==================== spislave_st_param
spislave_st_param, clock routing:
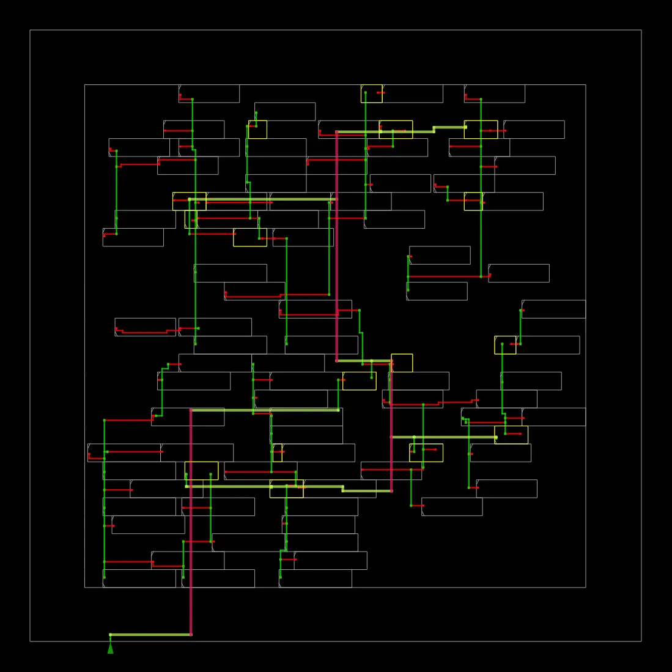
spislave_st_param, cell area per tile:
(3 px per um) The die is cut into 9 by 9 equal tiles; black is low, pale yellow is high, 0 to 100% covered.
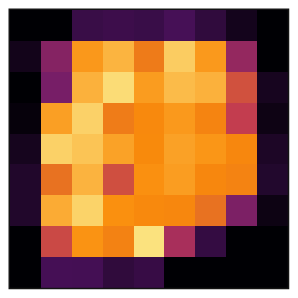
## src/rtl/spislave_st_param.sv

```systemverilog
`default_nettype none
// ============================================================================
// Module   : spislave_st_param
// Purpose  : SPI slave with Avalon-ST TX sink (through a small FIFO) and
//            Avalon-ST RX source. The SPI bus is oversampled on sysclk
//            through synchronizers. CPOL, CPHA, bit order and word width
//            are all parameters.
// Ports    : sysclk, nreset             - clock, async active-low reset
//            sclk, mosi, nss            - SPI bus inputs (async to sysclk)
//            miso, miso_oe              - serial out and pad tri-state enable
//            stsink{data,valid,ready}   - TX words into the FIFO
//            stsource{data,valid,ready} - received RX words
//            rx_overrun, tx_underrun    - sticky status flags
//            clr_status                 - pulse that clears both flags
// Revision : 1.0 - initial release
// ============================================================================
module spislave_st_param #(
  parameter int                    DATA_WIDTH = 8,
  parameter int                    SYNC_DEPTH = 2,
  parameter bit                    CPOL       = 1'b0,
  parameter bit                    CPHA       = 1'b0,
  parameter bit                    LSB_FIRST  = 1'b0,
  parameter int                    TX_DEPTH   = 4,
  parameter logic [DATA_WIDTH-1:0] IDLE_FILL  = '1
) (
  input  logic                  sysclk,
  input  logic                  nreset,
  input  logic                  sclk,
  input  logic                  mosi,
  input  logic                  nss,
  output logic                  miso,
  output logic                  miso_oe,
  input  logic [DATA_WIDTH-1:0] stsinkdata,
  input  logic                  stsinkvalid,
  output logic                  stsinkready,
  output logic [DATA_WIDTH-1:0] stsourcedata,
  output logic                  stsourcevalid,
  input  logic                  stsourceready,
  output logic                  rx_overrun,
  output logic                  tx_underrun,
  input  logic                  clr_status
);

  localparam int                PTR_W    = $clog2(TX_DEPTH);
  localparam int                CNT_W    = $clog2(DATA_WIDTH);
  localparam logic [CNT_W-1:0]  LAST_BIT = CNT_W'(DATA_WIDTH - 1);

  // --------------------------------------------------------------------------
  // Input synchronizers and edge detection
  // --------------------------------------------------------------------------
  logic [SYNC_DEPTH-1:0] sclk_sync;
  logic [SYNC_DEPTH-1:0] mosi_sync;
  logic [SYNC_DEPTH-1:0] nss_sync;
  logic                  sclk_prev;
  logic                  nss_prev;

  always_ff @(posedge sysclk or negedge nreset) begin
    if (!nreset) begin
      sclk_sync <= {SYNC_DEPTH{CPOL}};
      mosi_sync <= '0;
      nss_sync  <= '1;
      sclk_prev <= CPOL;
      nss_prev  <= 1'b1;
    end else begin
      sclk_sync <= {sclk_sync[SYNC_DEPTH-2:0], sclk};
      mosi_sync <= {mosi_sync[SYNC_DEPTH-2:0], mosi};
      nss_sync  <= {nss_sync[SYNC_DEPTH-2:0], nss};
      sclk_prev <= sclk_sync[SYNC_DEPTH-1];
      nss_prev  <= nss_sync[SYNC_DEPTH-1];
    end
  end

  logic sclk_s, mosi_s, nss_s;
  logic sclk_lead, sclk_trail;
  logic nss_fall, nss_rise;
  logic sample_edge, shift_edge;
  logic word_done, tx_load;

  assign sclk_s     = sclk_sync[SYNC_DEPTH-1];
  assign mosi_s     = mosi_sync[SYNC_DEPTH-1];
  assign nss_s      = nss_sync[SYNC_DEPTH-1];

  // Leading edge leaves the idle level, trailing edge returns to it.
  assign sclk_lead  = (sclk_prev == CPOL) && (sclk_s != CPOL);
  assign sclk_trail = (sclk_prev != CPOL) && (sclk_s == CPOL);
  assign nss_fall   = nss_prev && !nss_s;
  assign nss_rise   = !nss_prev && nss_s;

  assign sample_edge = !nss_s && !nss_fall && (CPHA ? sclk_trail : sclk_lead);
  assign shift_edge  = !nss_s && !nss_fall && (CPHA ? sclk_lead : sclk_trail);

  logic [CNT_W-1:0] bit_cnt;
  assign word_done = sample_edge && (bit_cnt == LAST_BIT);
  assign tx_load   = nss_fall || word_done;

  // --------------------------------------------------------------------------
  // TX FIFO
  // --------------------------------------------------------------------------
  logic [DATA_WIDTH-1:0] fifo_mem [TX_DEPTH];
  logic [PTR_W:0]        wr_ptr, rd_ptr;
  logic                  fifo_empty, fifo_full;
  logic                  sink_en;
  logic                  push, pop;
  logic [DATA_WIDTH-1:0] tx_head;

  assign fifo_empty  = (wr_ptr == rd_ptr);
  assign fifo_full   = (wr_ptr[PTR_W] != rd_ptr[PTR_W]) &&
                       (wr_ptr[PTR_W-1:0] == rd_ptr[PTR_W-1:0]);
  assign stsinkready = sink_en && !fifo_full;
  assign push        = stsinkvalid && stsinkready;
  // A push landing in the same cycle as a load from an empty FIFO is only
  // stored; the shifter gets IDLE_FILL because the head is not yet valid.
  assign pop         = tx_load && !fifo_empty;
  assign tx_head     = fifo_empty ? IDLE_FILL : fifo_mem[rd_ptr[PTR_W-1:0]];

  always_ff @(posedge sysclk) begin
    if (push) begin
      fifo_mem[wr_ptr[PTR_W-1:0]] <= stsinkdata;
    end
  end

  always_ff @(posedge sysclk or negedge nreset) begin
    if (!nreset) begin
      wr_ptr  <= '0;
      rd_ptr  <= '0;
      sink_en <= 1'b0;
    end else begin
      sink_en <= 1'b1;
      if (push) wr_ptr <= wr_ptr + (PTR_W+1)'(1);
      if (pop)  rd_ptr <= rd_ptr + (PTR_W+1)'(1);
    end
  end

  // --------------------------------------------------------------------------
  // TX shifter
  // --------------------------------------------------------------------------
  logic [DATA_WIDTH-1:0] tx_shift;
  logic [DATA_WIDTH-1:0] tx_shift_next;
  logic                  skip_shift;

  assign tx_shift_next = LSB_FIRST ? {1'b0, tx_shift[DATA_WIDTH-1:1]}
                                   : {tx_shift[DATA_WIDTH-2:0], 1'b0};

  // After a load the first bit is already on miso. The next shift edge must
  // therefore leave it in place, except for the CPHA=0 frame start where the
  // next edge is a sample edge and the following shift edge must advance.
  always_ff @(posedge sysclk or negedge nreset) begin
    if (!nreset) begin
      tx_shift   <= '0;
      skip_shift <= 1'b0;
    end else if (tx_load) begin
      tx_shift   <= tx_head;
      skip_shift <= CPHA || word_done;
    end else if (shift_edge) begin
      if (skip_shift) skip_shift <= 1'b0;
      else            tx_shift   <= tx_shift_next;
    end
  end

  assign miso    = LSB_FIRST ? tx_shift[0] : tx_shift[DATA_WIDTH-1];
  assign miso_oe = !nss_s;

  // --------------------------------------------------------------------------
  // RX shifter and bit counter
  // --------------------------------------------------------------------------
  logic [DATA_WIDTH-1:0] rx_shift;
  logic [DATA_WIDTH-1:0] rx_next;

  assign rx_next = LSB_FIRST ? {mosi_s, rx_shift[DATA_WIDTH-1:1]}
                             : {rx_shift[DATA_WIDTH-2:0], mosi_s};

  // A partial word left by nss rising is never presented: the counter
  // restarts and the stale rx_shift bits are fully overwritten next word.
  always_ff @(posedge sysclk or negedge nreset) begin
    if (!nreset) begin
      bit_cnt  <= '0;
      rx_shift <= '0;
    end else begin
      if (nss_fall || nss_rise) begin
        bit_cnt <= '0;
      end else if (sample_edge) begin
        bit_cnt <= word_done ? '0 : bit_cnt + CNT_W'(1);
      end
      if (sample_edge) rx_shift <= rx_next;
    end
  end

  // --------------------------------------------------------------------------
  // RX source and sticky status
  // --------------------------------------------------------------------------
  logic overrun_set, underrun_set;

  assign overrun_set  = word_done && stsourcevalid && !stsourceready;
  assign underrun_set = tx_load && fifo_empty;

  always_ff @(posedge sysclk or negedge nreset) begin
    if (!nreset) begin
      stsourcedata  <= '0;
      stsourcevalid <= 1'b0;
      rx_overrun    <= 1'b0;
      tx_underrun   <= 1'b0;
    end else begin
      if (word_done && !overrun_set) begin
        stsourcedata  <= rx_next;
        stsourcevalid <= 1'b1;
      end else if (stsourcevalid && stsourceready) begin
        stsourcevalid <= 1'b0;
      end

      if (overrun_set)     rx_overrun <= 1'b1;
      else if (clr_status) rx_overrun <= 1'b0;

      if (underrun_set)    tx_underrun <= 1'b1;
      else if (clr_status) tx_underrun <= 1'b0;
    end
  end

endmodule
`default_nettype wire

```

## config.mk

```make
export PLATFORM = sky130hd
export DESIGN_NAME = spislave_st_param
export DESIGN_NICKNAME = d
export VERILOG_FILES = /design/src/rtl/spislave_st_param.sv
export SDC_FILE = /design/constraint.sdc
export NUM_CORES = 1
export LEC_CHECK = 0
export CORE_MARGIN = 8
export CORE_UTILIZATION = 55
export CTS_CLUSTER_SIZE = 24
export DETAILED_ROUTE_END_ITERATION = 10
export PLACE_DENSITY = 0.77
export SLEW_MARGIN = 0
export SYNTH_ARGS = -nofsm -noshare
export SYNTH_HDL_FRONTEND = slang
export SYNTH_SLANG_ARGS = --single-unit
```

## constraint.sdc

```tcl
create_clock -name sysclk -period 2.19 [get_ports sysclk]
set_clock_uncertainty 0.15 [all_clocks]
set_input_delay 0.5475 -clock sysclk [delete_from_list [all_inputs] [get_ports sysclk]]
set_output_delay 0.5475 -clock sysclk [all_outputs]
set_load 0.01 [all_outputs]
```

==> notes.md <==
Status of the implementation.

- The detailed placer reported the number of placed instances as around 330.
- The floorplan step set the die height to ~90 um.
- Per the synthesis report, the number of distinct cell types is 48.
- In this run the tools logged warnings totalling 30.
- The number of DRC markers in iteration 0 is 53, for reference.
- Summed over all failing endpoints, the final setup total negative slack is 0 ps.
- The main area contributors are sky130_fd_sc_hd__dfrtp_1 33%, sky130_fd_sc_hd__edfxtp_1 30%, sky130_fd_sc_hd__mux2_2 4.9%.
- The inverter count is 24, for reference.
- The global routing report lists met2 layer usage as 0.2265.
- The placed standard-cell area is approximately 0.0038 mm^2, for reference.
- The max-slew violation total from the final report is 0, for reference.
- In this run the cell area of the synthesized design comes to 0.003228 mm^2.
- Among cell families on the critical path, the largest total delay comes from buffers and inverters.
- The portion of total power attributed to combinational logic is 0.318, for reference.
- The run finished with clean final reports.
- The slew of the pin with the lowest slew margin is 557.9 ps, for reference.
- The max capacitance violation total is 0, for reference.
- The design internal power is between 2 and 3 mW, for reference.
- In this run the critical path is formed by inv_1, clkdlybuf4s50_1.
- The number of buffers inserted by port buffering is 29, for reference.
- The dominant kind of cell is sequential cells, for reference.
- The dominant logic cell type in the layout is sky130_fd_sc_hd__dfrtp_1, for reference.
- The number of gates resized after CTS was 1.
- The internal reg-to-reg setup slack is between 200 and 300 ps, for reference.
- The remaining antenna violation count after routing is 0, for reference.
- The wire length of the first global-routing pass is around 9500 um, for reference.
- The multi-input gate share of total cell area is 0.2570, for reference.
- The global placement routability congestion is roughly 0.71, for reference.
- The setup slack after layout is 73.34 ps, for reference.
- The per-cell via count in the routed design is 5.250, for reference.
- The sum of internal, switching and leakage power is approximately 4.2 mW, for reference.
- The post-layout minimum cycle time is 2117 ps, for reference.
- The most common logic cells in the final layout are 42 x sky130_fd_sc_hd__dfrtp_1, 32 x sky130_fd_sc_hd__edfxtp_1, 27 x sky130_fd_sc_hd__clkdlybuf4s50_1.
- Across every metal layer, demand over resource in global routing totals 0.1435.
- The flow reported a cell area power density of 1062 mW/mm^2.
- The post-synth count of flops with an enable pin is 32.
- In the setup report, the worst path falls into the class flop to primary output.
- Looking at the clock tree report, the maximum root-to-sink buffer count equals 2.
- The via count of the first global-routing pass is 1,890, for reference.
- Per the layout area report, the combinational gate area comes to 0.001015 mm^2.
- The fraction of final cell area spent on clock buffers and inverters in this run is 0.04404.
- The net count after synthesis is about 230, for reference.
- The number of tap instances is around 75, for reference.
- The worst setup path endpoint is miso_oe, for reference.
- Of all power groups, the one with the highest power is registers.
About 'clock routing' of spislave_st_param:
clock network power consumption: 0.935 mW
latest clock arrival within the worst-skew pair: 350 ps
Num Clock Sinks: 77
clk_buf instances: 10
number of flip-flops and latches: 77

About 'cell area per tile' of spislave_st_param:
nearly empty tiles: 17%
emptiest ninth of the die: lower right
fullest tile: 94%
densest ninth of the die: center
mean over tiles: 45%
tiles over 75% full: 31%
core footprint: 0.005781 mm^2
effective utilization at floorplan: 0.5584


==================== vertex_submit_ctrl
$ cat config.mk
export PLATFORM = sky130hd
export DESIGN_NAME = vertex_submit_ctrl
export DESIGN_NICKNAME = d
export VERILOG_FILES = /design/src/rtl/vertex_submit_ctrl.sv
export SDC_FILE = /design/constraint.sdc
export NUM_CORES = 2
export LEC_CHECK = 0
export ABC_AREA = 0
export CORE_ASPECT_RATIO = 1.75
export CORE_MARGIN = 2
export CORE_UTILIZATION = 57
export CTS_CLUSTER_SIZE = 24
export DETAILED_ROUTE_END_ITERATION = 8
export PLACE_DENSITY = 0.8
export SLEW_MARGIN = 20
export SYNTH_ARGS = -nofsm -noshare
export SYNTH_HDL_FRONTEND = slang
export SYNTH_SLANG_ARGS = --single-unit
$ cat constraint.sdc
create_clock -name clock -period 31.3 [get_ports clock]
set_input_delay 3.13 -clock clock [delete_from_list [all_inputs] [get_ports clock]]
set_output_delay 3.13 -clock clock [all_outputs]
set_load 0.1 [all_outputs]
$ cat src/rtl/vertex_submit_ctrl.sv
// Host-side triangle submission controller: nine staging words are snapshotted on
// a kick and issued as one 288-bit write into the rasteriser vertex FIFO.
module vertex_submit_ctrl #(
    parameter bit AUTO_KICK   = 1'b0,
    parameter int COUNT_WIDTH = 16
) (
    input  logic         clock,
    input  logic         reset,
    input  logic [3:0]   host_address,
    input  logic         host_write,
    input  logic [31:0]  host_writedata,
    input  logic         host_read,
    output logic [31:0]  host_readdata,
    output logic         host_waitrequest,
    output logic [287:0] vertex_data,
    output logic         vertex_data_valid,
    input  logic         vertex_data_full,
    output logic         busy
);
    typedef enum logic {IDLE, PENDING} state_t;

    localparam logic [3:0] A_LAST_WORD = 4'd8;
    localparam logic [3:0] A_CTRL      = 4'd9;
    localparam logic [3:0] A_STATUS    = 4'd10;

    state_t                 state;
    logic [8:0][31:0]       stage;
    logic [8:0][31:0]       pend;
    logic [8:0][31:0]       snap;
    logic [287:0]           pend_flat;
    logic [COUNT_WIDTH-1:0] count;
    logic [15:0]            count16;
    logic                   kick_req;
    logic                   wr_ok;
    logic                   clr;
    logic                   issue;
    logic                   unused_host_read;

    assign unused_host_read = host_read;

    assign kick_req = host_write &&
                      ((host_address == A_CTRL && host_writedata[0]) ||
                       (AUTO_KICK && host_address == A_LAST_WORD));
    assign host_waitrequest = kick_req && busy;
    // A stalled access has no side effects until the edge where it completes.
    assign wr_ok = host_write && !host_waitrequest;
    assign clr   = wr_ok && host_address == A_CTRL && host_writedata[1];
    assign issue = (state == PENDING) && !vertex_data_full;
    assign count16 = 16'(count);

    always_comb begin
        snap = stage;
        if (AUTO_KICK && host_address == A_LAST_WORD)
            snap[8] = host_writedata;
    end

    // Word 0 (a_x) lands in the most significant slot of the packet.
    always_comb begin
        pend_flat = '0;
        for (int i = 0; i < 9; i++)
            pend_flat[(8 - i) * 32 +: 32] = pend[i];
    end

    always_comb begin
        host_readdata = '0;
        if (host_address <= A_LAST_WORD)
            host_readdata = stage[host_address];
        else if (host_address == A_STATUS)
            host_readdata = {count16, 14'd0, vertex_data_full, busy};
    end

    always_ff @(posedge clock or posedge reset) begin
        if (reset) begin
            state             <= IDLE;
            stage             <= '0;
            pend              <= '0;
            vertex_data       <= '0;
            vertex_data_valid <= 1'b0;
            busy              <= 1'b0;
            count             <= '0;
        end else begin
            vertex_data_valid <= 1'b0;
            if (wr_ok && host_address <= A_LAST_WORD)
                stage[host_address] <= host_writedata;
            case (state)
                IDLE: begin
                    if (kick_req) begin
                        pend  <= snap;
                        busy  <= 1'b1;
                        state <= PENDING;
                    end
                end
                PENDING: begin
                    if (!vertex_data_full) begin
                        vertex_data       <= pend_flat;
                        vertex_data_valid <= 1'b1;
                        busy              <= 1'b0;
                        state             <= IDLE;
                    end
                end
                default: state <= IDLE;
            endcase
            // Clear beats a coincident issue.
            if (clr)
                count <= '0;
            else if (issue)
                count <= count + COUNT_WIDTH'(1);
        end
    end
endmodule

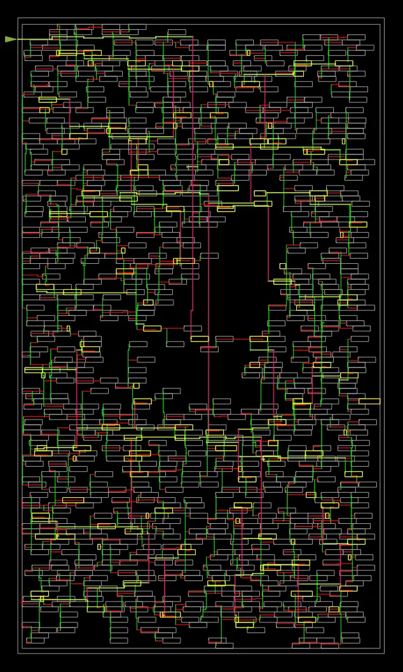
vertex_submit_ctrl: clock routing
setup skew after layout: 27.20 ps
number of flip-flops and latches: 883
latest clock arrival within the worst-skew pair: 610 ps
Num CTS Buffers: 76

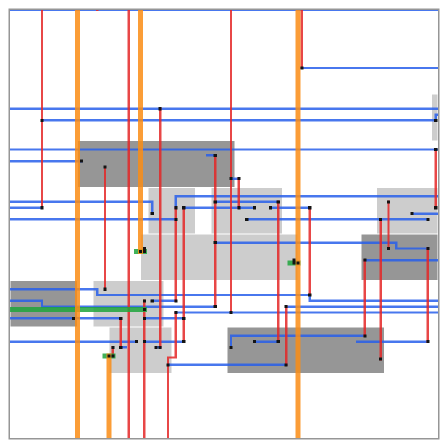
vertex_submit_ctrl: a small window of the routed layout
Region (83, 154) to (108, 179) um. Cells in gray, sequential cells in the stronger gray; small squares are vias.
| color | layer |
|---|---|
| orange | M4 |
| green | M3 |
| blue | M1 |
| red | M2 |
sequential cells in the window: 2
most frequent: mux2_2 (2), dfrtp_1 (2)
netlist names of flops here include: `pend` (1), `snap` (1)
cells with their middle in the window: 8

==> notes.md <==
Status of the implementation.

- Grouping stages by cell kind, the critical path spends the most delay in buffers and inverters.
- Looking at the max-slew report, the worst-margin pin has a slew of roughly 1200 ps.
- For reference, the top cells by count after synthesis are 883 x sky130_fd_sc_hd__dfrtp_1, 853 x sky130_fd_sc_hd__mux2_2, 83 x sky130_fd_sc_hd__buf_2.
- Yosys shows that the main logic family after synthesis is multiplexers.
- The switching share of power is 0.3084, for reference.
- The length of the first detailed-routing pass in iterations is 5, for reference.
- The horizontal die dimension is between 150 and 200 um, for reference.
- The share of layout cells above drive strength 1 is 0.4245, for reference.
- In the detailed route, the total length drawn on met2 is 43,440 um.
- After clock tree synthesis, the repair step resized 0 gates.
- The net count reported at finish is about 2,500, for reference.
- The number of cells in Yosys stat is ~2,100, for reference.
- The worst setup slack before clock tree synthesis is approximately 21,000 ps, for reference.
- Routed signal wires occupy layers up through met4.
- The number of fillers in the final layout is a little over 4,000, for reference.
- The final timing report counts setup violations totalling 0.
- The launch point of the worst min-delay path is recorded as pend[249].
- Per the synthesis report, the XOR/XNOR share of the synthesized area is 0.002491.
- The part of the power in the clock network is 0.314, for reference.
- The remaining antenna violation count after routing is 0, for reference.
- Per the synthesis report, the AND-OR/OR-AND share of the synthesized area is 0.01687.
- The flow ran to the end, and the final reports show no timing, DRC or antenna violations.
- Summing all flip-flop and latch instances after layout gives between 0.02 and 0.025 mm^2.
- TritonCTS built the clock tree.
- The most utilized layer in the global route result is met2, for reference.
- After layout, the clock buffer instance count stands at between 100 and 150.
- The number of flops mapped to enable cells by yosys is 0, for reference.
- The post-synthesis average cell area is between 15 and 20 um^2, for reference.
- The count of cells in the finished layout, fillers not included, comes to between 3,000 and 4,000.
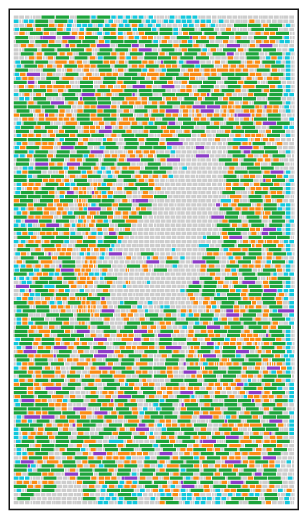
vertex_submit_ctrl: placement by cell class
(1.5 px per um) Fill, decap, tap and diode cells in gray.
| color | class | cells |
|---|---|---|
| cyan | remaining buffers and delay cells | 395 |
| green | registers | 883 |
| purple | clock drivers and dummy loads | 134 |
| orange | remaining logic cells | 1,125 |
core footprint: 0.06111 mm^2
utilization of the core after routing: 0.6883
fraction of area in registers: 0.5253
post-route design area: 0.04206 mm^2
# rows: 120


==================== mcpu_writeback_sequencer
mcpu_writeback_sequencer, cell area per tile:
(2 px per um) The die is cut into 14 by 14 equal tiles; black is low, pale yellow is high, 0 to 100% covered.
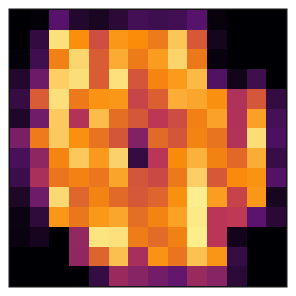
mcpu_writeback_sequencer, a small window of the routed layout:
Region (57, 57) to (82, 82) um. Cells in gray, sequential cells in the stronger gray; small squares are vias.
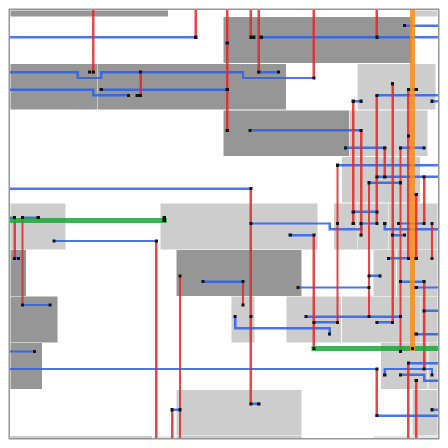
==> src/rtl/mcpu_writeback_sequencer.sv <==
// Register-file writeback sequencer: buffers execute-stage writeback commands in a
// small FIFO and replays each one as a setup / rising-edge / hold strobe on regsetwb.
module mcpu_writeback_sequencer #(
  parameter int WORD_SIZE       = 8,
  parameter int OPERAND_SIZE    = 12,
  parameter int FIFO_DEPTH_LOG2 = 2
) (
  input  logic                    clk,
  input  logic                    reset,
  input  logic                    ex_valid,
  output logic                    ex_ready,
  input  logic [1:0]              ex_cmd,
  input  logic [OPERAND_SIZE-1:0] ex_op1,
  input  logic [OPERAND_SIZE-1:0] ex_op2,
  input  logic [WORD_SIZE-1:0]    ex_data,
  output logic [OPERAND_SIZE-1:0] op1,
  output logic [OPERAND_SIZE-1:0] op2,
  output logic [WORD_SIZE-1:0]    datatoload,
  output logic [1:0]              regsetcmd,
  output logic                    regsetwb,
  output logic                    pending,
  output logic [15:0]             wb_count
);

  localparam int DEPTH   = 1 << FIFO_DEPTH_LOG2;
  localparam int ENTRY_W = 2 + 2 * OPERAND_SIZE + WORD_SIZE;
  localparam logic [FIFO_DEPTH_LOG2:0]   CNT_FULL = (FIFO_DEPTH_LOG2 + 1)'(DEPTH);
  localparam logic [FIFO_DEPTH_LOG2:0]   CNT_ONE  = (FIFO_DEPTH_LOG2 + 1)'(1);
  localparam logic [FIFO_DEPTH_LOG2-1:0] PTR_ONE  = FIFO_DEPTH_LOG2'(1);
  localparam logic [1:0]                 CMD_NOP  = 2'd3;

  typedef enum logic [1:0] {
    IDLE   = 2'd0,
    SETUP  = 2'd1,
    STROBE = 2'd2,
    HOLD   = 2'd3
  } state_t;

  state_t                     state_r;
  logic [ENTRY_W-1:0]         mem_r [DEPTH];
  logic [FIFO_DEPTH_LOG2-1:0] wr_ptr_r;
  logic [FIFO_DEPTH_LOG2-1:0] rd_ptr_r;
  logic [FIFO_DEPTH_LOG2:0]   count_r;

  logic                    full_s;
  logic                    empty_s;
  logic                    push_s;
  logic                    pop_s;
  logic [ENTRY_W-1:0]      head_s;
  logic [1:0]              head_cmd_s;
  logic [OPERAND_SIZE-1:0] head_op1_s;
  logic [OPERAND_SIZE-1:0] head_op2_s;
  logic [WORD_SIZE-1:0]    head_data_s;

  assign full_s   = (count_r == CNT_FULL);
  assign empty_s  = (count_r == '0);
  assign push_s   = ex_valid && !full_s;
  // The head is only consumed between strobes, never while a write is in flight.
  assign pop_s    = ((state_r == IDLE) || (state_r == HOLD)) && !empty_s;
  assign ex_ready = !full_s;
  assign pending  = !empty_s || (state_r != IDLE);

  assign head_s = mem_r[rd_ptr_r];
  assign {head_cmd_s, head_op1_s, head_op2_s, head_data_s} = head_s;

  // FIFO storage; entries are dead data until the pointers make them visible.
  always_ff @(posedge clk) begin
    if (push_s) begin
      mem_r[wr_ptr_r] <= {ex_cmd, ex_op1, ex_op2, ex_data};
    end
  end

  // FIFO pointers, strobe sequencer and registered register-file interface.
  always_ff @(posedge clk) begin
    if (reset) begin
      wr_ptr_r   <= '0;
      rd_ptr_r   <= '0;
      count_r    <= '0;
      state_r    <= IDLE;
      regsetwb   <= 1'b0;
      regsetcmd  <= CMD_NOP;
      op1        <= '0;
      op2        <= '0;
      datatoload <= '0;
      wb_count   <= 16'd0;
    end else begin
      if (push_s) begin
        wr_ptr_r <= wr_ptr_r + PTR_ONE;
      end
      if (pop_s) begin
        rd_ptr_r <= rd_ptr_r + PTR_ONE;
      end
      case ({push_s, pop_s})
        2'b10:   count_r <= count_r + CNT_ONE;
        2'b01:   count_r <= count_r - CNT_ONE;
        default: count_r <= count_r;
      endcase

      case (state_r)
        IDLE, HOLD: begin
          regsetwb <= 1'b0;
          if (pop_s && (head_cmd_s != CMD_NOP)) begin
            op1        <= head_op1_s;
            op2        <= head_op2_s;
            datatoload <= head_data_s;
            regsetcmd  <= head_cmd_s;
            state_r    <= SETUP;
          end else begin
            // A popped DO_NOTHING and an empty queue both park the interface idle.
            regsetcmd <= CMD_NOP;
            state_r   <= IDLE;
          end
        end
        SETUP: begin
          regsetwb <= 1'b1;
          wb_count <= wb_count + 16'd1;
          state_r  <= STROBE;
        end
        STROBE: begin
          regsetwb <= 1'b0;
          state_r  <= HOLD;
        end
        default: begin
          regsetwb <= 1'b0;
          state_r  <= IDLE;
        end
      endcase
    end
  end

endmodule

==> config.mk <==
export PLATFORM = sky130hd
export DESIGN_NAME = mcpu_writeback_sequencer
export DESIGN_NICKNAME = d
export VERILOG_FILES = /design/src/rtl/mcpu_writeback_sequencer.sv
export SDC_FILE = /design/constraint.sdc
export NUM_CORES = 1
export LEC_CHECK = 0
export CAP_MARGIN = 30
export CORE_MARGIN = 5
export CORE_UTILIZATION = 45
export DETAILED_ROUTE_END_ITERATION = 10
export HOLD_SLACK_MARGIN = 0.15
export PLACE_DENSITY = 0.73
export SLEW_MARGIN = 15
export SYNTH_ARGS = -nofsm -noshare
export SYNTH_HDL_FRONTEND = slang
export SYNTH_SLANG_ARGS = --single-unit
export TNS_END_PERCENT = 1
==> constraint.sdc <==
create_clock -name clk -period 2.28 [get_ports clk]
set_clock_uncertainty 0.1 [all_clocks]
set_input_delay 0.342 -clock clk [delete_from_list [all_inputs] [get_ports clk]]
set_output_delay 0.342 -clock clk [all_outputs]
set_load 0.01 [all_outputs]
==> notes.md <==
Status of the implementation.

- The flow ran to the end, and the final reports show no timing, DRC or antenna violations.
- The wire length of the first global-routing pass is around 24,000 um, for reference.
- Summed over all cells, the static leakage comes to approximately 3.1 nW.
- Of the total power, combinational logic draws 0.296.
- The power group with the largest share is registers, for reference.
- For this run, global-route usage on met3 was measured as 0.03966.
- There are 198 flip-flops and latches.
- Using the TritonRoute via totals, the vias-per-cell ratio works out to 5.211.
- Per the final report, max-transition violations number 0.
- The endpoint of the lowest-slack register-to-register path is count_r[2], for reference.
- Across all register-to-register paths, the minimum setup slack is 10 ps.
- Timing analysis after detailed placement gives a worst setup slack of -115.1 ps.
- The required time at the worst endpoint is listed as between 2000 and 3000 ps.
- The start point of the critical path is count_r[1], for reference.
- The total instance count after detailed placement is 772, for reference.
- The average instance in the mapped netlist occupies roughly 16 um^2.
- Once synthesis finished, the tally of register bits stood at roughly 200.
- The length of the first detailed-routing pass in iterations is 4, for reference.
- TritonCTS built the clock tree.
- Warnings raised by the tools during the run amount to 34.
- The clock distribution power is 3.04 mW, for reference.
- The mapped netlist covers approximately 0.0074 mm^2.
- The multiplexer share of the synthesized area is 0.1052, for reference.
- The flip-flop count of the largest register after layout is 136, for reference.
- The final cycle utilization of the critical path is 0.9941, for reference.
- Of the total power, the share spent switching nets is 0.2942.
- The number of flops mapped to enable cells by yosys is approximately 140, for reference.
- The most critical min-delay path falls under primary input to flop.
- The global routing report lists met1 layer usage as 0.2006.
- The register area share after synthesis is 0.7220, for reference.
- The placed standard-cell area is 0.008672 mm^2, for reference.
Notes on 'cell area per tile' of mcpu_writeback_sequencer above:
fullest tile: 96%
tiles over 75% full: 26%
mean over tiles: 48%
nearly empty tiles: 15%
effective utilization at floorplan: 0.4610
core footprint: 0.01600 mm^2

Notes on 'a small window of the routed layout' of mcpu_writeback_sequencer above:
| color | layer |
|---|---|
| blue | M1 |
| red | M2 |
| orange | M4 |
| green | M3 |
cells with their middle in the window: 18
netlist names of flops here include: `mem_r` (2), `wr_ptr_r` (2)
sequential cells in the window: 4
most frequent: ha_1 (4)


==================== if_axi_rd_bridge
if_axi_rd_bridge, placement by cell class:
(4 px per um) Fill, decap, tap and diode cells in gray.
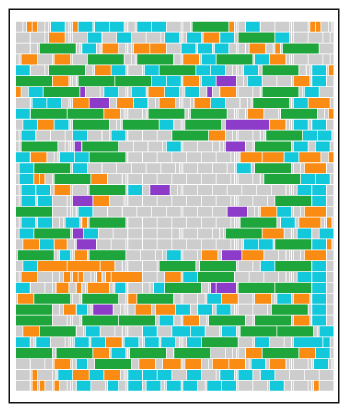
if_axi_rd_bridge, cell area per tile:
(3 px per um) The die is cut into 8 by 10 equal tiles; black is low, pale yellow is high, 0 to 100% covered.
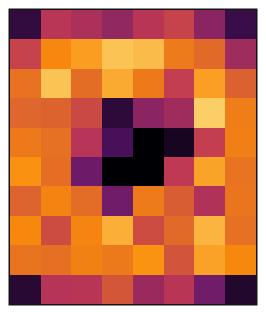
<file path="config.mk">
export PLATFORM = sky130hd
export DESIGN_NAME = if_axi_rd_bridge
export DESIGN_NICKNAME = d
export VERILOG_FILES = /design/src/rtl/if_axi_rd_bridge.sv
export SDC_FILE = /design/constraint.sdc
export NUM_CORES = 1
export LEC_CHECK = 0
export CAP_MARGIN = 20
export CORE_ASPECT_RATIO = 1.2
export CORE_UTILIZATION = 38
export DETAILED_ROUTE_END_ITERATION = 10
export HOLD_SLACK_MARGIN = 0.15
export PLACE_DENSITY = 0.8
export SYNTH_ARGS = -nofsm -noshare
export SYNTH_HDL_FRONTEND = slang
export SYNTH_SLANG_ARGS = --single-unit
export TNS_END_PERCENT = 10
</file>
<file path="constraint.sdc">
create_clock -name clk -period 2.5 [get_ports clk]
set_clock_uncertainty 0.2 [all_clocks]
set_input_delay 0.5 -clock clk [delete_from_list [all_inputs] [get_ports clk]]
set_output_delay 0.5 -clock clk [all_outputs]
set_load 0.03 [all_outputs]
</file>
<file path="src/rtl/if_axi_rd_bridge.sv">
// SRAM-like IF fetch port to single-beat AXI4 read master, in-order returns; if_data_ok one cycle after R beat.
// Backpressure: if_addr_ok held low while AR stalls (arvalid && !arready) or MAX_OUTSTANDING fetches are in flight.
module if_axi_rd_bridge #(
  parameter int         MAX_OUTSTANDING = 2,
  parameter logic [3:0] AXI_ID          = 4'd0
) (
  input  logic        clk,
  input  logic        resetn,
  input  logic [31:0] if_addr,
  input  logic [3:0]  if_ben,
  output logic        if_addr_ok,
  output logic        if_data_ok,
  output logic [31:0] if_rdata,
  output logic        if_rerr,
  output logic        proto_err,
  output logic [3:0]  arid,
  output logic [31:0] araddr,
  output logic [7:0]  arlen,
  output logic [2:0]  arsize,
  output logic [1:0]  arburst,
  output logic        arvalid,
  input  logic        arready,
  input  logic [3:0]  rid,
  input  logic [31:0] rdata,
  input  logic [1:0]  rresp,
  input  logic        rlast,
  input  logic        rvalid,
  output logic        rready
);

  logic [2:0] count;
  logic       req;
  logic       beat;
  logic       complete;
  logic       unused_rid;

  assign arid    = AXI_ID;
  assign arlen   = 8'd0;
  assign arsize  = 3'b010;
  assign arburst = 2'b01;
  assign rready  = 1'b1;

  // Single ID means the slave returns in order; rid carries no information.
  assign unused_rid = ^rid;

  assign req        = (if_ben != 4'b0000);
  assign if_addr_ok = req && (!arvalid || arready) && (count < 3'(MAX_OUTSTANDING));
  assign beat       = rvalid && rlast;
  assign complete   = beat && (count != 3'd0);

  always_ff @(posedge clk or negedge resetn) begin
    if (!resetn) begin
      arvalid <= 1'b0;
      araddr  <= 32'd0;
    end else if (if_addr_ok) begin
      arvalid <= 1'b1;
      araddr  <= if_addr;
    end else if (arready) begin
      arvalid <= 1'b0;
    end
  end

  always_ff @(posedge clk or negedge resetn) begin
    if (!resetn) begin
      count <= 3'd0;
    end else begin
      case ({if_addr_ok, complete})
        2'b10:   count <= count + 3'd1;
        2'b01:   count <= count - 3'd1;
        default: count <= count;
      endcase
    end
  end

  // Beats with nothing outstanding are dropped and flagged until reset.
  always_ff @(posedge clk or negedge resetn) begin
    if (!resetn) begin
      if_data_ok <= 1'b0;
      if_rdata   <= 32'd0;
      if_rerr    <= 1'b0;
      proto_err  <= 1'b0;
    end else begin
      if_data_ok <= complete;
      if_rerr    <= complete && (rresp != 2'b00);
      if (complete) begin
        if_rdata <= rdata;
      end
      if (beat && (count == 3'd0)) begin
        proto_err <= 1'b1;
      end
    end
  end

endmodule
</file>
==> notes.md <==
Status of the implementation.

- The first global-routing pass estimated 9528 um of wire.
- The number of resized instances in the post-cts repair step is 0, for reference.
- The netlist area before placement is about 0.0029 mm^2, for reference.
- Across the placement rows, the number of tap cells is 90.
- Of the total standard cell area in the layout, the sequential portion is 0.3869.
- The area growth from synthesis to layout is 57.24%, for reference.
- In the final report, the number of pins over their slew limit comes to 0.
- The flow ran to the end, and the final reports show no timing, DRC or antenna violations.
- The post-layout instance count excluding filler cells is around 430, for reference.
- The analysis attributes to cell leakage a power of about 2.0 nW.
- The biggest slice of the area belongs to sequential cells.
- The count of mapped cells out of synthesis is 182, for reference.
- The clock input transition at the sequential cells of the worst setup and hold paths is 60 ps, for reference.
- The global routing stage identified its most utilized layer as met2.
- The maximum single-stage delay on the critical path is between 400 and 500 ps, for reference.
Notes on 'placement by cell class' of if_axi_rd_bridge above:
| color | class | cells |
|---|---|---|
| cyan | remaining buffers and delay cells | 150 |
| purple | clock drivers and dummy loads | 16 |
| orange | remaining logic cells | 103 |
| green | registers | 71 |

Notes on 'cell area per tile' of if_axi_rd_bridge above:
mean over tiles: 56%
tiles over 75% full: 16%
fullest tile: 90%
effective utilization at floorplan: 0.3968
utilization of the core after routing: 0.6239


==================== dac_spi_driver
dac_spi_driver, clock routing:
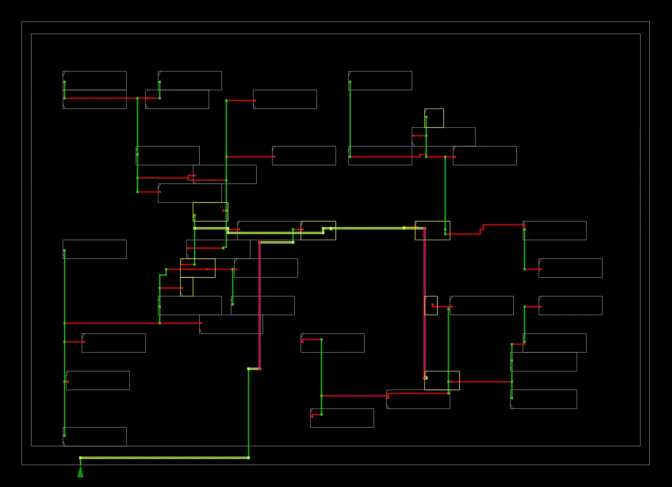
dac_spi_driver, cell area per tile:
(3 px per um) The die is cut into 9 by 6 equal tiles; black is low, pale yellow is high, 0 to 100% covered.
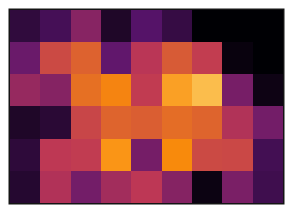
File: config.mk
export PLATFORM = sky130hd
export DESIGN_NAME = dac_spi_driver
export DESIGN_NICKNAME = d
export VERILOG_FILES = /design/src/rtl/dac_pkg.sv /design/src/rtl/dac_amp_scaler.sv /design/src/rtl/dac_spi_driver.sv
export SDC_FILE = /design/constraint.sdc
export NUM_CORES = 1
export LEC_CHECK = 0
export CORE_ASPECT_RATIO = 0.7
export CORE_UTILIZATION = 30
export CTS_CLUSTER_DIAMETER = 80
export CTS_CLUSTER_SIZE = 20
export DETAILED_ROUTE_END_ITERATION = 12
export PLACE_DENSITY_LB_ADDON = 0.3
export SLEW_MARGIN = 0
export SYNTH_ARGS = -nofsm -noshare
export SYNTH_HDL_FRONTEND = slang
export SYNTH_SLANG_ARGS = --single-unit
File: constraint.sdc
create_clock -name clk -period 1.7 [get_ports clk]
set_input_delay 0.51 -clock clk [delete_from_list [all_inputs] [get_ports clk]]
set_output_delay 0.51 -clock clk [all_outputs]
set_load 0.02 [all_outputs]
File: src/rtl/dac_pkg.sv
// ============================================================================
// Module      : dac_pkg
// Description : Shared types and constants for the MCP4921-class DAC output
//               stage (frame layout, mid-scale code, driver state encoding).
// Revision    : 1.0 - initial release
// ============================================================================
`default_nettype none

package dac_pkg;

    // Driver sequencing states
    typedef enum logic [1:0] {
        IDLE  = 2'd0,
        SHIFT = 2'd1,
        END   = 2'd2
    } dac_state_e;

    // Upper nibble of every frame: write DAC A, unbuffered Vref, 1x gain, active
    localparam logic [3:0] DAC_CTRL_BITS = 4'b0011;

    // Bits per SPI frame
    localparam int DAC_FRAME_W = 16;

    // Offset-binary mid-scale code (zero of the centred waveform)
    localparam logic [7:0] DAC_MID = 8'd128;

    // Build a DAC frame: control nibble, 8-bit code left-justified in 12 bits
    function automatic logic [DAC_FRAME_W-1:0] dac_frame(input logic [7:0] code);
        return {DAC_CTRL_BITS, code, 4'b0000};
    endfunction

endpackage

`default_nettype wire

File: src/rtl/dac_amp_scaler.sv
// ============================================================================
// Module      : dac_amp_scaler
// Description : Combinational centred amplitude scaler. With DAC_AMP_SCALE_EN
//               defined: scaled = ((sample - 128) * (gain + 1)) >>> 8 + 128.
//               With DAC_AMP_SCALE_EN undefined the sample passes straight
//               through and gain is ignored (no multiplier is built).
// Revision    : 1.0 - initial release
// ============================================================================
`default_nettype none

module dac_amp_scaler
    import dac_pkg::*;
(
    input  logic [7:0] sample_i,
    input  logic [7:0] gain_i,
    output logic [7:0] scaled_o
);

`ifdef DAC_AMP_SCALE_EN
    // Signed distance from mid-scale: -128..127
    logic signed [8:0]  w_diff;
    // Gain plus one so that 0xFF gives an exact unity multiply by 256
    logic        [9:0]  w_gain_p1;
    // Product range is -32768..32512, comfortably inside 18 signed bits
    logic signed [17:0] w_prod;
    // Bits outside the used window are structurally redundant
    logic               w_unused;

    assign w_diff    = $signed({1'b0, sample_i}) - $signed({1'b0, DAC_MID});
    assign w_gain_p1 = {2'b00, gain_i} + 10'd1;
    // Low 18 bits of an unsigned multiply of the sign-extended operands equal
    // the signed product, since the true result fits in 18 bits
    assign w_prod    = $signed({{9{w_diff[8]}}, w_diff} * {8'd0, w_gain_p1});
    // Arithmetic >>> 8 lands in -128..127, so only bits [15:8] matter and the
    // re-centring add can wrap in 8 bits without any saturation
    assign scaled_o  = w_prod[15:8] + DAC_MID;
    assign w_unused  = ^{w_prod[17:16], w_prod[7:0]};
`else
    // Gain is accepted but has no effect in the unscaled build
    logic w_unused;

    assign scaled_o = sample_i;
    assign w_unused = ^gain_i;
`endif

endmodule

`default_nettype wire

File: src/rtl/dac_spi_driver.sv
// ============================================================================
// Module      : dac_spi_driver
// Description : Signal-generator output stage. At a fixed sample rate latches
//               the (optionally scaled) 8-bit sample and shifts it out as a
//               16-bit SPI mode-0 frame to an MCP4921-class DAC, followed by
//               a CLK_DIV-cycle chip-select-high gap. Flags overrun when a
//               sample tick lands while a frame is still in progress.
//               Optional feature macro: DAC_AMP_SCALE_EN (amplitude scaling).
// Revision    : 1.0 - initial release
// ============================================================================
`default_nettype none

module dac_spi_driver
    import dac_pkg::*;
#(
    parameter int CLK_DIV    = 4,    // clk cycles per SCLK half-period, >= 1
    parameter int SAMPLE_DIV = 250   // clk cycles per output sample, >= 2
)
(
    input  logic       clk,
    input  logic       rst_n,
    input  logic       enable,
    input  logic [7:0] sample_in,
    input  logic [7:0] gain,
    output logic       dac_cs_n,
    output logic       dac_sclk,
    output logic       dac_din,
    output logic       sample_ack,
    output logic       busy,
    output logic       overrun
);

    localparam int CNT_W = $clog2(SAMPLE_DIV);
    localparam int HC_W  = (CLK_DIV > 1) ? $clog2(CLK_DIV) : 1;
    localparam int BIT_W = $clog2(DAC_FRAME_W);

    localparam logic [CNT_W-1:0] CNT_LAST = CNT_W'(SAMPLE_DIV - 1);
    localparam logic [HC_W-1:0]  HC_LAST  = HC_W'(CLK_DIV - 1);
    localparam logic [BIT_W-1:0] BIT_LAST = BIT_W'(DAC_FRAME_W - 1);

    dac_state_e             state_q, state_d;
    logic [CNT_W-1:0]       cnt_q, cnt_d;     // free-running sample-rate counter
    logic [HC_W-1:0]        hc_q, hc_d;       // cycles within an SCLK half / gap
    logic [BIT_W-1:0]       bit_q, bit_d;     // bits already completed in frame
    logic [DAC_FRAME_W-1:0] sr_q, sr_d;       // MSB drives dac_din
    logic                   sclk_q, sclk_d;
    logic                   cs_n_q, cs_n_d;
    logic                   ack_q, ack_d;
    logic                   busy_q, busy_d;
    logic                   ovr_q, ovr_d;

    logic                   w_tick;
    logic [7:0]             w_scaled;
    logic [DAC_FRAME_W-1:0] w_frame;

    dac_amp_scaler u_scaler (
        .sample_i (sample_in),
        .gain_i   (gain),
        .scaled_o (w_scaled)
    );

    assign w_frame = dac_frame(w_scaled);
    assign w_tick  = (cnt_q == CNT_LAST);

    // State and output registers; reset clears everything asynchronously
    always_ff @(posedge clk or negedge rst_n) begin
        if (!rst_n) begin
            state_q <= IDLE;
            cnt_q   <= '0;
            hc_q    <= '0;
            bit_q   <= '0;
            sr_q    <= '0;
            sclk_q  <= 1'b0;
            cs_n_q  <= 1'b1;
            ack_q   <= 1'b0;
            busy_q  <= 1'b0;
            ovr_q   <= 1'b0;
        end else begin
            state_q <= state_d;
            cnt_q   <= cnt_d;
            hc_q    <= hc_d;
            bit_q   <= bit_d;
            sr_q    <= sr_d;
            sclk_q  <= sclk_d;
            cs_n_q  <= cs_n_d;
            ack_q   <= ack_d;
            busy_q  <= busy_d;
            ovr_q   <= ovr_d;
        end
    end

    // Sample-rate counter, frame sequencing and next-value output decode
    always_comb begin
        state_d = state_q;
        hc_d    = hc_q;
        bit_d   = bit_q;
        sr_d    = sr_q;
        sclk_d  = sclk_q;
        cs_n_d  = cs_n_q;
        ack_d   = 1'b0;
        ovr_d   = ovr_q;

        // Counter wraps regardless of enable so the sample grid never drifts
        cnt_d = w_tick ? '0 : cnt_q + CNT_W'(1);

        // A tick that finds a frame (or its CS gap) in flight is dropped
        if (w_tick && enable && (state_q != IDLE)) begin
            ovr_d = 1'b1;
        end

        case (state_q)
            IDLE: begin
                if (w_tick && enable) begin
                    state_d = SHIFT;
                    sr_d    = w_frame;
                    cs_n_d  = 1'b0;
                    sclk_d  = 1'b0;
                    hc_d    = '0;
                    bit_d   = '0;
                    ack_d   = 1'b1;
                end
            end

            SHIFT: begin
                if (hc_q == HC_LAST) begin
                    hc_d = '0;
                    if (!sclk_q) begin
                        // End of low half: DAC samples din on this rise
                        sclk_d = 1'b1;
                    end else begin
                        // End of high half: falling edge advances din
                        sclk_d = 1'b0;
                        sr_d   = {sr_q[DAC_FRAME_W-2:0], 1'b0};
                        if (bit_q == BIT_LAST) begin
                            state_d = END;
                            cs_n_d  = 1'b1;
                        end else begin
                            bit_d = bit_q + BIT_W'(1);
                        end
                    end
                end else begin
                    hc_d = hc_q + HC_W'(1);
                end
            end

            END: begin
                // Hold CS high for one half-period before accepting a new tick
                if (hc_q == HC_LAST) begin
                    hc_d    = '0;
                    state_d = IDLE;
                end else begin
                    hc_d = hc_q + HC_W'(1);
                end
            end

            default: begin
                state_d = IDLE;
                cs_n_d  = 1'b1;
                sclk_d  = 1'b0;
            end
        endcase

        busy_d = (state_d != IDLE);
    end

    assign dac_cs_n   = cs_n_q;
    assign dac_sclk   = sclk_q;
    assign dac_din    = sr_q[DAC_FRAME_W-1];
    assign sample_ack = ack_q;
    assign busy       = busy_q;
    assign overrun    = ovr_q;

endmodule

`default_nettype wire

==> notes.md <==
Status of the implementation.

- Per the detailed placement report, the placed cell area equals approximately 0.0021 mm^2.
- The vertical extent of the die is 64.32 um, for reference.
- Ranked by instance count, the synthesized netlist is headed by 32 x sky130_fd_sc_hd__dfrtp_1, 31 x sky130_fd_sc_hd__o21ai_0, 9 x sky130_fd_sc_hd__nand2_1.
- The per-cell via count in the routed design is 4.839, for reference.
- For this run, the final setup violation count is recorded as 1.
- In this run the post-CTS setup repair buffer count came out at 1.
- The master cell of the clock root buffer is sky130_fd_sc_hd__clkbuf_8, for reference.
- More flip-flops sit in one register than any other, and that register is sr_q.
- The number of resized instances in the post-cts repair step is 24, for reference.
- OpenSTA, run right after detailed placement, puts the worst setup slack at -403.6 ps.
- The report puts the cell count of the worst reg-to-reg path at 5.
- Summed over all failing endpoints, the final setup total negative slack is -5.739 ps.
- The sequential fraction of design power is 0.561, for reference.
- The first global-routing pass estimated 6368 um of wire.
- The final report gives the standard cell area, fillers excluded, as about 0.0023 mm^2.
- Hold is met by roughly 470 ps.
- The count of synthesis-stage warnings from yosys is 0, for reference.
- The cell-mix breakdown from Yosys lists the compound-gate area share as 0.1774.
- The sum of internal, switching and leakage power is about 1.4 mW, for reference.
- The antenna diode count is 0, for reference.
- The setup slack after layout is -5.739 ps, for reference.
- The flow reports power dissipated in sequential cells as roughly 0.79 mW.
- The checks that failed: setup timing.
- Dividing the final minimum period by the clock period gives 1.003.
- The H-tree depth reported by CTS is 2, for reference.
- The worst setup path is captured at a flop.
- The arrival time of data at the critical path endpoint is 1910 ps, for reference.
- STA reports a reg2reg setup slack of -6 ps.
- In the detailed route, the total length drawn on met3 is 163 um.
- The net switching power in the latest report is 0.3127 mW.
- Per Yosys stat, the portion of area used by sequential elements is 0.4970.
- The run finished, with violations left.
- The start point of the critical path is state_q[1], for reference.
- met1 track demand over resource after global routing is 0.1991.
- The hold path startpoint is overrun, for reference.
Notes on 'clock routing' of dac_spi_driver above:
latest clock arrival within the worst-skew pair: 280 ps
number of flip-flops and latches: 33
Num Clock Sinks: 33

Notes on 'cell area per tile' of dac_spi_driver above:
nearly empty tiles: 7.4%
mean over tiles: 38%
emptiest ninth of the die: upper right
fullest tile: 86%
tiles over 75% full: 5.6%
densest ninth of the die: center
effective utilization at floorplan: 0.3149
utilization of the core after routing: 0.4323
core footprint: 0.005285 mm^2


==================== mem_ctrl
mem_ctrl, placement by cell class:
(2 px per um) Fill, decap, tap and diode cells in gray.
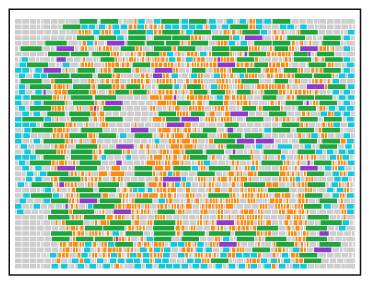
[src/rtl/mem_ctrl.sv]
// mem_ctrl: byte-serial memory controller between the pipeline and an 8-bit RAM port.
// It arbitrates IF fetches against MEM loads/stores, with MEM taking priority, and
// splits each access into 1, 2 or 4 little-endian byte transfers. A one-cycle done
// pulse returns the assembled data.
// Optional feature: define MEMCTRL_IF_ABORT_EN to let a MEM request abort an IF
// fetch that is still in the RD state.
module mem_ctrl #(
    parameter int ADDR_W = 32
) (
    input  logic              clk,
    input  logic              rst,
    input  logic              if_req_i,
    input  logic [ADDR_W-1:0] if_addr_i,
    output logic              if_done_o,
    output logic [31:0]       if_data_o,
    input  logic              ram_r_req_i,
    input  logic              ram_w_req_i,
    input  logic [ADDR_W-1:0] ram_addr_i,
    input  logic [31:0]       ram_w_data_i,
    input  logic [1:0]        ram_state_i,
    output logic              ram_done_o,
    output logic [31:0]       ram_r_data_o,
    input  logic [7:0]        mem_din_i,
    output logic [7:0]        mem_dout_o,
    output logic [ADDR_W-1:0] mem_a_o,
    output logic              mem_wr_o
);

    typedef enum logic [1:0] {IDLE, RD, WR, DONE} state_t;

    state_t            state;
    logic              owner_mem;     // 1 = MEM stage owns the transfer, 0 = IF
    logic [1:0]        n_last;        // index of the last byte (N-1)
    logic [2:0]        cyc;           // cycle index inside RD/WR
    logic [ADDR_W-1:0] base;
    logic [31:0]       wdata;
    logic [31:0]       rd_bytes;
    logic [31:0]       rd_bytes_next;

    logic              mem_req;
    logic              accept_mem;
    logic              accept_if;
    logic              accept;
    logic              capture;
    logic              abort;
    logic              rd_last;
    logic [1:0]        lane;
    logic [1:0]        next_idx;
    logic [ADDR_W-1:0] next_addr;
    logic [7:0]        wbyte;
    logic [1:0]        req_n_last;

    assign mem_req    = ram_r_req_i | ram_w_req_i;
    assign accept_mem = (state == IDLE) && mem_req;
    assign accept_if  = (state == IDLE) && !mem_req && if_req_i;
    assign accept     = accept_mem | accept_if;

`ifdef MEMCTRL_IF_ABORT_EN
    assign abort = (state == RD) && !owner_mem && mem_req;
`else
    assign abort = 1'b0;
`endif

    // Returned bytes lag their address by one cycle, so lane = cyc - 1.
    assign capture   = (state == RD) && (cyc != 3'd0) && !abort;
    assign lane      = cyc[1:0] - 2'd1;
    assign rd_last   = (cyc == ({1'b0, n_last} + 3'd1));
    assign next_idx  = cyc[1:0] + 2'd1;
    assign next_addr = base + ADDR_W'(next_idx);

    // Decode the size code into the index of the last byte; 10 is treated as a word.
    always_comb begin
        req_n_last = 2'd3;
        case (ram_state_i)
            2'b00:   req_n_last = 2'd0;
            2'b01:   req_n_last = 2'd1;
            default: req_n_last = 2'd3;
        endcase
    end

    // Merge the byte arriving this cycle into the read assembly buffer and pick the next store byte.
    always_comb begin
        rd_bytes_next                 = rd_bytes;
        rd_bytes_next[8*lane +: 8]    = mem_din_i;
        wbyte                         = wdata[8*next_idx +: 8];
    end

    // Latch the request payload on accept and collect read bytes; pure data, no reset needed.
    always_ff @(posedge clk) begin
        if (accept) begin
            base     <= accept_mem ? ram_addr_i : if_addr_i;
            wdata    <= ram_w_data_i;
            rd_bytes <= '0;
        end else if (capture) begin
            rd_bytes <= rd_bytes_next;
        end
    end

    // Transfer FSM with registered RAM-port and done outputs.
    always_ff @(posedge clk or posedge rst) begin
        if (rst) begin
            state        <= IDLE;
            owner_mem    <= 1'b0;
            n_last       <= 2'd0;
            cyc          <= 3'd0;
            if_done_o    <= 1'b0;
            ram_done_o   <= 1'b0;
            if_data_o    <= '0;
            ram_r_data_o <= '0;
            mem_a_o      <= '0;
            mem_dout_o   <= '0;
            mem_wr_o     <= 1'b0;
        end else begin
            if_done_o  <= 1'b0;
            ram_done_o <= 1'b0;
            case (state)
                IDLE: begin
                    if (accept_mem) begin
                        owner_mem <= 1'b1;
                        n_last    <= req_n_last;
                        cyc       <= 3'd0;
                        mem_a_o   <= ram_addr_i;
                        if (ram_w_req_i) begin
                            state      <= WR;
                            mem_wr_o   <= 1'b1;
                            mem_dout_o <= ram_w_data_i[7:0];
                        end else begin
                            state <= RD;
                        end
                    end else if (accept_if) begin
                        owner_mem <= 1'b0;
                        n_last    <= 2'd3;
                        cyc       <= 3'd0;
                        mem_a_o   <= if_addr_i;
                        state     <= RD;
                    end
                end
                RD: begin
                    if (abort) begin
                        state   <= IDLE;
                        cyc     <= 3'd0;
                        mem_a_o <= '0;
                    end else if (rd_last) begin
                        state   <= DONE;
                        mem_a_o <= '0;
                        if (owner_mem) begin
                            ram_done_o   <= 1'b1;
                            ram_r_data_o <= rd_bytes_next;
                        end else begin
                            if_done_o <= 1'b1;
                            if_data_o <= rd_bytes_next;
                        end
                    end else begin
                        cyc <= cyc + 3'd1;
                        if (cyc < {1'b0, n_last}) begin
                            mem_a_o <= next_addr;
                        end else begin
                            mem_a_o <= '0;
                        end
                    end
                end
                WR: begin
                    if (cyc < {1'b0, n_last}) begin
                        cyc        <= cyc + 3'd1;
                        mem_a_o    <= next_addr;
                        mem_dout_o <= wbyte;
                        mem_wr_o   <= 1'b1;
                    end else begin
                        state      <= DONE;
                        mem_wr_o   <= 1'b0;
                        mem_a_o    <= '0;
                        mem_dout_o <= '0;
                        if (owner_mem) begin
                            ram_done_o <= 1'b1;
                        end else begin
                            if_done_o <= 1'b1;
                        end
                    end
                end
                DONE: begin
                    state <= IDLE;
                end
                default: begin
                    state <= IDLE;
                end
            endcase
        end
    end

endmodule

[config.mk]
export PLATFORM = sky130hd
export DESIGN_NAME = mem_ctrl
export DESIGN_NICKNAME = d
export VERILOG_FILES = /design/src/rtl/mem_ctrl.sv
export SDC_FILE = /design/constraint.sdc
export NUM_CORES = 1
export LEC_CHECK = 0
export ABC_AREA = 1
export ABC_CLOCK_PERIOD_IN_PS = 4200
export CORE_ASPECT_RATIO = 0.75
export CORE_MARGIN = 2
export CORE_UTILIZATION = 46
export DETAILED_ROUTE_END_ITERATION = 6
export PLACE_DENSITY = 0.78
export SYNTH_ARGS = -nofsm -noshare
export SYNTH_HDL_FRONTEND = slang
export SYNTH_SLANG_ARGS = --single-unit
[constraint.sdc]
create_clock -name clk -period 4.2 [get_ports clk]
set_clock_uncertainty 0.15 [all_clocks]
set_input_delay 1.05 -clock clk [delete_from_list [all_inputs] [get_ports clk]]
set_output_delay 1.05 -clock clk [all_outputs]
set_load 0.005 [all_outputs]
==> notes.md <==
Status of the implementation.

- The run finished with clean final reports.
- The tightest slew margin relative to the limit is 0.2874, for reference.
- The horizontal die dimension is 174.9 um, for reference.
- The power report attributes to the clock group a share of 0.185.
- In the routed layout, each cell is associated on average with a via count of 5.105.
- The master cell of the clock root buffer is sky130_fd_sc_hd__clkbuf_16, for reference.
- The H-tree depth reported by CTS is 1, for reference.
- The maximum count of clock buffers along a single path is 3, for reference.
- The startpoint identified for the worst register-to-register timing path is cyc[1].
- The library cell used most frequently in the layout, excluding fill and tap cells, is sky130_fd_sc_hd__nand2_1.
- The count of hold buffers inserted by post-cts repair is 0, for reference.
- The TritonCTS clock tree is built, for reference.
- The met1 usage is 0.3760, for reference.
- Setup violations remaining at the end of the flow were counted as 0.
- The via count of the first global-routing pass is 8,391.
- The clock network power reported by the tool is roughly 1.9 mW.
- According to the timing report, the critical path is launched from ram_r_req_i.
- The largest fanout of any net on the critical path is approximately 46, for reference.
- The share of total power dissipated in combinational logic is 0.464.
- According to the report, the first pass of detailed routing completed in 5 iterations.
- The global-route usage over all layers is 0.2417, for reference.
- The share of layout cells above drive strength 1 is 0.05052, for reference.
- Post-CTS timing repair inserted 0 buffers for setup.
- The count of mapped cells out of synthesis is 1,220, for reference.
- For this design, Yosys synthesis ends with a cell count of around 1,200.
- Looking at the setup timing report, the critical path kind is primary input to flop.
- The sum of internal, switching and leakage power is between 10 and 15 mW, for reference.
- The max-slew violation total from the final report is 0, for reference.
- The dominant cell by count in the synthesized netlist is sky130_fd_sc_hd__nand2_1, for reference.
- The met3 wirelength from detailed routing is 2412 um, for reference.
- The post-layout minimum cycle time is about 3000 ps, for reference.
- The floorplan core density is 0.4731, for reference.
- After floorplanning, the core was sized to cover 0.02130 mm^2.
- The family of cells with the greatest summed delay on the critical path is buffers and inverters, for reference.
- On the critical path, the stage with the largest delay is an instance of sky130_fd_sc_hd__inv_2.
- The number of flops mapped to enable cells by yosys is between 60 and 70, for reference.
## Picture notes: 'placement by cell class' of mem_ctrl
| color | class | cells |
|---|---|---|
| green | registers | 211 |
| cyan | remaining buffers and delay cells | 233 |
| purple | clock drivers and dummy loads | 42 |
| orange | remaining logic cells | 959 |


==================== ctmm_ns_arbiter
==> src/rtl/ctmm_ns_arbiter.sv <==
// Namespace-memory port arbiter: GC mark/sweep traffic vs. queued G-bit clears.
// A GC read locks the port for the following cycle so a clear cannot split a GC read/write pair.
package ctmm_pkg;
  localparam int PERM_G = 3;

  typedef struct packed {
    logic [15:0] key;
    logic [7:0]  epoch;
    logic [7:0]  perms;
  } golden_token_t;
endpackage

module ctmm_ns_arbiter
  import ctmm_pkg::*;
#(
  parameter int FIFO_DEPTH = 4,
  parameter int MAX_WAIT   = 8
) (
  input  logic                          clk,
  input  logic                          rst_n,
  input  logic                          gc_req,
  input  logic [31:0]                   gc_addr,
  input  logic                          gc_rd_en,
  input  logic                          gc_wr_en,
  input  golden_token_t                 gc_wr_data,
  output logic                          gc_gnt,
  output golden_token_t                 gc_rd_data,
  input  logic                          rst_req_valid,
  input  logic [31:0]                   rst_req_addr,
  output logic                          rst_req_ready,
  output logic [31:0]                   mem_addr,
  output logic                          mem_rd_en,
  output logic                          mem_wr_en,
  output golden_token_t                 mem_wr_data,
  input  golden_token_t                 mem_rd_data,
  output logic                          rst_done,
  output logic [$clog2(FIFO_DEPTH):0]   pending_count,
  output logic [31:0]                   reset_serviced
);
  localparam int AW = $clog2(FIFO_DEPTH);
  localparam int CW = AW + 1;
  localparam int WW = $clog2(MAX_WAIT + 1);

  typedef enum logic [1:0] {
    ARB_IDLE,
    ARB_GC_LOCK,
    ARB_RST_WRITE
  } arb_state_e;

  arb_state_e            state_q, state_d;
  logic [31:0]           fifo_q [FIFO_DEPTH];
  logic [AW-1:0]         rd_ptr_q, wr_ptr_q;
  logic [CW-1:0]         count_q;
  logic [WW-1:0]         wait_q, wait_d;
  logic [31:0]           serviced_q;
  logic [FIFO_DEPTH-1:0] hit;
  logic [31:0]           head;
  logic                  empty, starve, rd_issue, pop, accept, dup, push;
  golden_token_t         rmw_data;

  assign head   = fifo_q[rd_ptr_q];
  assign empty  = (count_q == '0);
  assign starve = (wait_q == WW'(MAX_WAIT)) && !empty;

  // Compare against every occupied slot, the head included even while it is being popped.
  for (genvar gi = 0; gi < FIFO_DEPTH; gi++) begin : g_hit
    assign hit[gi] = (CW'(gi) < count_q) &&
                     (fifo_q[rd_ptr_q + AW'(gi)] == rst_req_addr);
  end

  assign rst_req_ready = rst_n && (count_q < CW'(FIFO_DEPTH));
  assign accept        = rst_req_valid && rst_req_ready;
  assign dup           = |hit;
  assign push          = accept && !dup;

  always_comb begin
    rmw_data               = mem_rd_data;
    rmw_data.perms[PERM_G] = 1'b0;
  end

  always_comb begin
    state_d     = state_q;
    gc_gnt      = 1'b0;
    mem_addr    = '0;
    mem_rd_en   = 1'b0;
    mem_wr_en   = 1'b0;
    mem_wr_data = '0;
    rst_done    = 1'b0;
    rd_issue    = 1'b0;
    pop         = 1'b0;
    case (state_q)
      ARB_IDLE: begin
        if (gc_req && !starve) begin
          gc_gnt      = 1'b1;
          mem_addr    = gc_addr;
          mem_rd_en   = gc_rd_en;
          mem_wr_en   = gc_wr_en;
          mem_wr_data = gc_wr_data;
          if (gc_rd_en) state_d = ARB_GC_LOCK;
        end else if (!empty) begin
          rd_issue  = 1'b1;
          mem_rd_en = 1'b1;
          mem_addr  = head;
          state_d   = ARB_RST_WRITE;
        end
      end
      ARB_GC_LOCK: begin
        gc_gnt      = 1'b1;
        mem_addr    = gc_addr;
        mem_rd_en   = gc_rd_en;
        mem_wr_en   = gc_wr_en;
        mem_wr_data = gc_wr_data;
        state_d     = gc_rd_en ? ARB_GC_LOCK : ARB_IDLE;
      end
      ARB_RST_WRITE: begin
        mem_wr_en   = 1'b1;
        mem_addr    = head;
        mem_wr_data = rmw_data;
        rst_done    = 1'b1;
        pop         = 1'b1;
        state_d     = ARB_IDLE;
      end
      default: state_d = ARB_IDLE;
    endcase
    if (!rst_n) begin
      gc_gnt    = 1'b0;
      mem_rd_en = 1'b0;
      mem_wr_en = 1'b0;
      rst_done  = 1'b0;
    end
  end

  always_comb begin
    wait_d = wait_q;
    if (rd_issue || empty)             wait_d = '0;
    else if (wait_q != WW'(MAX_WAIT))  wait_d = wait_q + WW'(1);
  end

  always_ff @(posedge clk) begin
    if (!rst_n) begin
      state_q    <= ARB_IDLE;
      rd_ptr_q   <= '0;
      wr_ptr_q   <= '0;
      count_q    <= '0;
      wait_q     <= '0;
      serviced_q <= '0;
    end else begin
      state_q <= state_d;
      wait_q  <= wait_d;
      if (push) wr_ptr_q <= wr_ptr_q + AW'(1);
      if (pop)  rd_ptr_q <= rd_ptr_q + AW'(1);
      if (push && !pop)      count_q <= count_q + CW'(1);
      else if (pop && !push) count_q <= count_q - CW'(1);
      if (pop) serviced_q <= serviced_q + 32'd1;
    end
  end

  always_ff @(posedge clk) begin
    if (push) fifo_q[wr_ptr_q] <= rst_req_addr;
  end

  assign gc_rd_data     = mem_rd_data;
  assign pending_count  = count_q;
  assign reset_serviced = serviced_q;
endmodule

==> config.mk <==
export PLATFORM = sky130hd
export DESIGN_NAME = ctmm_ns_arbiter
export DESIGN_NICKNAME = d
export VERILOG_FILES = /design/src/rtl/ctmm_ns_arbiter.sv
export SDC_FILE = /design/constraint.sdc
export NUM_CORES = 1
export LEC_CHECK = 0
export CAP_MARGIN = 10
export CORE_ASPECT_RATIO = 2
export CORE_MARGIN = 5
export CORE_UTILIZATION = 50
export DETAILED_ROUTE_END_ITERATION = 8
export PLACE_DENSITY = 0.89
export SYNTH_ARGS = -nofsm -noshare
export SYNTH_HDL_FRONTEND = slang
export SYNTH_SLANG_ARGS = --single-unit
==> constraint.sdc <==
create_clock -name clk -period 4.5 [get_ports clk]
set_input_delay 0.9 -clock clk [delete_from_list [all_inputs] [get_ports clk]]
set_output_delay 0.9 -clock clk [all_outputs]
set_load 0.02 [all_outputs]
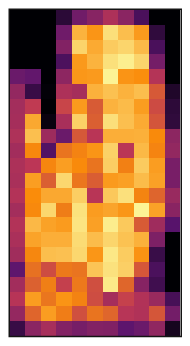
ctmm_ns_arbiter: cell area per tile
(1.5 px per um) The die is cut into 11 by 22 equal tiles; black is low, pale yellow is high, 0 to 100% covered.
tiles over 75% full: 38%
nearly empty tiles: 10%
emptiest ninth of the die: upper left
mean over tiles: 56%
core footprint: 0.02140 mm^2
utilization of the core after routing: 0.6598
effective utilization at floorplan: 0.5019

==> notes.md <==
Status of the implementation.

- The overall die size recorded for this design is roughly 0.025 mm^2.
- The master cell of the clock root buffer is sky130_fd_sc_hd__clkbuf_16, for reference.
- After floorplanning, the core was divided into about 76 placement rows.
- The Yosys step of the flow raised 0 warnings.
- The nature of the critical path endpoint is a primary output, for reference.
- For the worst reg-to-reg path, the endpoint reported by OpenROAD is pending_count[2].
- The finished cells cover 0.01412 mm^2.
- The endpoint of the worst hold path is wr_ptr_q[1], for reference.
- The part of the power in the clock network is 0.288, for reference.
- The biggest area contributor in the post-synthesis netlist is sky130_fd_sc_hd__edfxtp_1.
- Counting pins that exceed their max-slew limit in the final report gives 0.
- The global placement routability congestion is between 0.9 and 1, for reference.
- The flow ran to the end, and the final reports show no timing, DRC or antenna violations.
- The number of clock-tree buffers in the layout is 20, for reference.
- The switching portion of total power comes to 0.3066.
- The final layout report lists a filler cell count of ~1,600.
- The TritonCTS clock tree is built, for reference.
- Among cell families on the critical path, the largest total delay comes from buffers and inverters.
- For the pin with the worst max-slew slack, the measured transition is 842.7 ps.
- In this run, placement finished with an instance count of around 1,300.
- The dominant kind of cell is combinational gates, for reference.
- For the worst-skew pair, the clock arrives at the later sink with an insertion delay of around 430 ps.
- The count of hold buffers inserted by post-cts repair is 0, for reference.
- The yosys synthesis chip area is between 0.01 and 0.015 mm^2, for reference.
- The vertical extent of the die is ~220 um, for reference.
- The required time of the worst setup path is 3600 ps, for reference.
- The report counts max-capacitance violations totalling 0.
- In this run, post-CTS repair resized a total of 0 instances.

==================== lfsr16
## config.mk

```make
export PLATFORM = sky130hd
export DESIGN_NAME = lfsr16
export DESIGN_NICKNAME = d
export VERILOG_FILES = /design/src/rtl/sort_checker_pkg.sv /design/src/rtl/sort_checker_lfsr16.sv
export SDC_FILE = /design/constraint.sdc
export NUM_CORES = 1
export LEC_CHECK = 0
export CORE_MARGIN = 2
export CORE_UTILIZATION = 48
export CTS_BUF_LIST = sky130_fd_sc_hd__clkbuf_8
export CTS_CLUSTER_DIAMETER = 50
export DETAILED_ROUTE_END_ITERATION = 6
export HOLD_SLACK_MARGIN = 0.05
export PLACE_DENSITY_LB_ADDON = 0.2
export SLEW_MARGIN = 20
export SYNTH_ARGS = -nofsm -noshare
export SYNTH_HDL_FRONTEND = slang
export SYNTH_SLANG_ARGS = --single-unit
```

## constraint.sdc

```tcl
create_clock -name clk_i -period 1.45 [get_ports clk_i]
set_clock_uncertainty 0.15 [all_clocks]
set_input_delay 0.29 -clock clk_i [delete_from_list [all_inputs] [get_ports clk_i]]
set_output_delay 0.29 -clock clk_i [all_outputs]
set_load 0.05 [all_outputs]
```

## src/rtl/sort_checker_pkg.sv

```systemverilog
// Shared types and constants for the sort_checker packet sink.
package sort_pkg;

  typedef enum logic [1:0] {IDLE_S, RX_S, REPORT_S} state_t;

  localparam logic [15:0] LFSR_SEED = 16'hACE1;
  // Fibonacci taps 16,14,13,11 as a mask over state bits [15:0]
  localparam logic [15:0] LFSR_TAPS = 16'hB400;

  function automatic int len_width(input int max_len);
    return $clog2(max_len) + 1;
  endfunction

endpackage

```

## src/rtl/sort_checker_lfsr16.sv

```systemverilog
// 16-bit Fibonacci LFSR used to generate pseudo-random sink stalls.
module lfsr16
  import sort_pkg::*;
#(
  parameter logic [15:0] SEED = LFSR_SEED
) (
  input  logic        clk_i,
  input  logic        arst_i,
  input  logic        en_i,
  output logic [15:0] state_o
);

  logic [15:0] lfsr_q, lfsr_d;

  always_comb begin
    lfsr_d = lfsr_q;
    if (en_i) lfsr_d = {lfsr_q[14:0], ^(lfsr_q & LFSR_TAPS)};
  end

  always_ff @(posedge clk_i or posedge arst_i) begin
    if (arst_i) lfsr_q <= SEED;
    else        lfsr_q <= lfsr_d;
  end

  assign state_o = lfsr_q;

endmodule

```

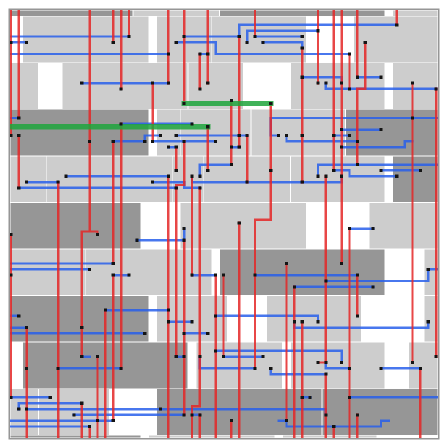
lfsr16: a small window of the routed layout
Region (8, 8) to (33, 33) um. Cells in gray, sequential cells in the stronger gray; small squares are vias.
| color | layer |
|---|---|
| blue | M1 |
| green | M3 |
| red | M2 |
most frequent: buf_12 (8), mux2_4 (6), dfstp_2 (6)
cells with their middle in the window: 32
sequential cells in the window: 8
netlist names of flops here include: `state_o` (8)

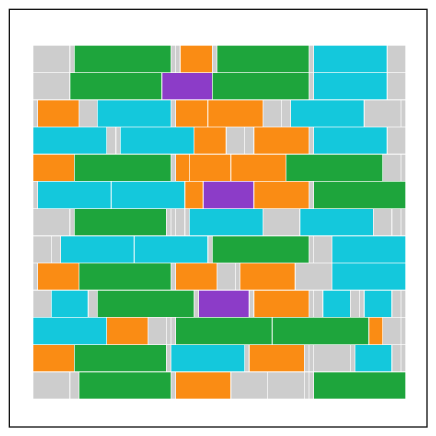
lfsr16: placement by cell class
(10 px per um) Fill, decap, tap and diode cells in gray.
| color | class | cells |
|---|---|---|
| green | registers | 16 |
| cyan | remaining buffers and delay cells | 21 |
| purple | clock-net drivers | 3 |
| orange | remaining logic cells | 21 |

==> notes.md <==
Status of the implementation.

- The flow ran to the end, and the final reports show no timing, DRC or antenna violations.
- In this run, synthesis inferred 0 flip-flops with an integrated enable.
- In this run, placement finished with an instance count of a little over 70.
- Traced cell by cell, the critical path runs through buf_12.
- The portion of the layout cell area used by clock cells is 0.03811, for reference.
- The family of cells with the greatest summed delay on the critical path is flip-flops, for reference.
- The length of the first detailed-routing pass in iterations is 2, for reference.
- Per the synthesis report, the XOR/XNOR share of the synthesized area is 0.03867.
- The worst setup path is of the flop to primary output kind.
- In the final layout, flip-flops and latches occupy around 410 um^2.
- The maximum single-stage delay on the critical path is approximately 590 ps, for reference.
- When the netlist entered floorplanning its net count stood at approximately 42.
- The met3 track demand over resource is 0.04783, for reference.
- The sum of routed wire segments on met1 is between 500 and 600 um, for reference.
- The dominant logic cell type in the layout is sky130_fd_sc_hd__buf_12, for reference.
- The maximum count of clock buffers along a single path is 2, for reference.
- For this run the aggregate overflow at the end of global routing stands at 0.
- In this run the core area contains 13 standard-cell rows.
- The finished layout reports a core utilization of 0.8224.
- STA classifies the critical path endpoint as a primary output.
- From bottom edge to top edge, the die measures around 42 um.
- Headroom to the max-slew limit came out at 0.8632.
- The main flop type is sky130_fd_sc_hd__dfstp_2, for reference.
- The endpoint of the lowest-slack register-to-register path is state_o[0], for reference.
- From synthesis to final layout, the design area changed by 59.48%.
- Counting the warning lines in the Yosys log gives 0.
- The finished cells cover between 0.001 and 0.0015 mm^2.
- In the detailed route, the total length drawn on met2 is 686 um.
- The final layout contains about 66 nets.
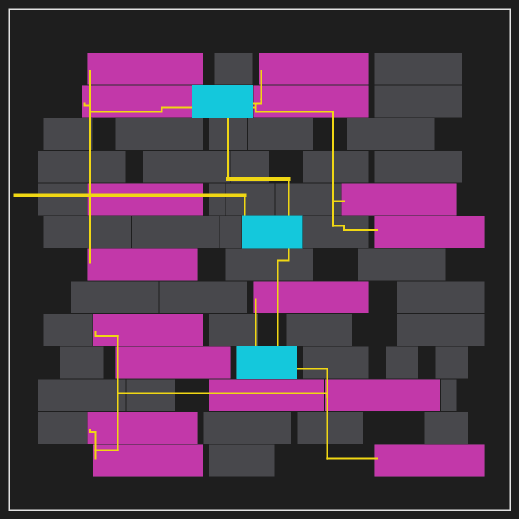
lfsr16: clock wires, drivers and flops
(12 px per um)
[yellow] clock wires | length: 169 um
[magenta] flip-flops | count: 16
[cyan] clock-net drivers | count: 3
routed clock nets: 4


==================== mac_window_feeder_flat
`src/rtl/mac_window_feeder_if.sv`:
```
// Operand/result bundle between the window feeder and its neighbours (loader, MAC, consumer).
// master = feeder side, slave = environment side.
interface mac_window_feeder_if #(
    parameter int IW = 8,
    parameter int OW = 32
);
    logic                 kernel_valid_i;
    logic                 kernel_ready_o;
    logic signed [IW-1:0] kernel_data_i;
    logic signed [OW-1:0] kernel_bias_i;
    logic                 kernel_clear_i;

    logic                 fin_valid_i;
    logic                 fin_ready_o;
    logic signed [IW-1:0] fin_data_i;

    logic                 mac_fin_and_kernel_valid_o;
    logic signed [IW-1:0] mac_fin_data_o;
    logic signed [IW-1:0] mac_kernel_data_o;
    logic signed [OW-1:0] mac_kernel_bias_o;
    logic                 mac_valid_i;
    logic signed [OW-1:0] mac_data_i;
    logic                 mac_ready_o;

    logic                 res_valid_o;
    logic                 res_ready_i;
    logic signed [OW-1:0] res_data_o;
    logic                 timeout_o;

    modport master (
        input  kernel_valid_i, kernel_data_i, kernel_bias_i, kernel_clear_i,
        input  fin_valid_i, fin_data_i,
        input  mac_valid_i, mac_data_i, res_ready_i,
        output kernel_ready_o, fin_ready_o,
        output mac_fin_and_kernel_valid_o, mac_fin_data_o, mac_kernel_data_o, mac_kernel_bias_o,
        output mac_ready_o, res_valid_o, res_data_o, timeout_o
    );

    modport slave (
        output kernel_valid_i, kernel_data_i, kernel_bias_i, kernel_clear_i,
        output fin_valid_i, fin_data_i,
        output mac_valid_i, mac_data_i, res_ready_i,
        input  kernel_ready_o, fin_ready_o,
        input  mac_fin_and_kernel_valid_o, mac_fin_data_o, mac_kernel_data_o, mac_kernel_bias_o,
        input  mac_ready_o, res_valid_o, res_data_o, timeout_o
    );
endinterface

```
`src/rtl/mac_window_feeder.sv`:
```
// Stores a KxK kernel + bias and one activation window, streams them to the MAC as an unbroken
// N-beat burst one cycle after the last activation, then holds the MAC result until res_ready_i.
module mac_window_feeder #(
    parameter int INPUT_BIT_RESOLUTION  = 8,
    parameter int OUTPUT_BIT_RESOLUTION = 32,
    parameter int KERNEL_SIZE           = 3,
    parameter int TIMEOUT_CYCLES        = 64
) (
    input  logic               clk_i,
    input  logic               rst_ni,
    mac_window_feeder_if.master bus
);
    localparam int IW = INPUT_BIT_RESOLUTION;
    localparam int OW = OUTPUT_BIT_RESOLUTION;
    localparam int N  = KERNEL_SIZE * KERNEL_SIZE;
    localparam int AW = (N > 1) ? $clog2(N) : 1;
    localparam int TW = $clog2(TIMEOUT_CYCLES + 1);

    typedef enum logic [2:0] {
        ST_KLOAD,
        ST_FILL,
        ST_BURST,
        ST_WAIT,
        ST_OUT
    } state_e;

    state_e               state_q, state_d;
    logic                 run_q, run_d;
    logic [AW-1:0]        idx_q, idx_d;
    logic [TW-1:0]        tmo_q, tmo_d;
    logic signed [IW-1:0] w_q   [N];
    logic signed [IW-1:0] w_d   [N];
    logic signed [IW-1:0] act_q [N];
    logic signed [IW-1:0] act_d [N];
    logic signed [OW-1:0] bias_q, bias_d;
    logic signed [OW-1:0] res_q, res_d;
    logic                 timeout_q, timeout_d;

    logic                 k_rdy;
    logic                 idx_last;

    // run_q keeps kernel_ready_o low for the reset cycles themselves.
    assign k_rdy    = run_q && (state_q == ST_KLOAD);
    assign idx_last = (idx_q == AW'(N - 1));

    always_ff @(posedge clk_i) begin
        if (!rst_ni) begin
            state_q   <= ST_KLOAD;
            run_q     <= 1'b0;
            idx_q     <= '0;
            tmo_q     <= '0;
            bias_q    <= '0;
            res_q     <= '0;
            timeout_q <= 1'b0;
            for (int i = 0; i < N; i++) begin
                w_q[i]   <= '0;
                act_q[i] <= '0;
            end
        end else begin
            state_q   <= state_d;
            run_q     <= run_d;
            idx_q     <= idx_d;
            tmo_q     <= tmo_d;
            bias_q    <= bias_d;
            res_q     <= res_d;
            timeout_q <= timeout_d;
            w_q       <= w_d;
            act_q     <= act_d;
        end
    end

    always_comb begin
        state_d   = state_q;
        run_d     = 1'b1;
        idx_d     = idx_q;
        tmo_d     = tmo_q;
        bias_d    = bias_q;
        res_d     = res_q;
        timeout_d = timeout_q;
        w_d       = w_q;
        act_d     = act_q;

        case (state_q)
            ST_KLOAD: begin
                if (k_rdy && bus.kernel_valid_i) begin
                    w_d[idx_q] = bus.kernel_data_i;
                    if (idx_last) begin
                        bias_d  = bus.kernel_bias_i;
                        idx_d   = '0;
                        state_d = ST_FILL;
                    end else begin
                        idx_d = idx_q + AW'(1);
                    end
                end
            end
            ST_FILL: begin
                // A clear wins over a simultaneous first activation; later clears are ignored.
                if (bus.kernel_clear_i && (idx_q == '0)) begin
                    state_d = ST_KLOAD;
                end else if (bus.fin_valid_i) begin
                    act_d[idx_q] = bus.fin_data_i;
                    if (idx_last) begin
                        idx_d   = '0;
                        state_d = ST_BURST;
                    end else begin
                        idx_d = idx_q + AW'(1);
                    end
                end
            end
            ST_BURST: begin
                if (idx_last) begin
                    idx_d   = '0;
                    tmo_d   = '0;
                    state_d = ST_WAIT;
                end else begin
                    idx_d = idx_q + AW'(1);
                end
            end
            ST_WAIT: begin
                if (bus.mac_valid_i) begin
                    res_d   = bus.mac_data_i;
                    state_d = ST_OUT;
                end else if (tmo_q == TW'(TIMEOUT_CYCLES - 1)) begin
                    timeout_d = 1'b1;
                    state_d   = ST_FILL;
                end else begin
                    tmo_d = tmo_q + TW'(1);
                end
            end
            ST_OUT: begin
                if (bus.res_ready_i) begin
                    state_d = ST_FILL;
                end
            end
            default: begin
                state_d = ST_KLOAD;
            end
        endcase
    end

    assign bus.kernel_ready_o             = k_rdy;
    assign bus.fin_ready_o                = (state_q == ST_FILL);
    assign bus.mac_fin_and_kernel_valid_o = (state_q == ST_BURST);
    assign bus.mac_fin_data_o             = act_q[idx_q];
    assign bus.mac_kernel_data_o          = w_q[idx_q];
    assign bus.mac_kernel_bias_o          = bias_q;
    assign bus.mac_ready_o                = (state_q == ST_WAIT);
    assign bus.res_valid_o                = (state_q == ST_OUT);
    assign bus.res_data_o                 = res_q;
    assign bus.timeout_o                  = timeout_q;
endmodule

```
`src/flat_wrapper.sv`:
```
// flat-port wrapper written by rule: the top's interface ports become plain ports
module mac_window_feeder_flat 
#(
    parameter int INPUT_BIT_RESOLUTION  = 8,
    parameter int OUTPUT_BIT_RESOLUTION = 32,
    parameter int KERNEL_SIZE           = 3,
    parameter int TIMEOUT_CYCLES        = 64
)
  (clk_i, rst_ni, bus_kernel_valid_i, bus_kernel_data_i, bus_kernel_bias_i, bus_kernel_clear_i, bus_fin_valid_i, bus_fin_data_i, bus_mac_valid_i, bus_mac_data_i, bus_res_ready_i, bus_kernel_ready_o, bus_fin_ready_o, bus_mac_fin_and_kernel_valid_o, bus_mac_fin_data_o, bus_mac_kernel_data_o, bus_mac_kernel_bias_o, bus_mac_ready_o, bus_res_valid_o, bus_res_data_o, bus_timeout_o);
  mac_window_feeder_if #(.IW((8)), .OW((32))) bus_i ();
  input  logic clk_i;
  input  logic rst_ni;
  input wire logic [$bits(bus_i.kernel_valid_i)-1:0] bus_kernel_valid_i;
  input wire logic [$bits(bus_i.kernel_data_i)-1:0] bus_kernel_data_i;
  input wire logic [$bits(bus_i.kernel_bias_i)-1:0] bus_kernel_bias_i;
  input wire logic [$bits(bus_i.kernel_clear_i)-1:0] bus_kernel_clear_i;
  input wire logic [$bits(bus_i.fin_valid_i)-1:0] bus_fin_valid_i;
  input wire logic [$bits(bus_i.fin_data_i)-1:0] bus_fin_data_i;
  input wire logic [$bits(bus_i.mac_valid_i)-1:0] bus_mac_valid_i;
  input wire logic [$bits(bus_i.mac_data_i)-1:0] bus_mac_data_i;
  input wire logic [$bits(bus_i.res_ready_i)-1:0] bus_res_ready_i;
  output wire logic [$bits(bus_i.kernel_ready_o)-1:0] bus_kernel_ready_o;
  output wire logic [$bits(bus_i.fin_ready_o)-1:0] bus_fin_ready_o;
  output wire logic [$bits(bus_i.mac_fin_and_kernel_valid_o)-1:0] bus_mac_fin_and_kernel_valid_o;
  output wire logic [$bits(bus_i.mac_fin_data_o)-1:0] bus_mac_fin_data_o;
  output wire logic [$bits(bus_i.mac_kernel_data_o)-1:0] bus_mac_kernel_data_o;
  output wire logic [$bits(bus_i.mac_kernel_bias_o)-1:0] bus_mac_kernel_bias_o;
  output wire logic [$bits(bus_i.mac_ready_o)-1:0] bus_mac_ready_o;
  output wire logic [$bits(bus_i.res_valid_o)-1:0] bus_res_valid_o;
  output wire logic [$bits(bus_i.res_data_o)-1:0] bus_res_data_o;
  output wire logic [$bits(bus_i.timeout_o)-1:0] bus_timeout_o;
  assign bus_i.kernel_valid_i = bus_kernel_valid_i;
  assign bus_i.kernel_data_i = bus_kernel_data_i;
  assign bus_i.kernel_bias_i = bus_kernel_bias_i;
  assign bus_i.kernel_clear_i = bus_kernel_clear_i;
  assign bus_i.fin_valid_i = bus_fin_valid_i;
  assign bus_i.fin_data_i = bus_fin_data_i;
  assign bus_i.mac_valid_i = bus_mac_valid_i;
  assign bus_i.mac_data_i = bus_mac_data_i;
  assign bus_i.res_ready_i = bus_res_ready_i;
  assign bus_kernel_ready_o = bus_i.kernel_ready_o;
  assign bus_fin_ready_o = bus_i.fin_ready_o;
  assign bus_mac_fin_and_kernel_valid_o = bus_i.mac_fin_and_kernel_valid_o;
  assign bus_mac_fin_data_o = bus_i.mac_fin_data_o;
  assign bus_mac_kernel_data_o = bus_i.mac_kernel_data_o;
  assign bus_mac_kernel_bias_o = bus_i.mac_kernel_bias_o;
  assign bus_mac_ready_o = bus_i.mac_ready_o;
  assign bus_res_valid_o = bus_i.res_valid_o;
  assign bus_res_data_o = bus_i.res_data_o;
  assign bus_timeout_o = bus_i.timeout_o;
  mac_window_feeder #(.INPUT_BIT_RESOLUTION(INPUT_BIT_RESOLUTION), .OUTPUT_BIT_RESOLUTION(OUTPUT_BIT_RESOLUTION), .KERNEL_SIZE(KERNEL_SIZE), .TIMEOUT_CYCLES(TIMEOUT_CYCLES)) u_core (.clk_i(clk_i), .rst_ni(rst_ni), .bus(bus_i));
endmodule
```
`config.mk`:
```
export PLATFORM = sky130hd
export DESIGN_NAME = mac_window_feeder_flat
export DESIGN_NICKNAME = d
export VERILOG_FILES = /design/src/rtl/mac_window_feeder_if.sv /design/src/rtl/mac_window_feeder.sv /design/src/flat_wrapper.sv
export SDC_FILE = /design/constraint.sdc
export NUM_CORES = 1
export LEC_CHECK = 0
export ABC_AREA = 1
export CORE_MARGIN = 5
export CORE_UTILIZATION = 40
export CTS_CLUSTER_SIZE = 30
export DETAILED_ROUTE_END_ITERATION = 16
export PLACE_DENSITY = 0.74
export SETUP_SLACK_MARGIN = 0.2
export SLEW_MARGIN = 40
export SYNTH_ARGS = -nofsm -noshare
export SYNTH_HDL_FRONTEND = slang
export SYNTH_SLANG_ARGS = --single-unit
```
`constraint.sdc`:
```
create_clock -name clk_i -period 4.8 [get_ports clk_i]
set_input_delay 0.72 -clock clk_i [delete_from_list [all_inputs] [get_ports clk_i]]
set_output_delay 0.72 -clock clk_i [all_outputs]
set_load 0.01 [all_outputs]
```
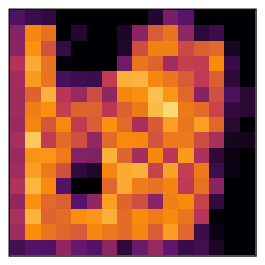
mac_window_feeder_flat: cell area per tile
(1.5 px per um) The die is cut into 16 by 16 equal tiles; black is low, pale yellow is high, 0 to 100% covered.
densest ninth of the die: center
mean over tiles: 44%
tiles over 75% full: 13%
nearly empty tiles: 16%
emptiest ninth of the die: lower right
core footprint: 0.02333 mm^2
utilization of the core after routing: 0.5189
effective utilization at floorplan: 0.4040

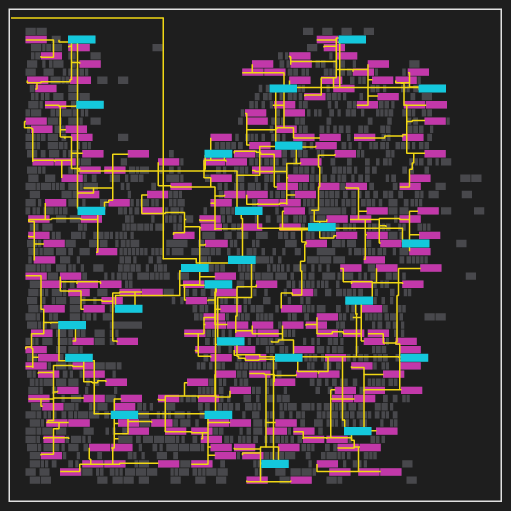
mac_window_feeder_flat: clock wires, drivers and flops
(3 px per um)
[yellow] clock wires | length: 2,850 um
[cyan] clock-net drivers | count: 25
[magenta] flip-flops | count: 224
routed clock nets: 26

==> notes.md <==
Status of the implementation.

- The number of cells in Yosys stat is between 1,000 and 1,500, for reference.
- The number of post-CTS setup repair buffers is 0, for reference.
- The sum of routed wire segments on met1 is approximately 12,000 um, for reference.
- The maximum single-stage delay on the critical path is slightly below 600 ps, for reference.
- The run finished with clean final reports.
- The via count of the routed design is ~9,200, for reference.
- Setup repair after global routing left no endpoint under its margin.
- The length of the first detailed-routing pass in iterations is 5, for reference.
- The number of fillers in the final layout is approximately 2,200, for reference.
- The registers reported with the highest flop counts are u_core.act_q (72), u_core.w_q (72).
- The combinational family with the most area after synthesis is simple AND/OR/NAND/NOR gates, for reference.
- The die is about 160 um wide.
- The post-layout minimum cycle time is approximately 3800 ps, for reference.
- The combinational gate area is 0.004323 mm^2, for reference.
- The global placement routability congestion is between 0.9 and 1, for reference.
- Of the post-synthesis cell area, the dominant cell type holds 0.4757.
- In this design, the critical path's most frequently occurring cell is sky130_fd_sc_hd__o21ai_0.
- The power attributed to combinational cells is between 0.3 and 0.4 mW, for reference.
- Yosys attributes the largest share of cell area to sky130_fd_sc_hd__dfxtp_1 48%, sky130_fd_sc_hd__nor2_1 16%, sky130_fd_sc_hd__o21ai_0 15%.
- The number of warnings in the stage logs is 31, for reference.
- The flop and latch count out of synthesis is roughly 220, for reference.
- Endpoints failing hold in the final report were tallied at 0.
- In the global route stage, met2 resource usage came out at 0.3419.
- The number of clock buffers inserted by TritonCTS is 25, for reference.
- Counting distinct cell types in the post-synthesis netlist gives 34.
- Per the summary, power density relative to cell area is around 340 mW/mm^2.
- The endpoint of the lowest-slack register-to-register path is u_core.w_q[1], for reference.
- The timing report gives the clock slew at the launch and capture registers of the worst setup and hold paths as 60 ps.
- In this run the static leakage power is roughly 4.8 nW.
- Synthesis produced a netlist with a net count of 1,395.
- In this run the power spent charging and discharging nets is between 0.9 and 1 mW.
- The internal reg-to-reg setup slack is 1530 ps, for reference.
- In the finished layout, the clock tree contains a buffer count of 31.
- The power group with the largest share is the clock network, for reference.
- The and-or/or-and share of the synthesized area is 0.2170, for reference.
- Across every metal layer, demand over resource in global routing totals 0.2073.

==================== cdb_arbiter
--- src/rtl/cdb_arbiter.sv ---
// Writeback arbiter: per-FU result FIFOs feeding a single registered CDB with
// round-robin selection. Define CDB_FLUSH_EN to add a synchronous flush input.
module cdb_arbiter #(
    parameter int NUM_FU = 3,
    parameter int DEPTH  = 2,
    parameter int TAG_W  = 6,
    parameter int DATA_W = 32
) (
    input  logic                     clk,
    input  logic                     reset,
`ifdef CDB_FLUSH_EN
    input  logic                     flush,
`endif
    input  logic [NUM_FU-1:0]        fu_valid,
    output logic [NUM_FU-1:0]        fu_ready,
    input  logic [NUM_FU*TAG_W-1:0]  fu_rd,
    input  logic [NUM_FU*TAG_W-1:0]  fu_rob_idx,
    input  logic [NUM_FU*DATA_W-1:0] fu_value,
    input  logic [NUM_FU-1:0]        fu_regwrite,
    output logic                     cdb_valid,
    input  logic                     cdb_ready,
    output logic [TAG_W-1:0]         cdb_rd,
    output logic [TAG_W-1:0]         cdb_rob_idx,
    output logic [DATA_W-1:0]        cdb_value,
    output logic                     cdb_regwrite
);
    typedef struct packed {
        logic [TAG_W-1:0]  rd;
        logic [TAG_W-1:0]  rob_idx;
        logic [DATA_W-1:0] value;
        logic              regwrite;
    } cdb_ent_t;

    localparam int              PW       = (DEPTH > 1) ? $clog2(DEPTH) : 1;
    localparam int              FW       = (NUM_FU > 1) ? $clog2(NUM_FU) : 1;
    localparam logic [PW:0]     CNT_FULL = (PW+1)'(DEPTH);
    localparam logic [FW-1:0]   RR_INIT  = FW'(NUM_FU-1);

    logic flush_w;
`ifdef CDB_FLUSH_EN
    assign flush_w = flush;
`else
    assign flush_w = 1'b0;
`endif

    logic [NUM_FU-1:0]    nonempty;
    logic [NUM_FU-1:0]    pop;
    cdb_ent_t [NUM_FU-1:0] head;
    logic                 found;
    logic [FW-1:0]        winner;
    logic                 out_free;
    logic                 grant;

    cdb_ent_t      cdb_q, cdb_d;
    logic          cdb_valid_q, cdb_valid_d;
    logic [FW-1:0] rr_ptr_q, rr_ptr_d;

    for (genvar i = 0; i < NUM_FU; i++) begin : g_fifo
        cdb_ent_t [DEPTH-1:0] mem_q, mem_d;
        logic [PW-1:0]        wptr_q, wptr_d, rptr_q, rptr_d;
        logic [PW:0]          cnt_q, cnt_d;
        logic                 push;
        cdb_ent_t             in_ent;

        assign in_ent      = {fu_rd[i*TAG_W +: TAG_W], fu_rob_idx[i*TAG_W +: TAG_W],
                              fu_value[i*DATA_W +: DATA_W], fu_regwrite[i]};
        // Ready looks only at the registered count: a same-cycle pop never frees a slot.
        assign fu_ready[i] = (cnt_q != CNT_FULL);
        assign push        = fu_valid[i] && fu_ready[i] && !flush_w;
        assign nonempty[i] = (cnt_q != '0);
        assign head[i]     = mem_q[rptr_q];
        assign pop[i]      = grant && (winner == FW'(i));

        always_comb begin
            mem_d  = mem_q;
            wptr_d = wptr_q;
            rptr_d = rptr_q;
            cnt_d  = cnt_q;
            if (flush_w) begin
                wptr_d = '0;
                rptr_d = '0;
                cnt_d  = '0;
            end else begin
                if (push) begin
                    mem_d[wptr_q] = in_ent;
                    wptr_d        = wptr_q + PW'(1);
                end
                if (pop[i]) rptr_d = rptr_q + PW'(1);
                if (push && !pop[i])      cnt_d = cnt_q + (PW+1)'(1);
                else if (!push && pop[i]) cnt_d = cnt_q - (PW+1)'(1);
            end
        end

        always_ff @(posedge clk or posedge reset) begin
            if (reset) begin
                wptr_q <= '0;
                rptr_q <= '0;
                cnt_q  <= '0;
            end else begin
                wptr_q <= wptr_d;
                rptr_q <= rptr_d;
                cnt_q  <= cnt_d;
            end
        end

        // Storage needs no reset: an entry is only read once the count says it was written.
        always_ff @(posedge clk) begin
            mem_q <= mem_d;
        end
    end

    always_comb begin
        logic [FW-1:0] j;
        found  = 1'b0;
        winner = rr_ptr_q;
        j      = '0;
        for (int k = 1; k <= NUM_FU; k++) begin
            j = FW'((int'(rr_ptr_q) + k) % NUM_FU);
            if (!found && nonempty[j]) begin
                found  = 1'b1;
                winner = j;
            end
        end
    end

    assign out_free = !cdb_valid_q || cdb_ready;
    assign grant    = out_free && found && !flush_w;

    always_comb begin
        cdb_valid_d = cdb_valid_q;
        cdb_d       = cdb_q;
        rr_ptr_d    = rr_ptr_q;
        if (flush_w) begin
            cdb_valid_d = 1'b0;
            rr_ptr_d    = RR_INIT;
        end else if (out_free) begin
            cdb_valid_d = found;
            if (found) begin
                cdb_d    = head[winner];
                rr_ptr_d = winner;
            end
        end
    end

    always_ff @(posedge clk or posedge reset) begin
        if (reset) begin
            cdb_valid_q <= 1'b0;
            cdb_q       <= '0;
            rr_ptr_q    <= RR_INIT;
        end else begin
            cdb_valid_q <= cdb_valid_d;
            cdb_q       <= cdb_d;
            rr_ptr_q    <= rr_ptr_d;
        end
    end

    assign cdb_valid    = cdb_valid_q;
    assign cdb_rd       = cdb_q.rd;
    assign cdb_rob_idx  = cdb_q.rob_idx;
    assign cdb_value    = cdb_q.value;
    assign cdb_regwrite = cdb_q.regwrite;
endmodule

--- config.mk ---
export PLATFORM = sky130hd
export DESIGN_NAME = cdb_arbiter
export DESIGN_NICKNAME = d
export VERILOG_FILES = /design/src/rtl/cdb_arbiter.sv
export SDC_FILE = /design/constraint.sdc
export NUM_CORES = 1
export LEC_CHECK = 0
export CORE_MARGIN = 5
export CORE_UTILIZATION = 54
export DETAILED_ROUTE_END_ITERATION = 12
export GPL_ROUTABILITY_DRIVEN = 0
export PLACE_DENSITY = 0.88
export SLEW_MARGIN = 20
export SYNTH_ARGS = -nofsm -noshare
export SYNTH_HDL_FRONTEND = slang
export SYNTH_SLANG_ARGS = --single-unit
--- constraint.sdc ---
create_clock -name clk -period 4.3 [get_ports clk]
set_clock_uncertainty 0.2 [all_clocks]
set_input_delay 0.86 -clock clk [delete_from_list [all_inputs] [get_ports clk]]
set_output_delay 0.86 -clock clk [all_outputs]
set_load 0.005 [all_outputs]
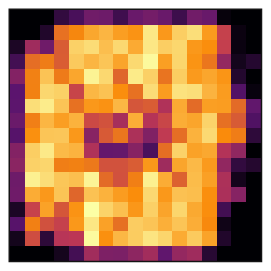
cdb_arbiter: cell area per tile
(1.5 px per um) The die is cut into 17 by 17 equal tiles; black is low, pale yellow is high, 0 to 100% covered.
fullest tile: 100%
mean over tiles: 58%
emptiest ninth of the die: lower right
nearly empty tiles: 9.0%
core footprint: 0.02432 mm^2
utilization of the core after routing: 0.6849
effective utilization at floorplan: 0.5487

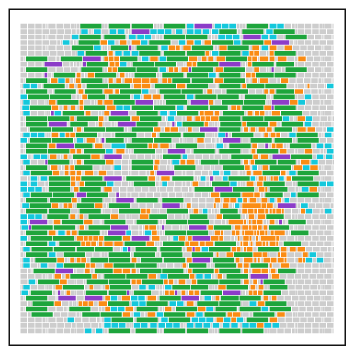
cdb_arbiter: placement by cell class
(2 px per um) Fill, decap, tap and diode cells in gray.
| color | class | cells |
|---|---|---|
| green | registers | 330 |
| cyan | remaining buffers and delay cells | 208 |
| purple | clock drivers and dummy loads | 62 |
| orange | remaining logic cells | 420 |

==> notes.md <==
Status of the implementation.

- The slew of the pin with the lowest slew margin is 947.8 ps, for reference.
- The cell sequence reported for the critical path is inv_1, ha_1, and2b_1, a221oi_2, nor4b_1, o221ai_4, nand2b_1, ha_1, xor2_1, nor2_1, xor2_1.
- In the final layout, excluding clock buffers the buffer count is around 210.
- The register area share after synthesis is 0.7201, for reference.
- Per STA, the startpoint of the critical path is rr_ptr_q[0].
- The tightest slew margin relative to the limit is 0.3681, for reference.
- The main flop type is sky130_fd_sc_hd__edfxtp_1, for reference.
- The global routing report lists met1 layer usage as 0.2612.
- The initial antenna violation count was 3.
- The arrival time of data at the critical path endpoint is about 3900 ps, for reference.
- The sequential cells in the finished layout cover a total of ~0.0096 mm^2.
- The fraction of cell area in sequential cells is reported as 0.5775.
- The per-cell via count in the routed design is roughly 5.7, for reference.
- The worst setup path endpoint is g_fifo[0].cnt_q[1], for reference.
- The final cycle utilization of the critical path is 0.8478, for reference.
- The maximum vdd ir drop is 530.9 uV, for reference.
- After clock tree synthesis, the flow added hold-fix buffers numbering 0.
- The final antenna diode tally reported by the flow is 3.
- The chip footprint is roughly 0.028 mm^2, for reference.
- The flop and latch count out of synthesis is around 330, for reference.
- The routed layout has roughly 7,700 vias.
- CTS reports a maximum clock tree buffer depth of 3.
- By area the synthesized netlist is led by sky130_fd_sc_hd__edfxtp_1 61%, sky130_fd_sc_hd__dfrtp_1 11%, sky130_fd_sc_hd__mux2_2 3.8%.
- The inverter count is 10, for reference.
- The run finished with clean final reports.
- The met3 wirelength from detailed routing is roughly 1900 um, for reference.
- The multiplexer share of the synthesized area is 0.07172, for reference.
- The post-layout instance count excluding filler cells is about 1,300, for reference.
- Of the cells placed in the final design, the portion with a size suffix greater than 1 is 0.1657.
- After routing the design area is ~0.017 mm^2.
- In this run the tools logged warnings totalling 29.
- The post-layout minimum cycle time is 3646 ps, for reference.
- The count of mapped cells out of synthesis is 802, for reference.
- The area taken by multi-input combinational cells is reported as roughly 0.0035 mm^2.
- roughly 190 I/O pins were placed.
- The dominant logic cell type in the layout is sky130_fd_sc_hd__edfxtp_1, for reference.
- STA classifies the critical path endpoint as a flop.
- The total wire length after detailed routing is about 30,000 um, for reference.
- Yosys mapped a number of flops with a built-in enable equal to 270.

==================== spi_target_fifo
## src/rtl/spi_pkg.sv

```systemverilog
// Shared SPI definitions: mode encoding, edge selection and the default underrun fill word.
package spi_pkg;

    typedef enum logic [1:0] {
        SpiMode0 = 2'b00,
        SpiMode1 = 2'b01,
        SpiMode2 = 2'b10,
        SpiMode3 = 2'b11
    } spi_mode_e;

    typedef struct packed {
        logic sample;
        logic shift;
    } spi_edge_t;

    localparam logic [31:0] FILL_WORD_DEFAULT = 32'h0000_00FF;

    // Leading edge leaves the idle level; CPHA picks which of the two edges samples.
    function automatic spi_edge_t edge_sel(input spi_mode_e mode, input logic sck_prev,
                                           input logic sck_now);
        logic      cpol;
        logic      cpha;
        logic      leading;
        logic      trailing;
        spi_edge_t e;
        {cpol, cpha} = mode;
        leading  = (sck_prev == cpol) && (sck_now != cpol);
        trailing = (sck_prev != cpol) && (sck_now == cpol);
        e.sample = cpha ? trailing : leading;
        e.shift  = cpha ? leading : trailing;
        return e;
    endfunction

endpackage

```

## src/rtl/spi_tx_fifo.sv

```systemverilog
// Synchronous TX FIFO with flush, occupancy level and not-full ready.
module spi_tx_fifo #(
    parameter int unsigned DATA_W = 8,
    parameter int unsigned DEPTH  = 4
) (
    input  logic                   clk6x,
    input  logic                   reset,
    input  logic                   flush_i,
    input  logic                   push_i,
    input  logic [DATA_W-1:0]      data_i,
    input  logic                   pop_i,
    output logic [DATA_W-1:0]      head_o,
    output logic                   empty_o,
    output logic                   ready_o,
    output logic [$clog2(DEPTH):0] level_o
);

    localparam int unsigned PTR_W = $clog2(DEPTH);
    localparam int unsigned LVL_W = PTR_W + 1;

    logic [DATA_W-1:0] mem_q [DEPTH];
    logic [PTR_W-1:0]  wr_ptr_q;
    logic [PTR_W-1:0]  rd_ptr_q;
    logic [LVL_W-1:0]  level_q;
    logic              push_ok;
    logic              pop_ok;

    assign empty_o = (level_q == '0);
    assign ready_o = (level_q != LVL_W'(DEPTH));
    assign level_o = level_q;
    assign head_o  = mem_q[rd_ptr_q];

    // Flush wins over both push and pop; no full-level bypass since ready gates the push.
    assign push_ok = push_i && ready_o && !flush_i;
    assign pop_ok  = pop_i && !empty_o && !flush_i;

    always_ff @(posedge clk6x or posedge reset) begin
        if (reset) begin
            wr_ptr_q <= '0;
            rd_ptr_q <= '0;
            level_q  <= '0;
        end else if (flush_i) begin
            wr_ptr_q <= '0;
            rd_ptr_q <= '0;
            level_q  <= '0;
        end else begin
            if (push_ok) wr_ptr_q <= wr_ptr_q + PTR_W'(1);
            if (pop_ok)  rd_ptr_q <= rd_ptr_q + PTR_W'(1);
            level_q <= level_q + LVL_W'(push_ok) - LVL_W'(pop_ok);
        end
    end

    always_ff @(posedge clk6x) begin
        if (push_ok) mem_q[wr_ptr_q] <= data_i;
    end

endmodule

```

## src/rtl/spi_target_fifo.sv

```systemverilog
// SPI target for the ICD/host link: oversampled SCK/CSN/MOSI, any SPI mode, parametric word
// width, TX FIFO feeding the shift register with a fill word on underrun.
module spi_target_fifo
    import spi_pkg::*;
#(
    parameter int unsigned       DATA_W      = 8,
    parameter bit                CPOL        = 1'b0,
    parameter bit                CPHA        = 1'b0,
    parameter int unsigned       SYNC_STAGES = 2,
    parameter int unsigned       TX_DEPTH    = 4,
    parameter logic [DATA_W-1:0] FILL_WORD   = DATA_W'(FILL_WORD_DEFAULT),
    parameter int unsigned       CNT_W       = 8
) (
    input  logic                      clk6x,
    input  logic                      reset,
    input  logic                      spi_clk_i,
    input  logic                      spi_csn_i,
    input  logic                      spi_mosi_i,
    output logic                      spi_miso_o,
    output logic                      spi_miso_drive_o,
    output logic [DATA_W-1:0]         rx_data_o,
    output logic                      rx_valid_o,
    output logic                      rx_first_o,
    output logic [CNT_W-1:0]          rx_count_o,
    input  logic [DATA_W-1:0]         tx_data_i,
    input  logic                      tx_valid_i,
    output logic                      tx_ready_o,
    output logic [$clog2(TX_DEPTH):0] tx_level_o,
    input  logic                      tx_flush_i,
    output logic                      tx_underrun_o,
    output logic                      frame_start_o,
    output logic                      frame_end_o,
    output logic                      frame_abort_o
);

    localparam spi_mode_e   MODE  = spi_mode_e'({CPOL, CPHA});
    localparam int unsigned BIT_W = $clog2(DATA_W + 1);

    localparam logic [0:0] StIdle   = 1'b0;
    localparam logic [0:0] StActive = 1'b1;

    logic [SYNC_STAGES-1:0] sck_sync, csn_sync, mosi_sync;
    logic                   sck_q, csn_q;
    logic                   sck_s, csn_s, mosi_s;
    spi_edge_t              edges;

    logic [0:0]        state_q;
    logic [BIT_W-1:0]  bit_cnt_q;
    logic [DATA_W-1:0] rx_sr_q, tx_sr_q, rx_data_q;
    logic [CNT_W-1:0]  rx_count_q;
    logic              rx_valid_q, rx_first_q, underrun_q, fill_pend_q;
    logic              start_q, end_q, abort_q;

    logic              start, stop, run, sample, shift, word_done, first_bit, load;
    logic              underrun_d;
    logic [DATA_W-1:0] fifo_head;
    logic              fifo_empty;

    always_ff @(posedge clk6x or posedge reset) begin
        if (reset) begin
            sck_sync  <= {SYNC_STAGES{CPOL}};
            csn_sync  <= '1;
            mosi_sync <= '0;
            sck_q     <= CPOL;
            csn_q     <= 1'b1;
        end else begin
            sck_sync  <= {sck_sync[SYNC_STAGES-2:0], spi_clk_i};
            csn_sync  <= {csn_sync[SYNC_STAGES-2:0], spi_csn_i};
            mosi_sync <= {mosi_sync[SYNC_STAGES-2:0], spi_mosi_i};
            sck_q     <= sck_s;
            csn_q     <= csn_s;
        end
    end

    assign sck_s  = sck_sync[SYNC_STAGES-1];
    assign csn_s  = csn_sync[SYNC_STAGES-1];
    assign mosi_s = mosi_sync[SYNC_STAGES-1];
    assign edges  = edge_sel(MODE, sck_q, sck_s);

    always_comb begin
        start     = (state_q == StIdle) && csn_q && !csn_s;
        stop      = (state_q == StActive) && !csn_q && csn_s;
        run       = (state_q == StActive) && !stop;
        word_done = (bit_cnt_q == BIT_W'(DATA_W));
        first_bit = (bit_cnt_q == '0);
        sample    = run && edges.sample;
        // A zero bit count means the MSB is already on the wire (fresh load or CPHA=1 lead-in).
        shift     = run && edges.shift && !first_bit;
        load      = start || word_done;
        // Mid-frame fill words are reported once they actually start going out.
        underrun_d = (start && fifo_empty) || (sample && first_bit && fill_pend_q);
    end

    always_ff @(posedge clk6x or posedge reset) begin
        if (reset) begin
            state_q     <= StIdle;
            bit_cnt_q   <= '0;
            rx_sr_q     <= '0;
            tx_sr_q     <= FILL_WORD;
            rx_data_q   <= '0;
            rx_count_q  <= '0;
            rx_valid_q  <= 1'b0;
            rx_first_q  <= 1'b0;
            underrun_q  <= 1'b0;
            fill_pend_q <= 1'b0;
            start_q     <= 1'b0;
            end_q       <= 1'b0;
            abort_q     <= 1'b0;
        end else begin
            rx_valid_q <= 1'b0;
            rx_first_q <= 1'b0;
            underrun_q <= underrun_d;
            start_q    <= start;
            end_q      <= stop;
            abort_q    <= stop && !first_bit && !word_done;

            if (start)     state_q <= StActive;
            else if (stop) state_q <= StIdle;

            if (load || state_q == StIdle) tx_sr_q <= fifo_empty ? FILL_WORD : fifo_head;
            else if (shift)                tx_sr_q <= {tx_sr_q[DATA_W-2:0], 1'b0};

            if (start || stop)               fill_pend_q <= 1'b0;
            else if (word_done)              fill_pend_q <= fifo_empty;
            else if (sample && first_bit)    fill_pend_q <= 1'b0;

            if (start || stop || word_done) begin
                bit_cnt_q <= '0;
            end else if (sample) begin
                bit_cnt_q <= bit_cnt_q + BIT_W'(1);
                rx_sr_q   <= {rx_sr_q[DATA_W-2:0], mosi_s};
            end

            if (start) begin
                rx_count_q <= '0;
            end else if (word_done) begin
                rx_data_q  <= rx_sr_q;
                rx_valid_q <= 1'b1;
                rx_first_q <= (rx_count_q == '0);
                if (rx_count_q != '1) rx_count_q <= rx_count_q + CNT_W'(1);
            end
        end
    end

    spi_tx_fifo #(
        .DATA_W (DATA_W),
        .DEPTH  (TX_DEPTH)
    ) u_tx_fifo (
        .clk6x   (clk6x),
        .reset   (reset),
        .flush_i (tx_flush_i),
        .push_i  (tx_valid_i),
        .data_i  (tx_data_i),
        .pop_i   (load),
        .head_o  (fifo_head),
        .empty_o (fifo_empty),
        .ready_o (tx_ready_o),
        .level_o (tx_level_o)
    );

    assign spi_miso_o       = tx_sr_q[DATA_W-1];
    assign spi_miso_drive_o = (state_q == StActive);
    assign rx_data_o        = rx_data_q;
    assign rx_valid_o       = rx_valid_q;
    assign rx_first_o       = rx_first_q;
    assign rx_count_o       = rx_count_q;
    assign tx_underrun_o    = underrun_q;
    assign frame_start_o    = start_q;
    assign frame_end_o      = end_q;
    assign frame_abort_o    = abort_q;

endmodule

```

## config.mk

```make
export PLATFORM = sky130hd
export DESIGN_NAME = spi_target_fifo
export DESIGN_NICKNAME = d
export VERILOG_FILES = /design/src/rtl/spi_pkg.sv /design/src/rtl/spi_tx_fifo.sv /design/src/rtl/spi_target_fifo.sv
export SDC_FILE = /design/constraint.sdc
export NUM_CORES = 1
export LEC_CHECK = 0
export CORE_UTILIZATION = 45
export DETAILED_ROUTE_END_ITERATION = 16
export PLACE_DENSITY = 0.75
export SYNTH_ARGS = -nofsm -noshare
export SYNTH_HDL_FRONTEND = slang
export SYNTH_SLANG_ARGS = --single-unit
```

## constraint.sdc

```tcl
create_clock -name clk6x -period 2.2 [get_ports clk6x]
set_input_delay 0.44 -clock clk6x [delete_from_list [all_inputs] [get_ports clk6x]]
set_output_delay 0.44 -clock clk6x [all_outputs]
set_load 0.01 [all_outputs]
```

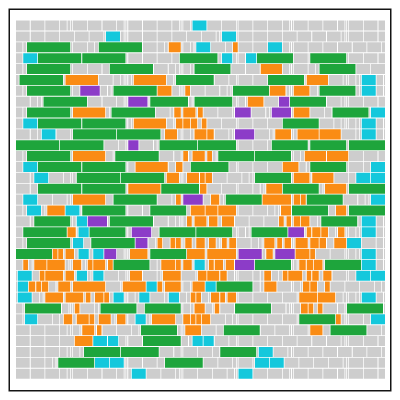
spi_target_fifo: placement by cell class
(4 px per um) Fill, decap, tap and diode cells in gray.
| color | class | cells |
|---|---|---|
| purple | clock drivers and dummy loads | 16 |
| green | registers | 91 |
| orange | remaining logic cells | 172 |
| cyan | remaining buffers and delay cells | 62 |
# rows: 33
fraction of area in registers: 0.5169
core footprint: 0.008299 mm^2
post-route design area: 0.004742 mm^2

==> notes.md <==
Status of the implementation.

- The total negative slack for setup checks is -250.9 ps, for reference.
- The run finished, with violations left.
- The design received a total of 105 well taps at floorplan.
- The TritonCTS clock tree is built, for reference.
- The number of hold buffers added after CTS was 0.
- The setup slack after layout is -135.4 ps, for reference.
- The number of flops mapped to enable cells by yosys is 32, for reference.
- The floorplan core density is 0.4690, for reference.
- After synthesis the cells add up to 0.003892 mm^2.
- Looking at the clock tree report, the root buffer type is sky130_fd_sc_hd__clkbuf_8.
- Walking the worst path, the cells encountered are inv_1, or3_4, inv_12, o21ai_4, nor2_2, ha_1, inv_1, ha_1, inv_1, fa_2, nor2_1.
- The detailed route wirelength on metal2 is around 3300 um, for reference.
- The run reported a max-capacitance violation count of 0.
- The net count after synthesis is around 300.
- The maximum clock rate is 428.2 MHz, for reference.
- The final reports fail on setup timing.
- STA shows the worst reg2reg path with a cell count of 11.
- Per the cell usage report, the commonest logic cells after layout are 48 x sky130_fd_sc_hd__dfrtp_1, 41 x sky130_fd_sc_hd__clkdlybuf4s50_1, 32 x sky130_fd_sc_hd__edfxtp_1.
- Entering global routing, the biggest net connects 34 pins.
- The timing report notes that buffer and inverter cells on the critical path total 4.
- For reference, the critical path is launched at csn_q.
- Global route summary, busiest routing layer listed as met2.
- The chip footprint is 0.009026 mm^2, for reference.
- Routing resource usage on met2 recorded by global route was 0.2608.
- Counting the fill cells in the layout gives 671.
- Yosys printed 0 warnings.
- The number of endpoints failing setup at the final stage is 2, for reference.
- The net count reported at finish is 362, for reference.

==================== alu_multicycle_flat
### src/rtl/alu_multicycle_if.sv
// -----------------------------------------------------------------------------
// alu_multicycle_if
// Request/response bundle between the execute-stage control and the ALU.
//   start     : request, taken only when the ALU is not busy
//   op_mode   : 00 ADD, 01 SUB, 10 use func, 11 ADD
//   func      : operation select when op_mode = 10
//   in_1/in_2 : operands (in_1 = divisor, in_2 = dividend for DIVU/REMU)
//   busy      : iterative MUL/DIV in progress
//   done      : one-cycle completion pulse
//   result    : registered result, held until the next completion
//   zeroflag/ovf/divz : completion flags
// master = requester (control FSM / testbench), slave = ALU.
// -----------------------------------------------------------------------------
interface alu_multicycle_if #(
    parameter int WIDTH = 32
);
    logic             start;
    logic [1:0]       op_mode;
    logic [2:0]       func;
    logic [WIDTH-1:0] in_1;
    logic [WIDTH-1:0] in_2;
    logic             busy;
    logic             done;
    logic [WIDTH-1:0] result;
    logic             zeroflag;
    logic             ovf;
    logic             divz;

    modport master (
        output start, op_mode, func, in_1, in_2,
        input  busy, done, result, zeroflag, ovf, divz
    );

    modport slave (
        input  start, op_mode, func, in_1, in_2,
        output busy, done, result, zeroflag, ovf, divz
    );
endinterface

### src/rtl/alu_multicycle.sv
// -----------------------------------------------------------------------------
// alu_multicycle
// WIDTH-bit execute-stage ALU. ADD/SUB/NOT/AND/OR (and divide by zero) finish
// in one cycle; MUL and DIVU/REMU iterate one bit per cycle and finish
// WIDTH cycles after acceptance. All outputs are registered.
//   clk   : rising-edge clock
//   rst_n : asynchronous active-low reset
//   bus   : alu_multicycle_if.slave (start/op_mode/func/in_1/in_2 in,
//           busy/done/result/zeroflag/ovf/divz out)
// -----------------------------------------------------------------------------
module alu_multicycle #(
    parameter int WIDTH = 32
) (
    input  logic              clk,
    input  logic              rst_n,
    alu_multicycle_if.slave   bus
);
    localparam int CW = $clog2(WIDTH);

    localparam logic [2:0] F_ADD  = 3'd0;
    localparam logic [2:0] F_SUB  = 3'd1;
    localparam logic [2:0] F_MUL  = 3'd2;
    localparam logic [2:0] F_NOT  = 3'd3;
    localparam logic [2:0] F_AND  = 3'd4;
    localparam logic [2:0] F_OR   = 3'd5;
    localparam logic [2:0] F_DIVU = 3'd6;
    localparam logic [2:0] F_REMU = 3'd7;

    typedef enum logic [1:0] {S_IDLE, S_MUL, S_DIV} state_t;

    state_t             state, state_nxt;
    logic [CW-1:0]      cnt;
    logic [2*WIDTH-1:0] acc;       // MUL: {partial product, multiplier}; DIV: {remainder, quotient}
    logic [WIDTH-1:0]   opnd;      // multiplicand (MUL) or divisor (DIV)
    logic               want_rem;

    logic               busy_r, done_r, zero_r, ovf_r, divz_r;
    logic [WIDTH-1:0]   result_r;

    // Signed overflow: operands of equal sign giving a sum of the other sign.
    function automatic logic add_ovf(input logic [WIDTH-1:0] a, b, s);
        return (a[WIDTH-1] == b[WIDTH-1]) && (s[WIDTH-1] != a[WIDTH-1]);
    endfunction

    // Signed overflow of x - y: operands of different sign, result sign differs from x.
    function automatic logic sub_ovf(input logic [WIDTH-1:0] x, y, s);
        return (x[WIDTH-1] != y[WIDTH-1]) && (s[WIDTH-1] != x[WIDTH-1]);
    endfunction

    logic [2:0] fn_eff;
    always_comb begin
        case (bus.op_mode)
            2'b01:   fn_eff = F_SUB;
            2'b10:   fn_eff = bus.func;
            default: fn_eff = F_ADD;
        endcase
    end

    logic accept, mul_go, div_go;
    assign accept = (state == S_IDLE) && bus.start;
    assign mul_go = (fn_eff == F_MUL);
    // Divide by a nonzero divisor iterates; divide by zero completes at once.
    assign div_go = ((fn_eff == F_DIVU) || (fn_eff == F_REMU)) && (bus.in_1 != '0);

    logic [WIDTH-1:0] sc_res;
    logic             sc_ovf, sc_divz;
    always_comb begin
        sc_res  = '0;
        sc_ovf  = 1'b0;
        sc_divz = 1'b0;
        case (fn_eff)
            F_ADD: begin
                sc_res = bus.in_1 + bus.in_2;
                sc_ovf = add_ovf(bus.in_1, bus.in_2, sc_res);
            end
            F_SUB: begin
                sc_res = bus.in_2 - bus.in_1;
                sc_ovf = sub_ovf(bus.in_2, bus.in_1, sc_res);
            end
            F_NOT:  sc_res = ~bus.in_1;
            F_AND:  sc_res = bus.in_1 & bus.in_2;
            F_OR:   sc_res = bus.in_1 | bus.in_2;
            F_DIVU: begin
                sc_res  = '1;
                sc_divz = 1'b1;
            end
            F_REMU: begin
                sc_res  = bus.in_2;
                sc_divz = 1'b1;
            end
            default: sc_res = '0;
        endcase
    end

    // Shift-add step: add multiplicand into the high half when the current
    // multiplier bit (acc[0] = in_1 bit cnt) is set, then shift right.
    logic [WIDTH:0]     mul_sum;
    logic [2*WIDTH-1:0] mul_nxt;
    assign mul_sum = {1'b0, acc[2*WIDTH-1:WIDTH]} + {1'b0, (acc[0] ? opnd : {WIDTH{1'b0}})};
    assign mul_nxt = {mul_sum, acc[WIDTH-1:1]};

    // Restoring step: shift next dividend bit into the remainder, subtract the
    // divisor and keep the difference only if it did not go negative.
    logic [WIDTH:0]     div_top, div_diff;
    logic [2*WIDTH-1:0] div_nxt;
    logic [WIDTH-1:0]   div_res;
    assign div_top  = acc[2*WIDTH-1:WIDTH-1];
    assign div_diff = div_top - {1'b0, opnd};
    assign div_nxt  = div_diff[WIDTH] ? {div_top[WIDTH-1:0], acc[WIDTH-2:0], 1'b0}
                                      : {div_diff[WIDTH-1:0], acc[WIDTH-2:0], 1'b1};
    assign div_res  = want_rem ? div_nxt[2*WIDTH-1:WIDTH] : div_nxt[WIDTH-1:0];

    logic last;
    assign last = (cnt == CW'(WIDTH - 1));

    always_ff @(posedge clk or negedge rst_n) begin
        if (!rst_n) state <= S_IDLE;
        else        state <= state_nxt;
    end

    always_comb begin
        state_nxt = state;
        case (state)
            S_IDLE: begin
                if (accept && mul_go)      state_nxt = S_MUL;
                else if (accept && div_go) state_nxt = S_DIV;
            end
            S_MUL, S_DIV: if (last) state_nxt = S_IDLE;
            default: state_nxt = S_IDLE;
        endcase
    end

    always_ff @(posedge clk or negedge rst_n) begin
        if (!rst_n) begin
            cnt      <= '0;
            acc      <= '0;
            opnd     <= '0;
            want_rem <= 1'b0;
            busy_r   <= 1'b0;
            done_r   <= 1'b0;
            result_r <= '0;
            zero_r   <= 1'b0;
            ovf_r    <= 1'b0;
            divz_r   <= 1'b0;
        end else begin
            done_r <= 1'b0;
            case (state)
                S_IDLE: begin
                    if (accept) begin
                        if (mul_go || div_go) begin
                            cnt      <= '0;
                            busy_r   <= 1'b1;
                            want_rem <= (fn_eff == F_REMU);
                            acc      <= mul_go ? {{WIDTH{1'b0}}, bus.in_1} : {{WIDTH{1'b0}}, bus.in_2};
                            opnd     <= mul_go ? bus.in_2 : bus.in_1;
                        end else begin
                            result_r <= sc_res;
                            zero_r   <= (sc_res == '0);
                            ovf_r    <= sc_ovf;
                            divz_r   <= sc_divz;
                            done_r   <= 1'b1;
                        end
                    end
                end
                S_MUL: begin
                    acc <= mul_nxt;
                    cnt <= cnt + CW'(1);
                    if (last) begin
                        result_r <= mul_nxt[WIDTH-1:0];
                        zero_r   <= (mul_nxt[WIDTH-1:0] == '0);
                        ovf_r    <= |mul_nxt[2*WIDTH-1:WIDTH];
                        divz_r   <= 1'b0;
                        done_r   <= 1'b1;
                        busy_r   <= 1'b0;
                    end
                end
                S_DIV: begin
                    acc <= div_nxt;
                    cnt <= cnt + CW'(1);
                    if (last) begin
                        result_r <= div_res;
                        zero_r   <= (div_res == '0);
                        ovf_r    <= 1'b0;
                        divz_r   <= 1'b0;
                        done_r   <= 1'b1;
                        busy_r   <= 1'b0;
                    end
                end
                default: busy_r <= 1'b0;
            endcase
        end
    end

    assign bus.busy     = busy_r;
    assign bus.done     = done_r;
    assign bus.result   = result_r;
    assign bus.zeroflag = zero_r;
    assign bus.ovf      = ovf_r;
    assign bus.divz     = divz_r;
endmodule
### src/flat_wrapper.sv
// flat-port wrapper written by rule: the top's interface ports become plain ports
module alu_multicycle_flat 
#(
    parameter int WIDTH = 32
)
  (clk, rst_n, bus_start, bus_op_mode, bus_func, bus_in_1, bus_in_2, bus_busy, bus_done, bus_result, bus_zeroflag, bus_ovf, bus_divz);
  alu_multicycle_if #(.WIDTH(WIDTH)) bus_i ();
  input  logic clk;
  input  logic rst_n;
  input wire logic [$bits(bus_i.start)-1:0] bus_start;
  input wire logic [$bits(bus_i.op_mode)-1:0] bus_op_mode;
  input wire logic [$bits(bus_i.func)-1:0] bus_func;
  input wire logic [$bits(bus_i.in_1)-1:0] bus_in_1;
  input wire logic [$bits(bus_i.in_2)-1:0] bus_in_2;
  output wire logic [$bits(bus_i.busy)-1:0] bus_busy;
  output wire logic [$bits(bus_i.done)-1:0] bus_done;
  output wire logic [$bits(bus_i.result)-1:0] bus_result;
  output wire logic [$bits(bus_i.zeroflag)-1:0] bus_zeroflag;
  output wire logic [$bits(bus_i.ovf)-1:0] bus_ovf;
  output wire logic [$bits(bus_i.divz)-1:0] bus_divz;
  assign bus_i.start = bus_start;
  assign bus_i.op_mode = bus_op_mode;
  assign bus_i.func = bus_func;
  assign bus_i.in_1 = bus_in_1;
  assign bus_i.in_2 = bus_in_2;
  assign bus_busy = bus_i.busy;
  assign bus_done = bus_i.done;
  assign bus_result = bus_i.result;
  assign bus_zeroflag = bus_i.zeroflag;
  assign bus_ovf = bus_i.ovf;
  assign bus_divz = bus_i.divz;
  alu_multicycle #(.WIDTH(WIDTH)) u_core (.clk(clk), .rst_n(rst_n), .bus(bus_i));
endmodule
### config.mk
export PLATFORM = sky130hd
export DESIGN_NAME = alu_multicycle_flat
export DESIGN_NICKNAME = d
export VERILOG_FILES = /design/src/rtl/alu_multicycle_if.sv /design/src/rtl/alu_multicycle.sv /design/src/flat_wrapper.sv
export SDC_FILE = /design/constraint.sdc
export NUM_CORES = 1
export LEC_CHECK = 0
export CORE_MARGIN = 2
export CORE_UTILIZATION = 40
export CTS_BUF_LIST = sky130_fd_sc_hd__clkbuf_2
export DETAILED_ROUTE_END_ITERATION = 16
export PLACE_DENSITY = 0.6
export SLEW_MARGIN = 20
export SYNTH_ARGS = -nofsm -noshare
export SYNTH_HDL_FRONTEND = slang
export SYNTH_SLANG_ARGS = --single-unit
### constraint.sdc
create_clock -name clk -period 7.8 [get_ports clk]
set_input_delay 2.34 -clock clk [delete_from_list [all_inputs] [get_ports clk]]
set_output_delay 2.34 -clock clk [all_outputs]
set_load 0.005 [all_outputs]
==> notes.md <==
Status of the implementation.

- The region available for standard cell placement spans roughly 0.043 mm^2.
- For the worst setup path, the data required time is 8560 ps.
- After layout, the inverter instance count without clock inverters stands at 162.
- Setup repair after global routing left no endpoint under its margin.
- The combinational family with the most area after synthesis is AND-OR/OR-AND gates, for reference.
- The H-tree depth reported by CTS is 4, for reference.
- The setup slack after layout is between 1000 and 1500 ps, for reference.
- The final antenna diode tally reported by the flow is 2.
- The number of flops mapped to enable cells by yosys is 0, for reference.
- The total instance count after detailed placement is between 3,000 and 4,000, for reference.
- The number of DRC markers in iteration 0 is ~1,800, for reference.
- The detailed route wirelength on metal2 is between 30,000 and 40,000 um, for reference.
- The worst setup path is captured at a flop.
- The design internal power is roughly 2.3 mW, for reference.
- The share of the synthesized area in the top cell type is 0.2016, for reference.
- The count of hold buffers inserted by post-cts repair is 0, for reference.
- The overall die size recorded for this design is approximately 0.045 mm^2.
- The non-clock buffer count in the final layout is roughly 150, for reference.
- The finished layout reports a core utilization of 0.4477.
- The number of resized instances in the post-cts repair step is 0, for reference.
- The flow ran to the end, and the final reports show no timing, DRC or antenna violations.
- The met3 wirelength from detailed routing is 4848 um, for reference.
- The number of post-CTS setup repair buffers is 0, for reference.
- Per the OpenROAD power report, leakage power amounts to approximately 8.5 nW.
- The max-slew violation total from the final report is 0, for reference.
- At the end of routability-driven placement, the weighted congestion stood at just under 1.
- Per the final report, the share of cell area in clock cells is 0.01016.
- For hold timing, the worst endpoint is u_core.bus.result[26].
- The flow reports power dissipated in sequential cells as between 1 and 1.5 mW.
- Per the OpenROAD power report, switching power amounts to around 2.5 mW.
- The critical path starts at bus_in_1[5].
- The net count after synthesis is about 2,700, for reference.
- Sorting the synthesized cells by how often they occur yields 315 x sky130_fd_sc_hd__nand2_1, 285 x sky130_fd_sc_hd__o21ai_0, 263 x sky130_fd_sc_hd__a21oi_1.
- The maximum clock rate is 156.9 MHz, for reference.
- The share of cell area taken by flip-flops and latches is 0.1826, for reference.
- The final cycle utilization of the critical path is 0.8172, for reference.
- The number of cells reported by Yosys stat comes to between 2,000 and 2,500.
- The number of clock-tree buffers in the layout is 19, for reference.
- TritonCTS reports the number of clock sinks as approximately 140.
- Per the synthesis report, the simple-gate share of the synthesized area is 0.2159.
- The power report attributes to the clock group a share of 0.086.
- IR analysis of the VDD net gives a maximum drop of 145.0 uV.
- The post-layout minimum cycle time is between 6000 and 7000 ps, for reference.
- The portion of total power attributed to combinational logic is 0.629, for reference.
- The largest fanout of any net on the critical path is 7, for reference.
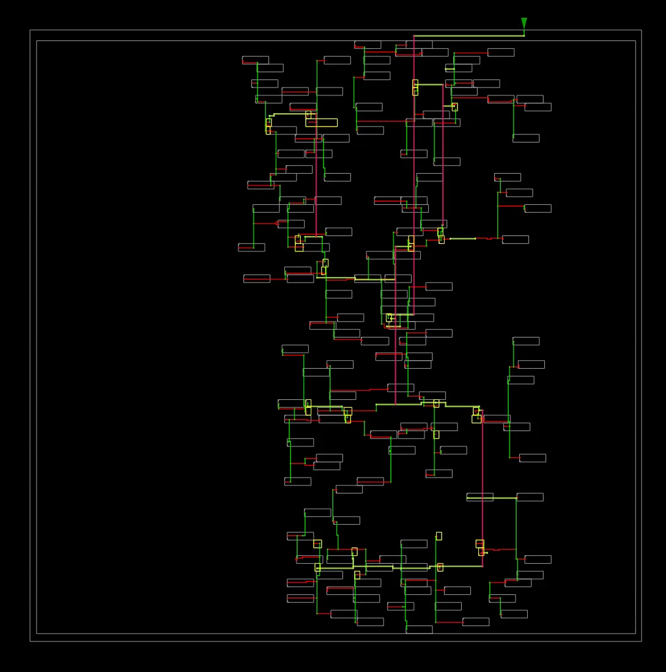
alu_multicycle_flat: clock routing
latest clock arrival within the worst-skew pair: 830 ps
number of flip-flops and latches: 141



==> screenshots <==
Cell area per tile.
picture 1
(3 px per um) The die is cut into 10 by 10 equal tiles; black is low, pale yellow is high, 0 to 100% covered.
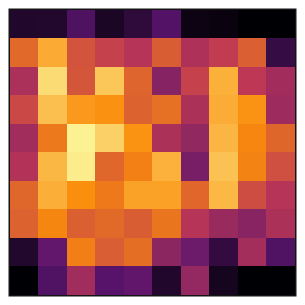
picture 2
(1 px per um) The die is cut into 21 by 21 equal tiles; black is low, pale yellow is high, 0 to 100% covered.
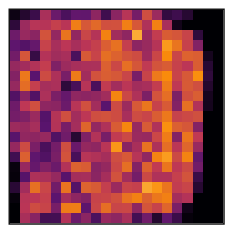
picture 3
(1.5 px per um) The die is cut into 17 by 13 equal tiles; black is low, pale yellow is high, 0 to 100% covered.
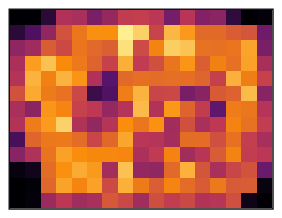
picture 4
(1 px per um) The die is cut into 19 by 33 equal tiles; black is low, pale yellow is high, 0 to 100% covered.
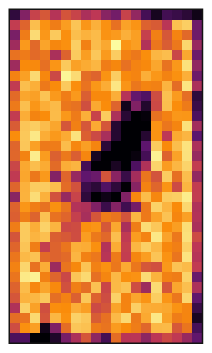
picture 5
(6 px per um) The die is cut into 8 by 8 equal tiles; black is low, pale yellow is high, 0 to 100% covered.
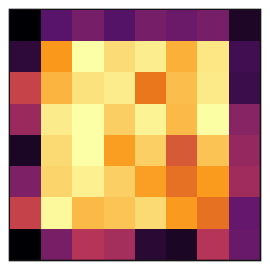
Of these, largest die: picture 4
Of these, smallest die: picture 5
For spi_target_fifo, see picture 1.
For lfsr16, see picture 5.
For vertex_submit_ctrl, see picture 4.
For alu_multicycle_flat, see picture 2.
For mem_ctrl, see picture 3.

Key to picture 2:
tiles over 75% full: 1.8%
emptiest ninth of the die: lower right
nearly empty tiles: 11%
fullest tile: 82%


==> screenshots <==
Placement by cell class.
image #1
(2 px per um) Fill, decap, tap and diode cells in gray.
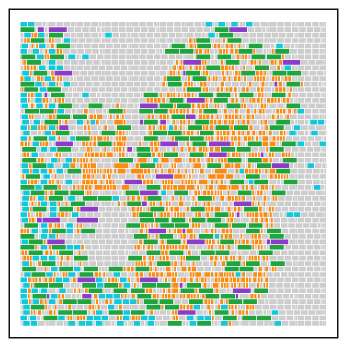
image #2
(2 px per um) Fill, decap, tap and diode cells in gray.
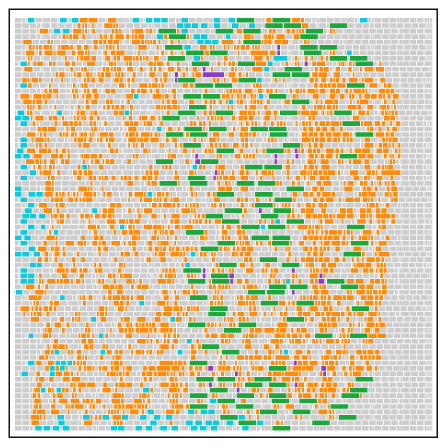
image #3
(2 px per um) Fill, decap, tap and diode cells in gray.
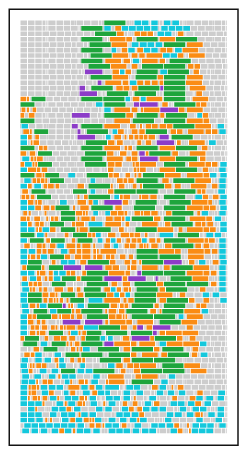
image #4
(4 px per um) Fill, decap, tap and diode cells in gray.
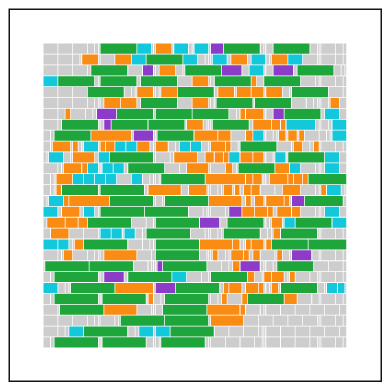
image #5
(4 px per um) Fill, decap, tap and diode cells in gray.
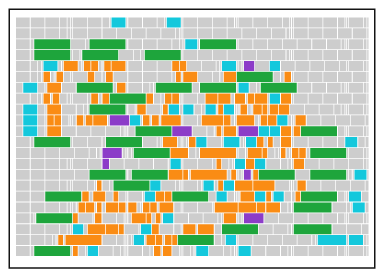
image #6
(3 px per um) Fill, decap, tap and diode cells in gray.
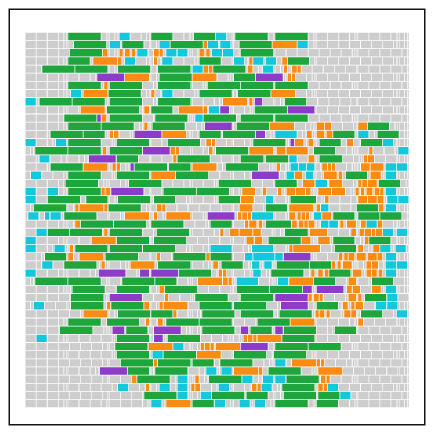
alu_multicycle_flat -> image #2
dac_spi_driver -> image #5
mcpu_writeback_sequencer -> image #6
spislave_st_param -> image #4
ctmm_ns_arbiter -> image #3
mac_window_feeder_flat -> image #1

Key to image #3:
| color | class | cells |
|---|---|---|
| green | registers | 175 |
| orange | remaining logic cells | 590 |
| purple | clock drivers and dummy loads | 32 |
| cyan | remaining buffers and delay cells | 303 |

Power is estimated from default activity; no workload was simulated.
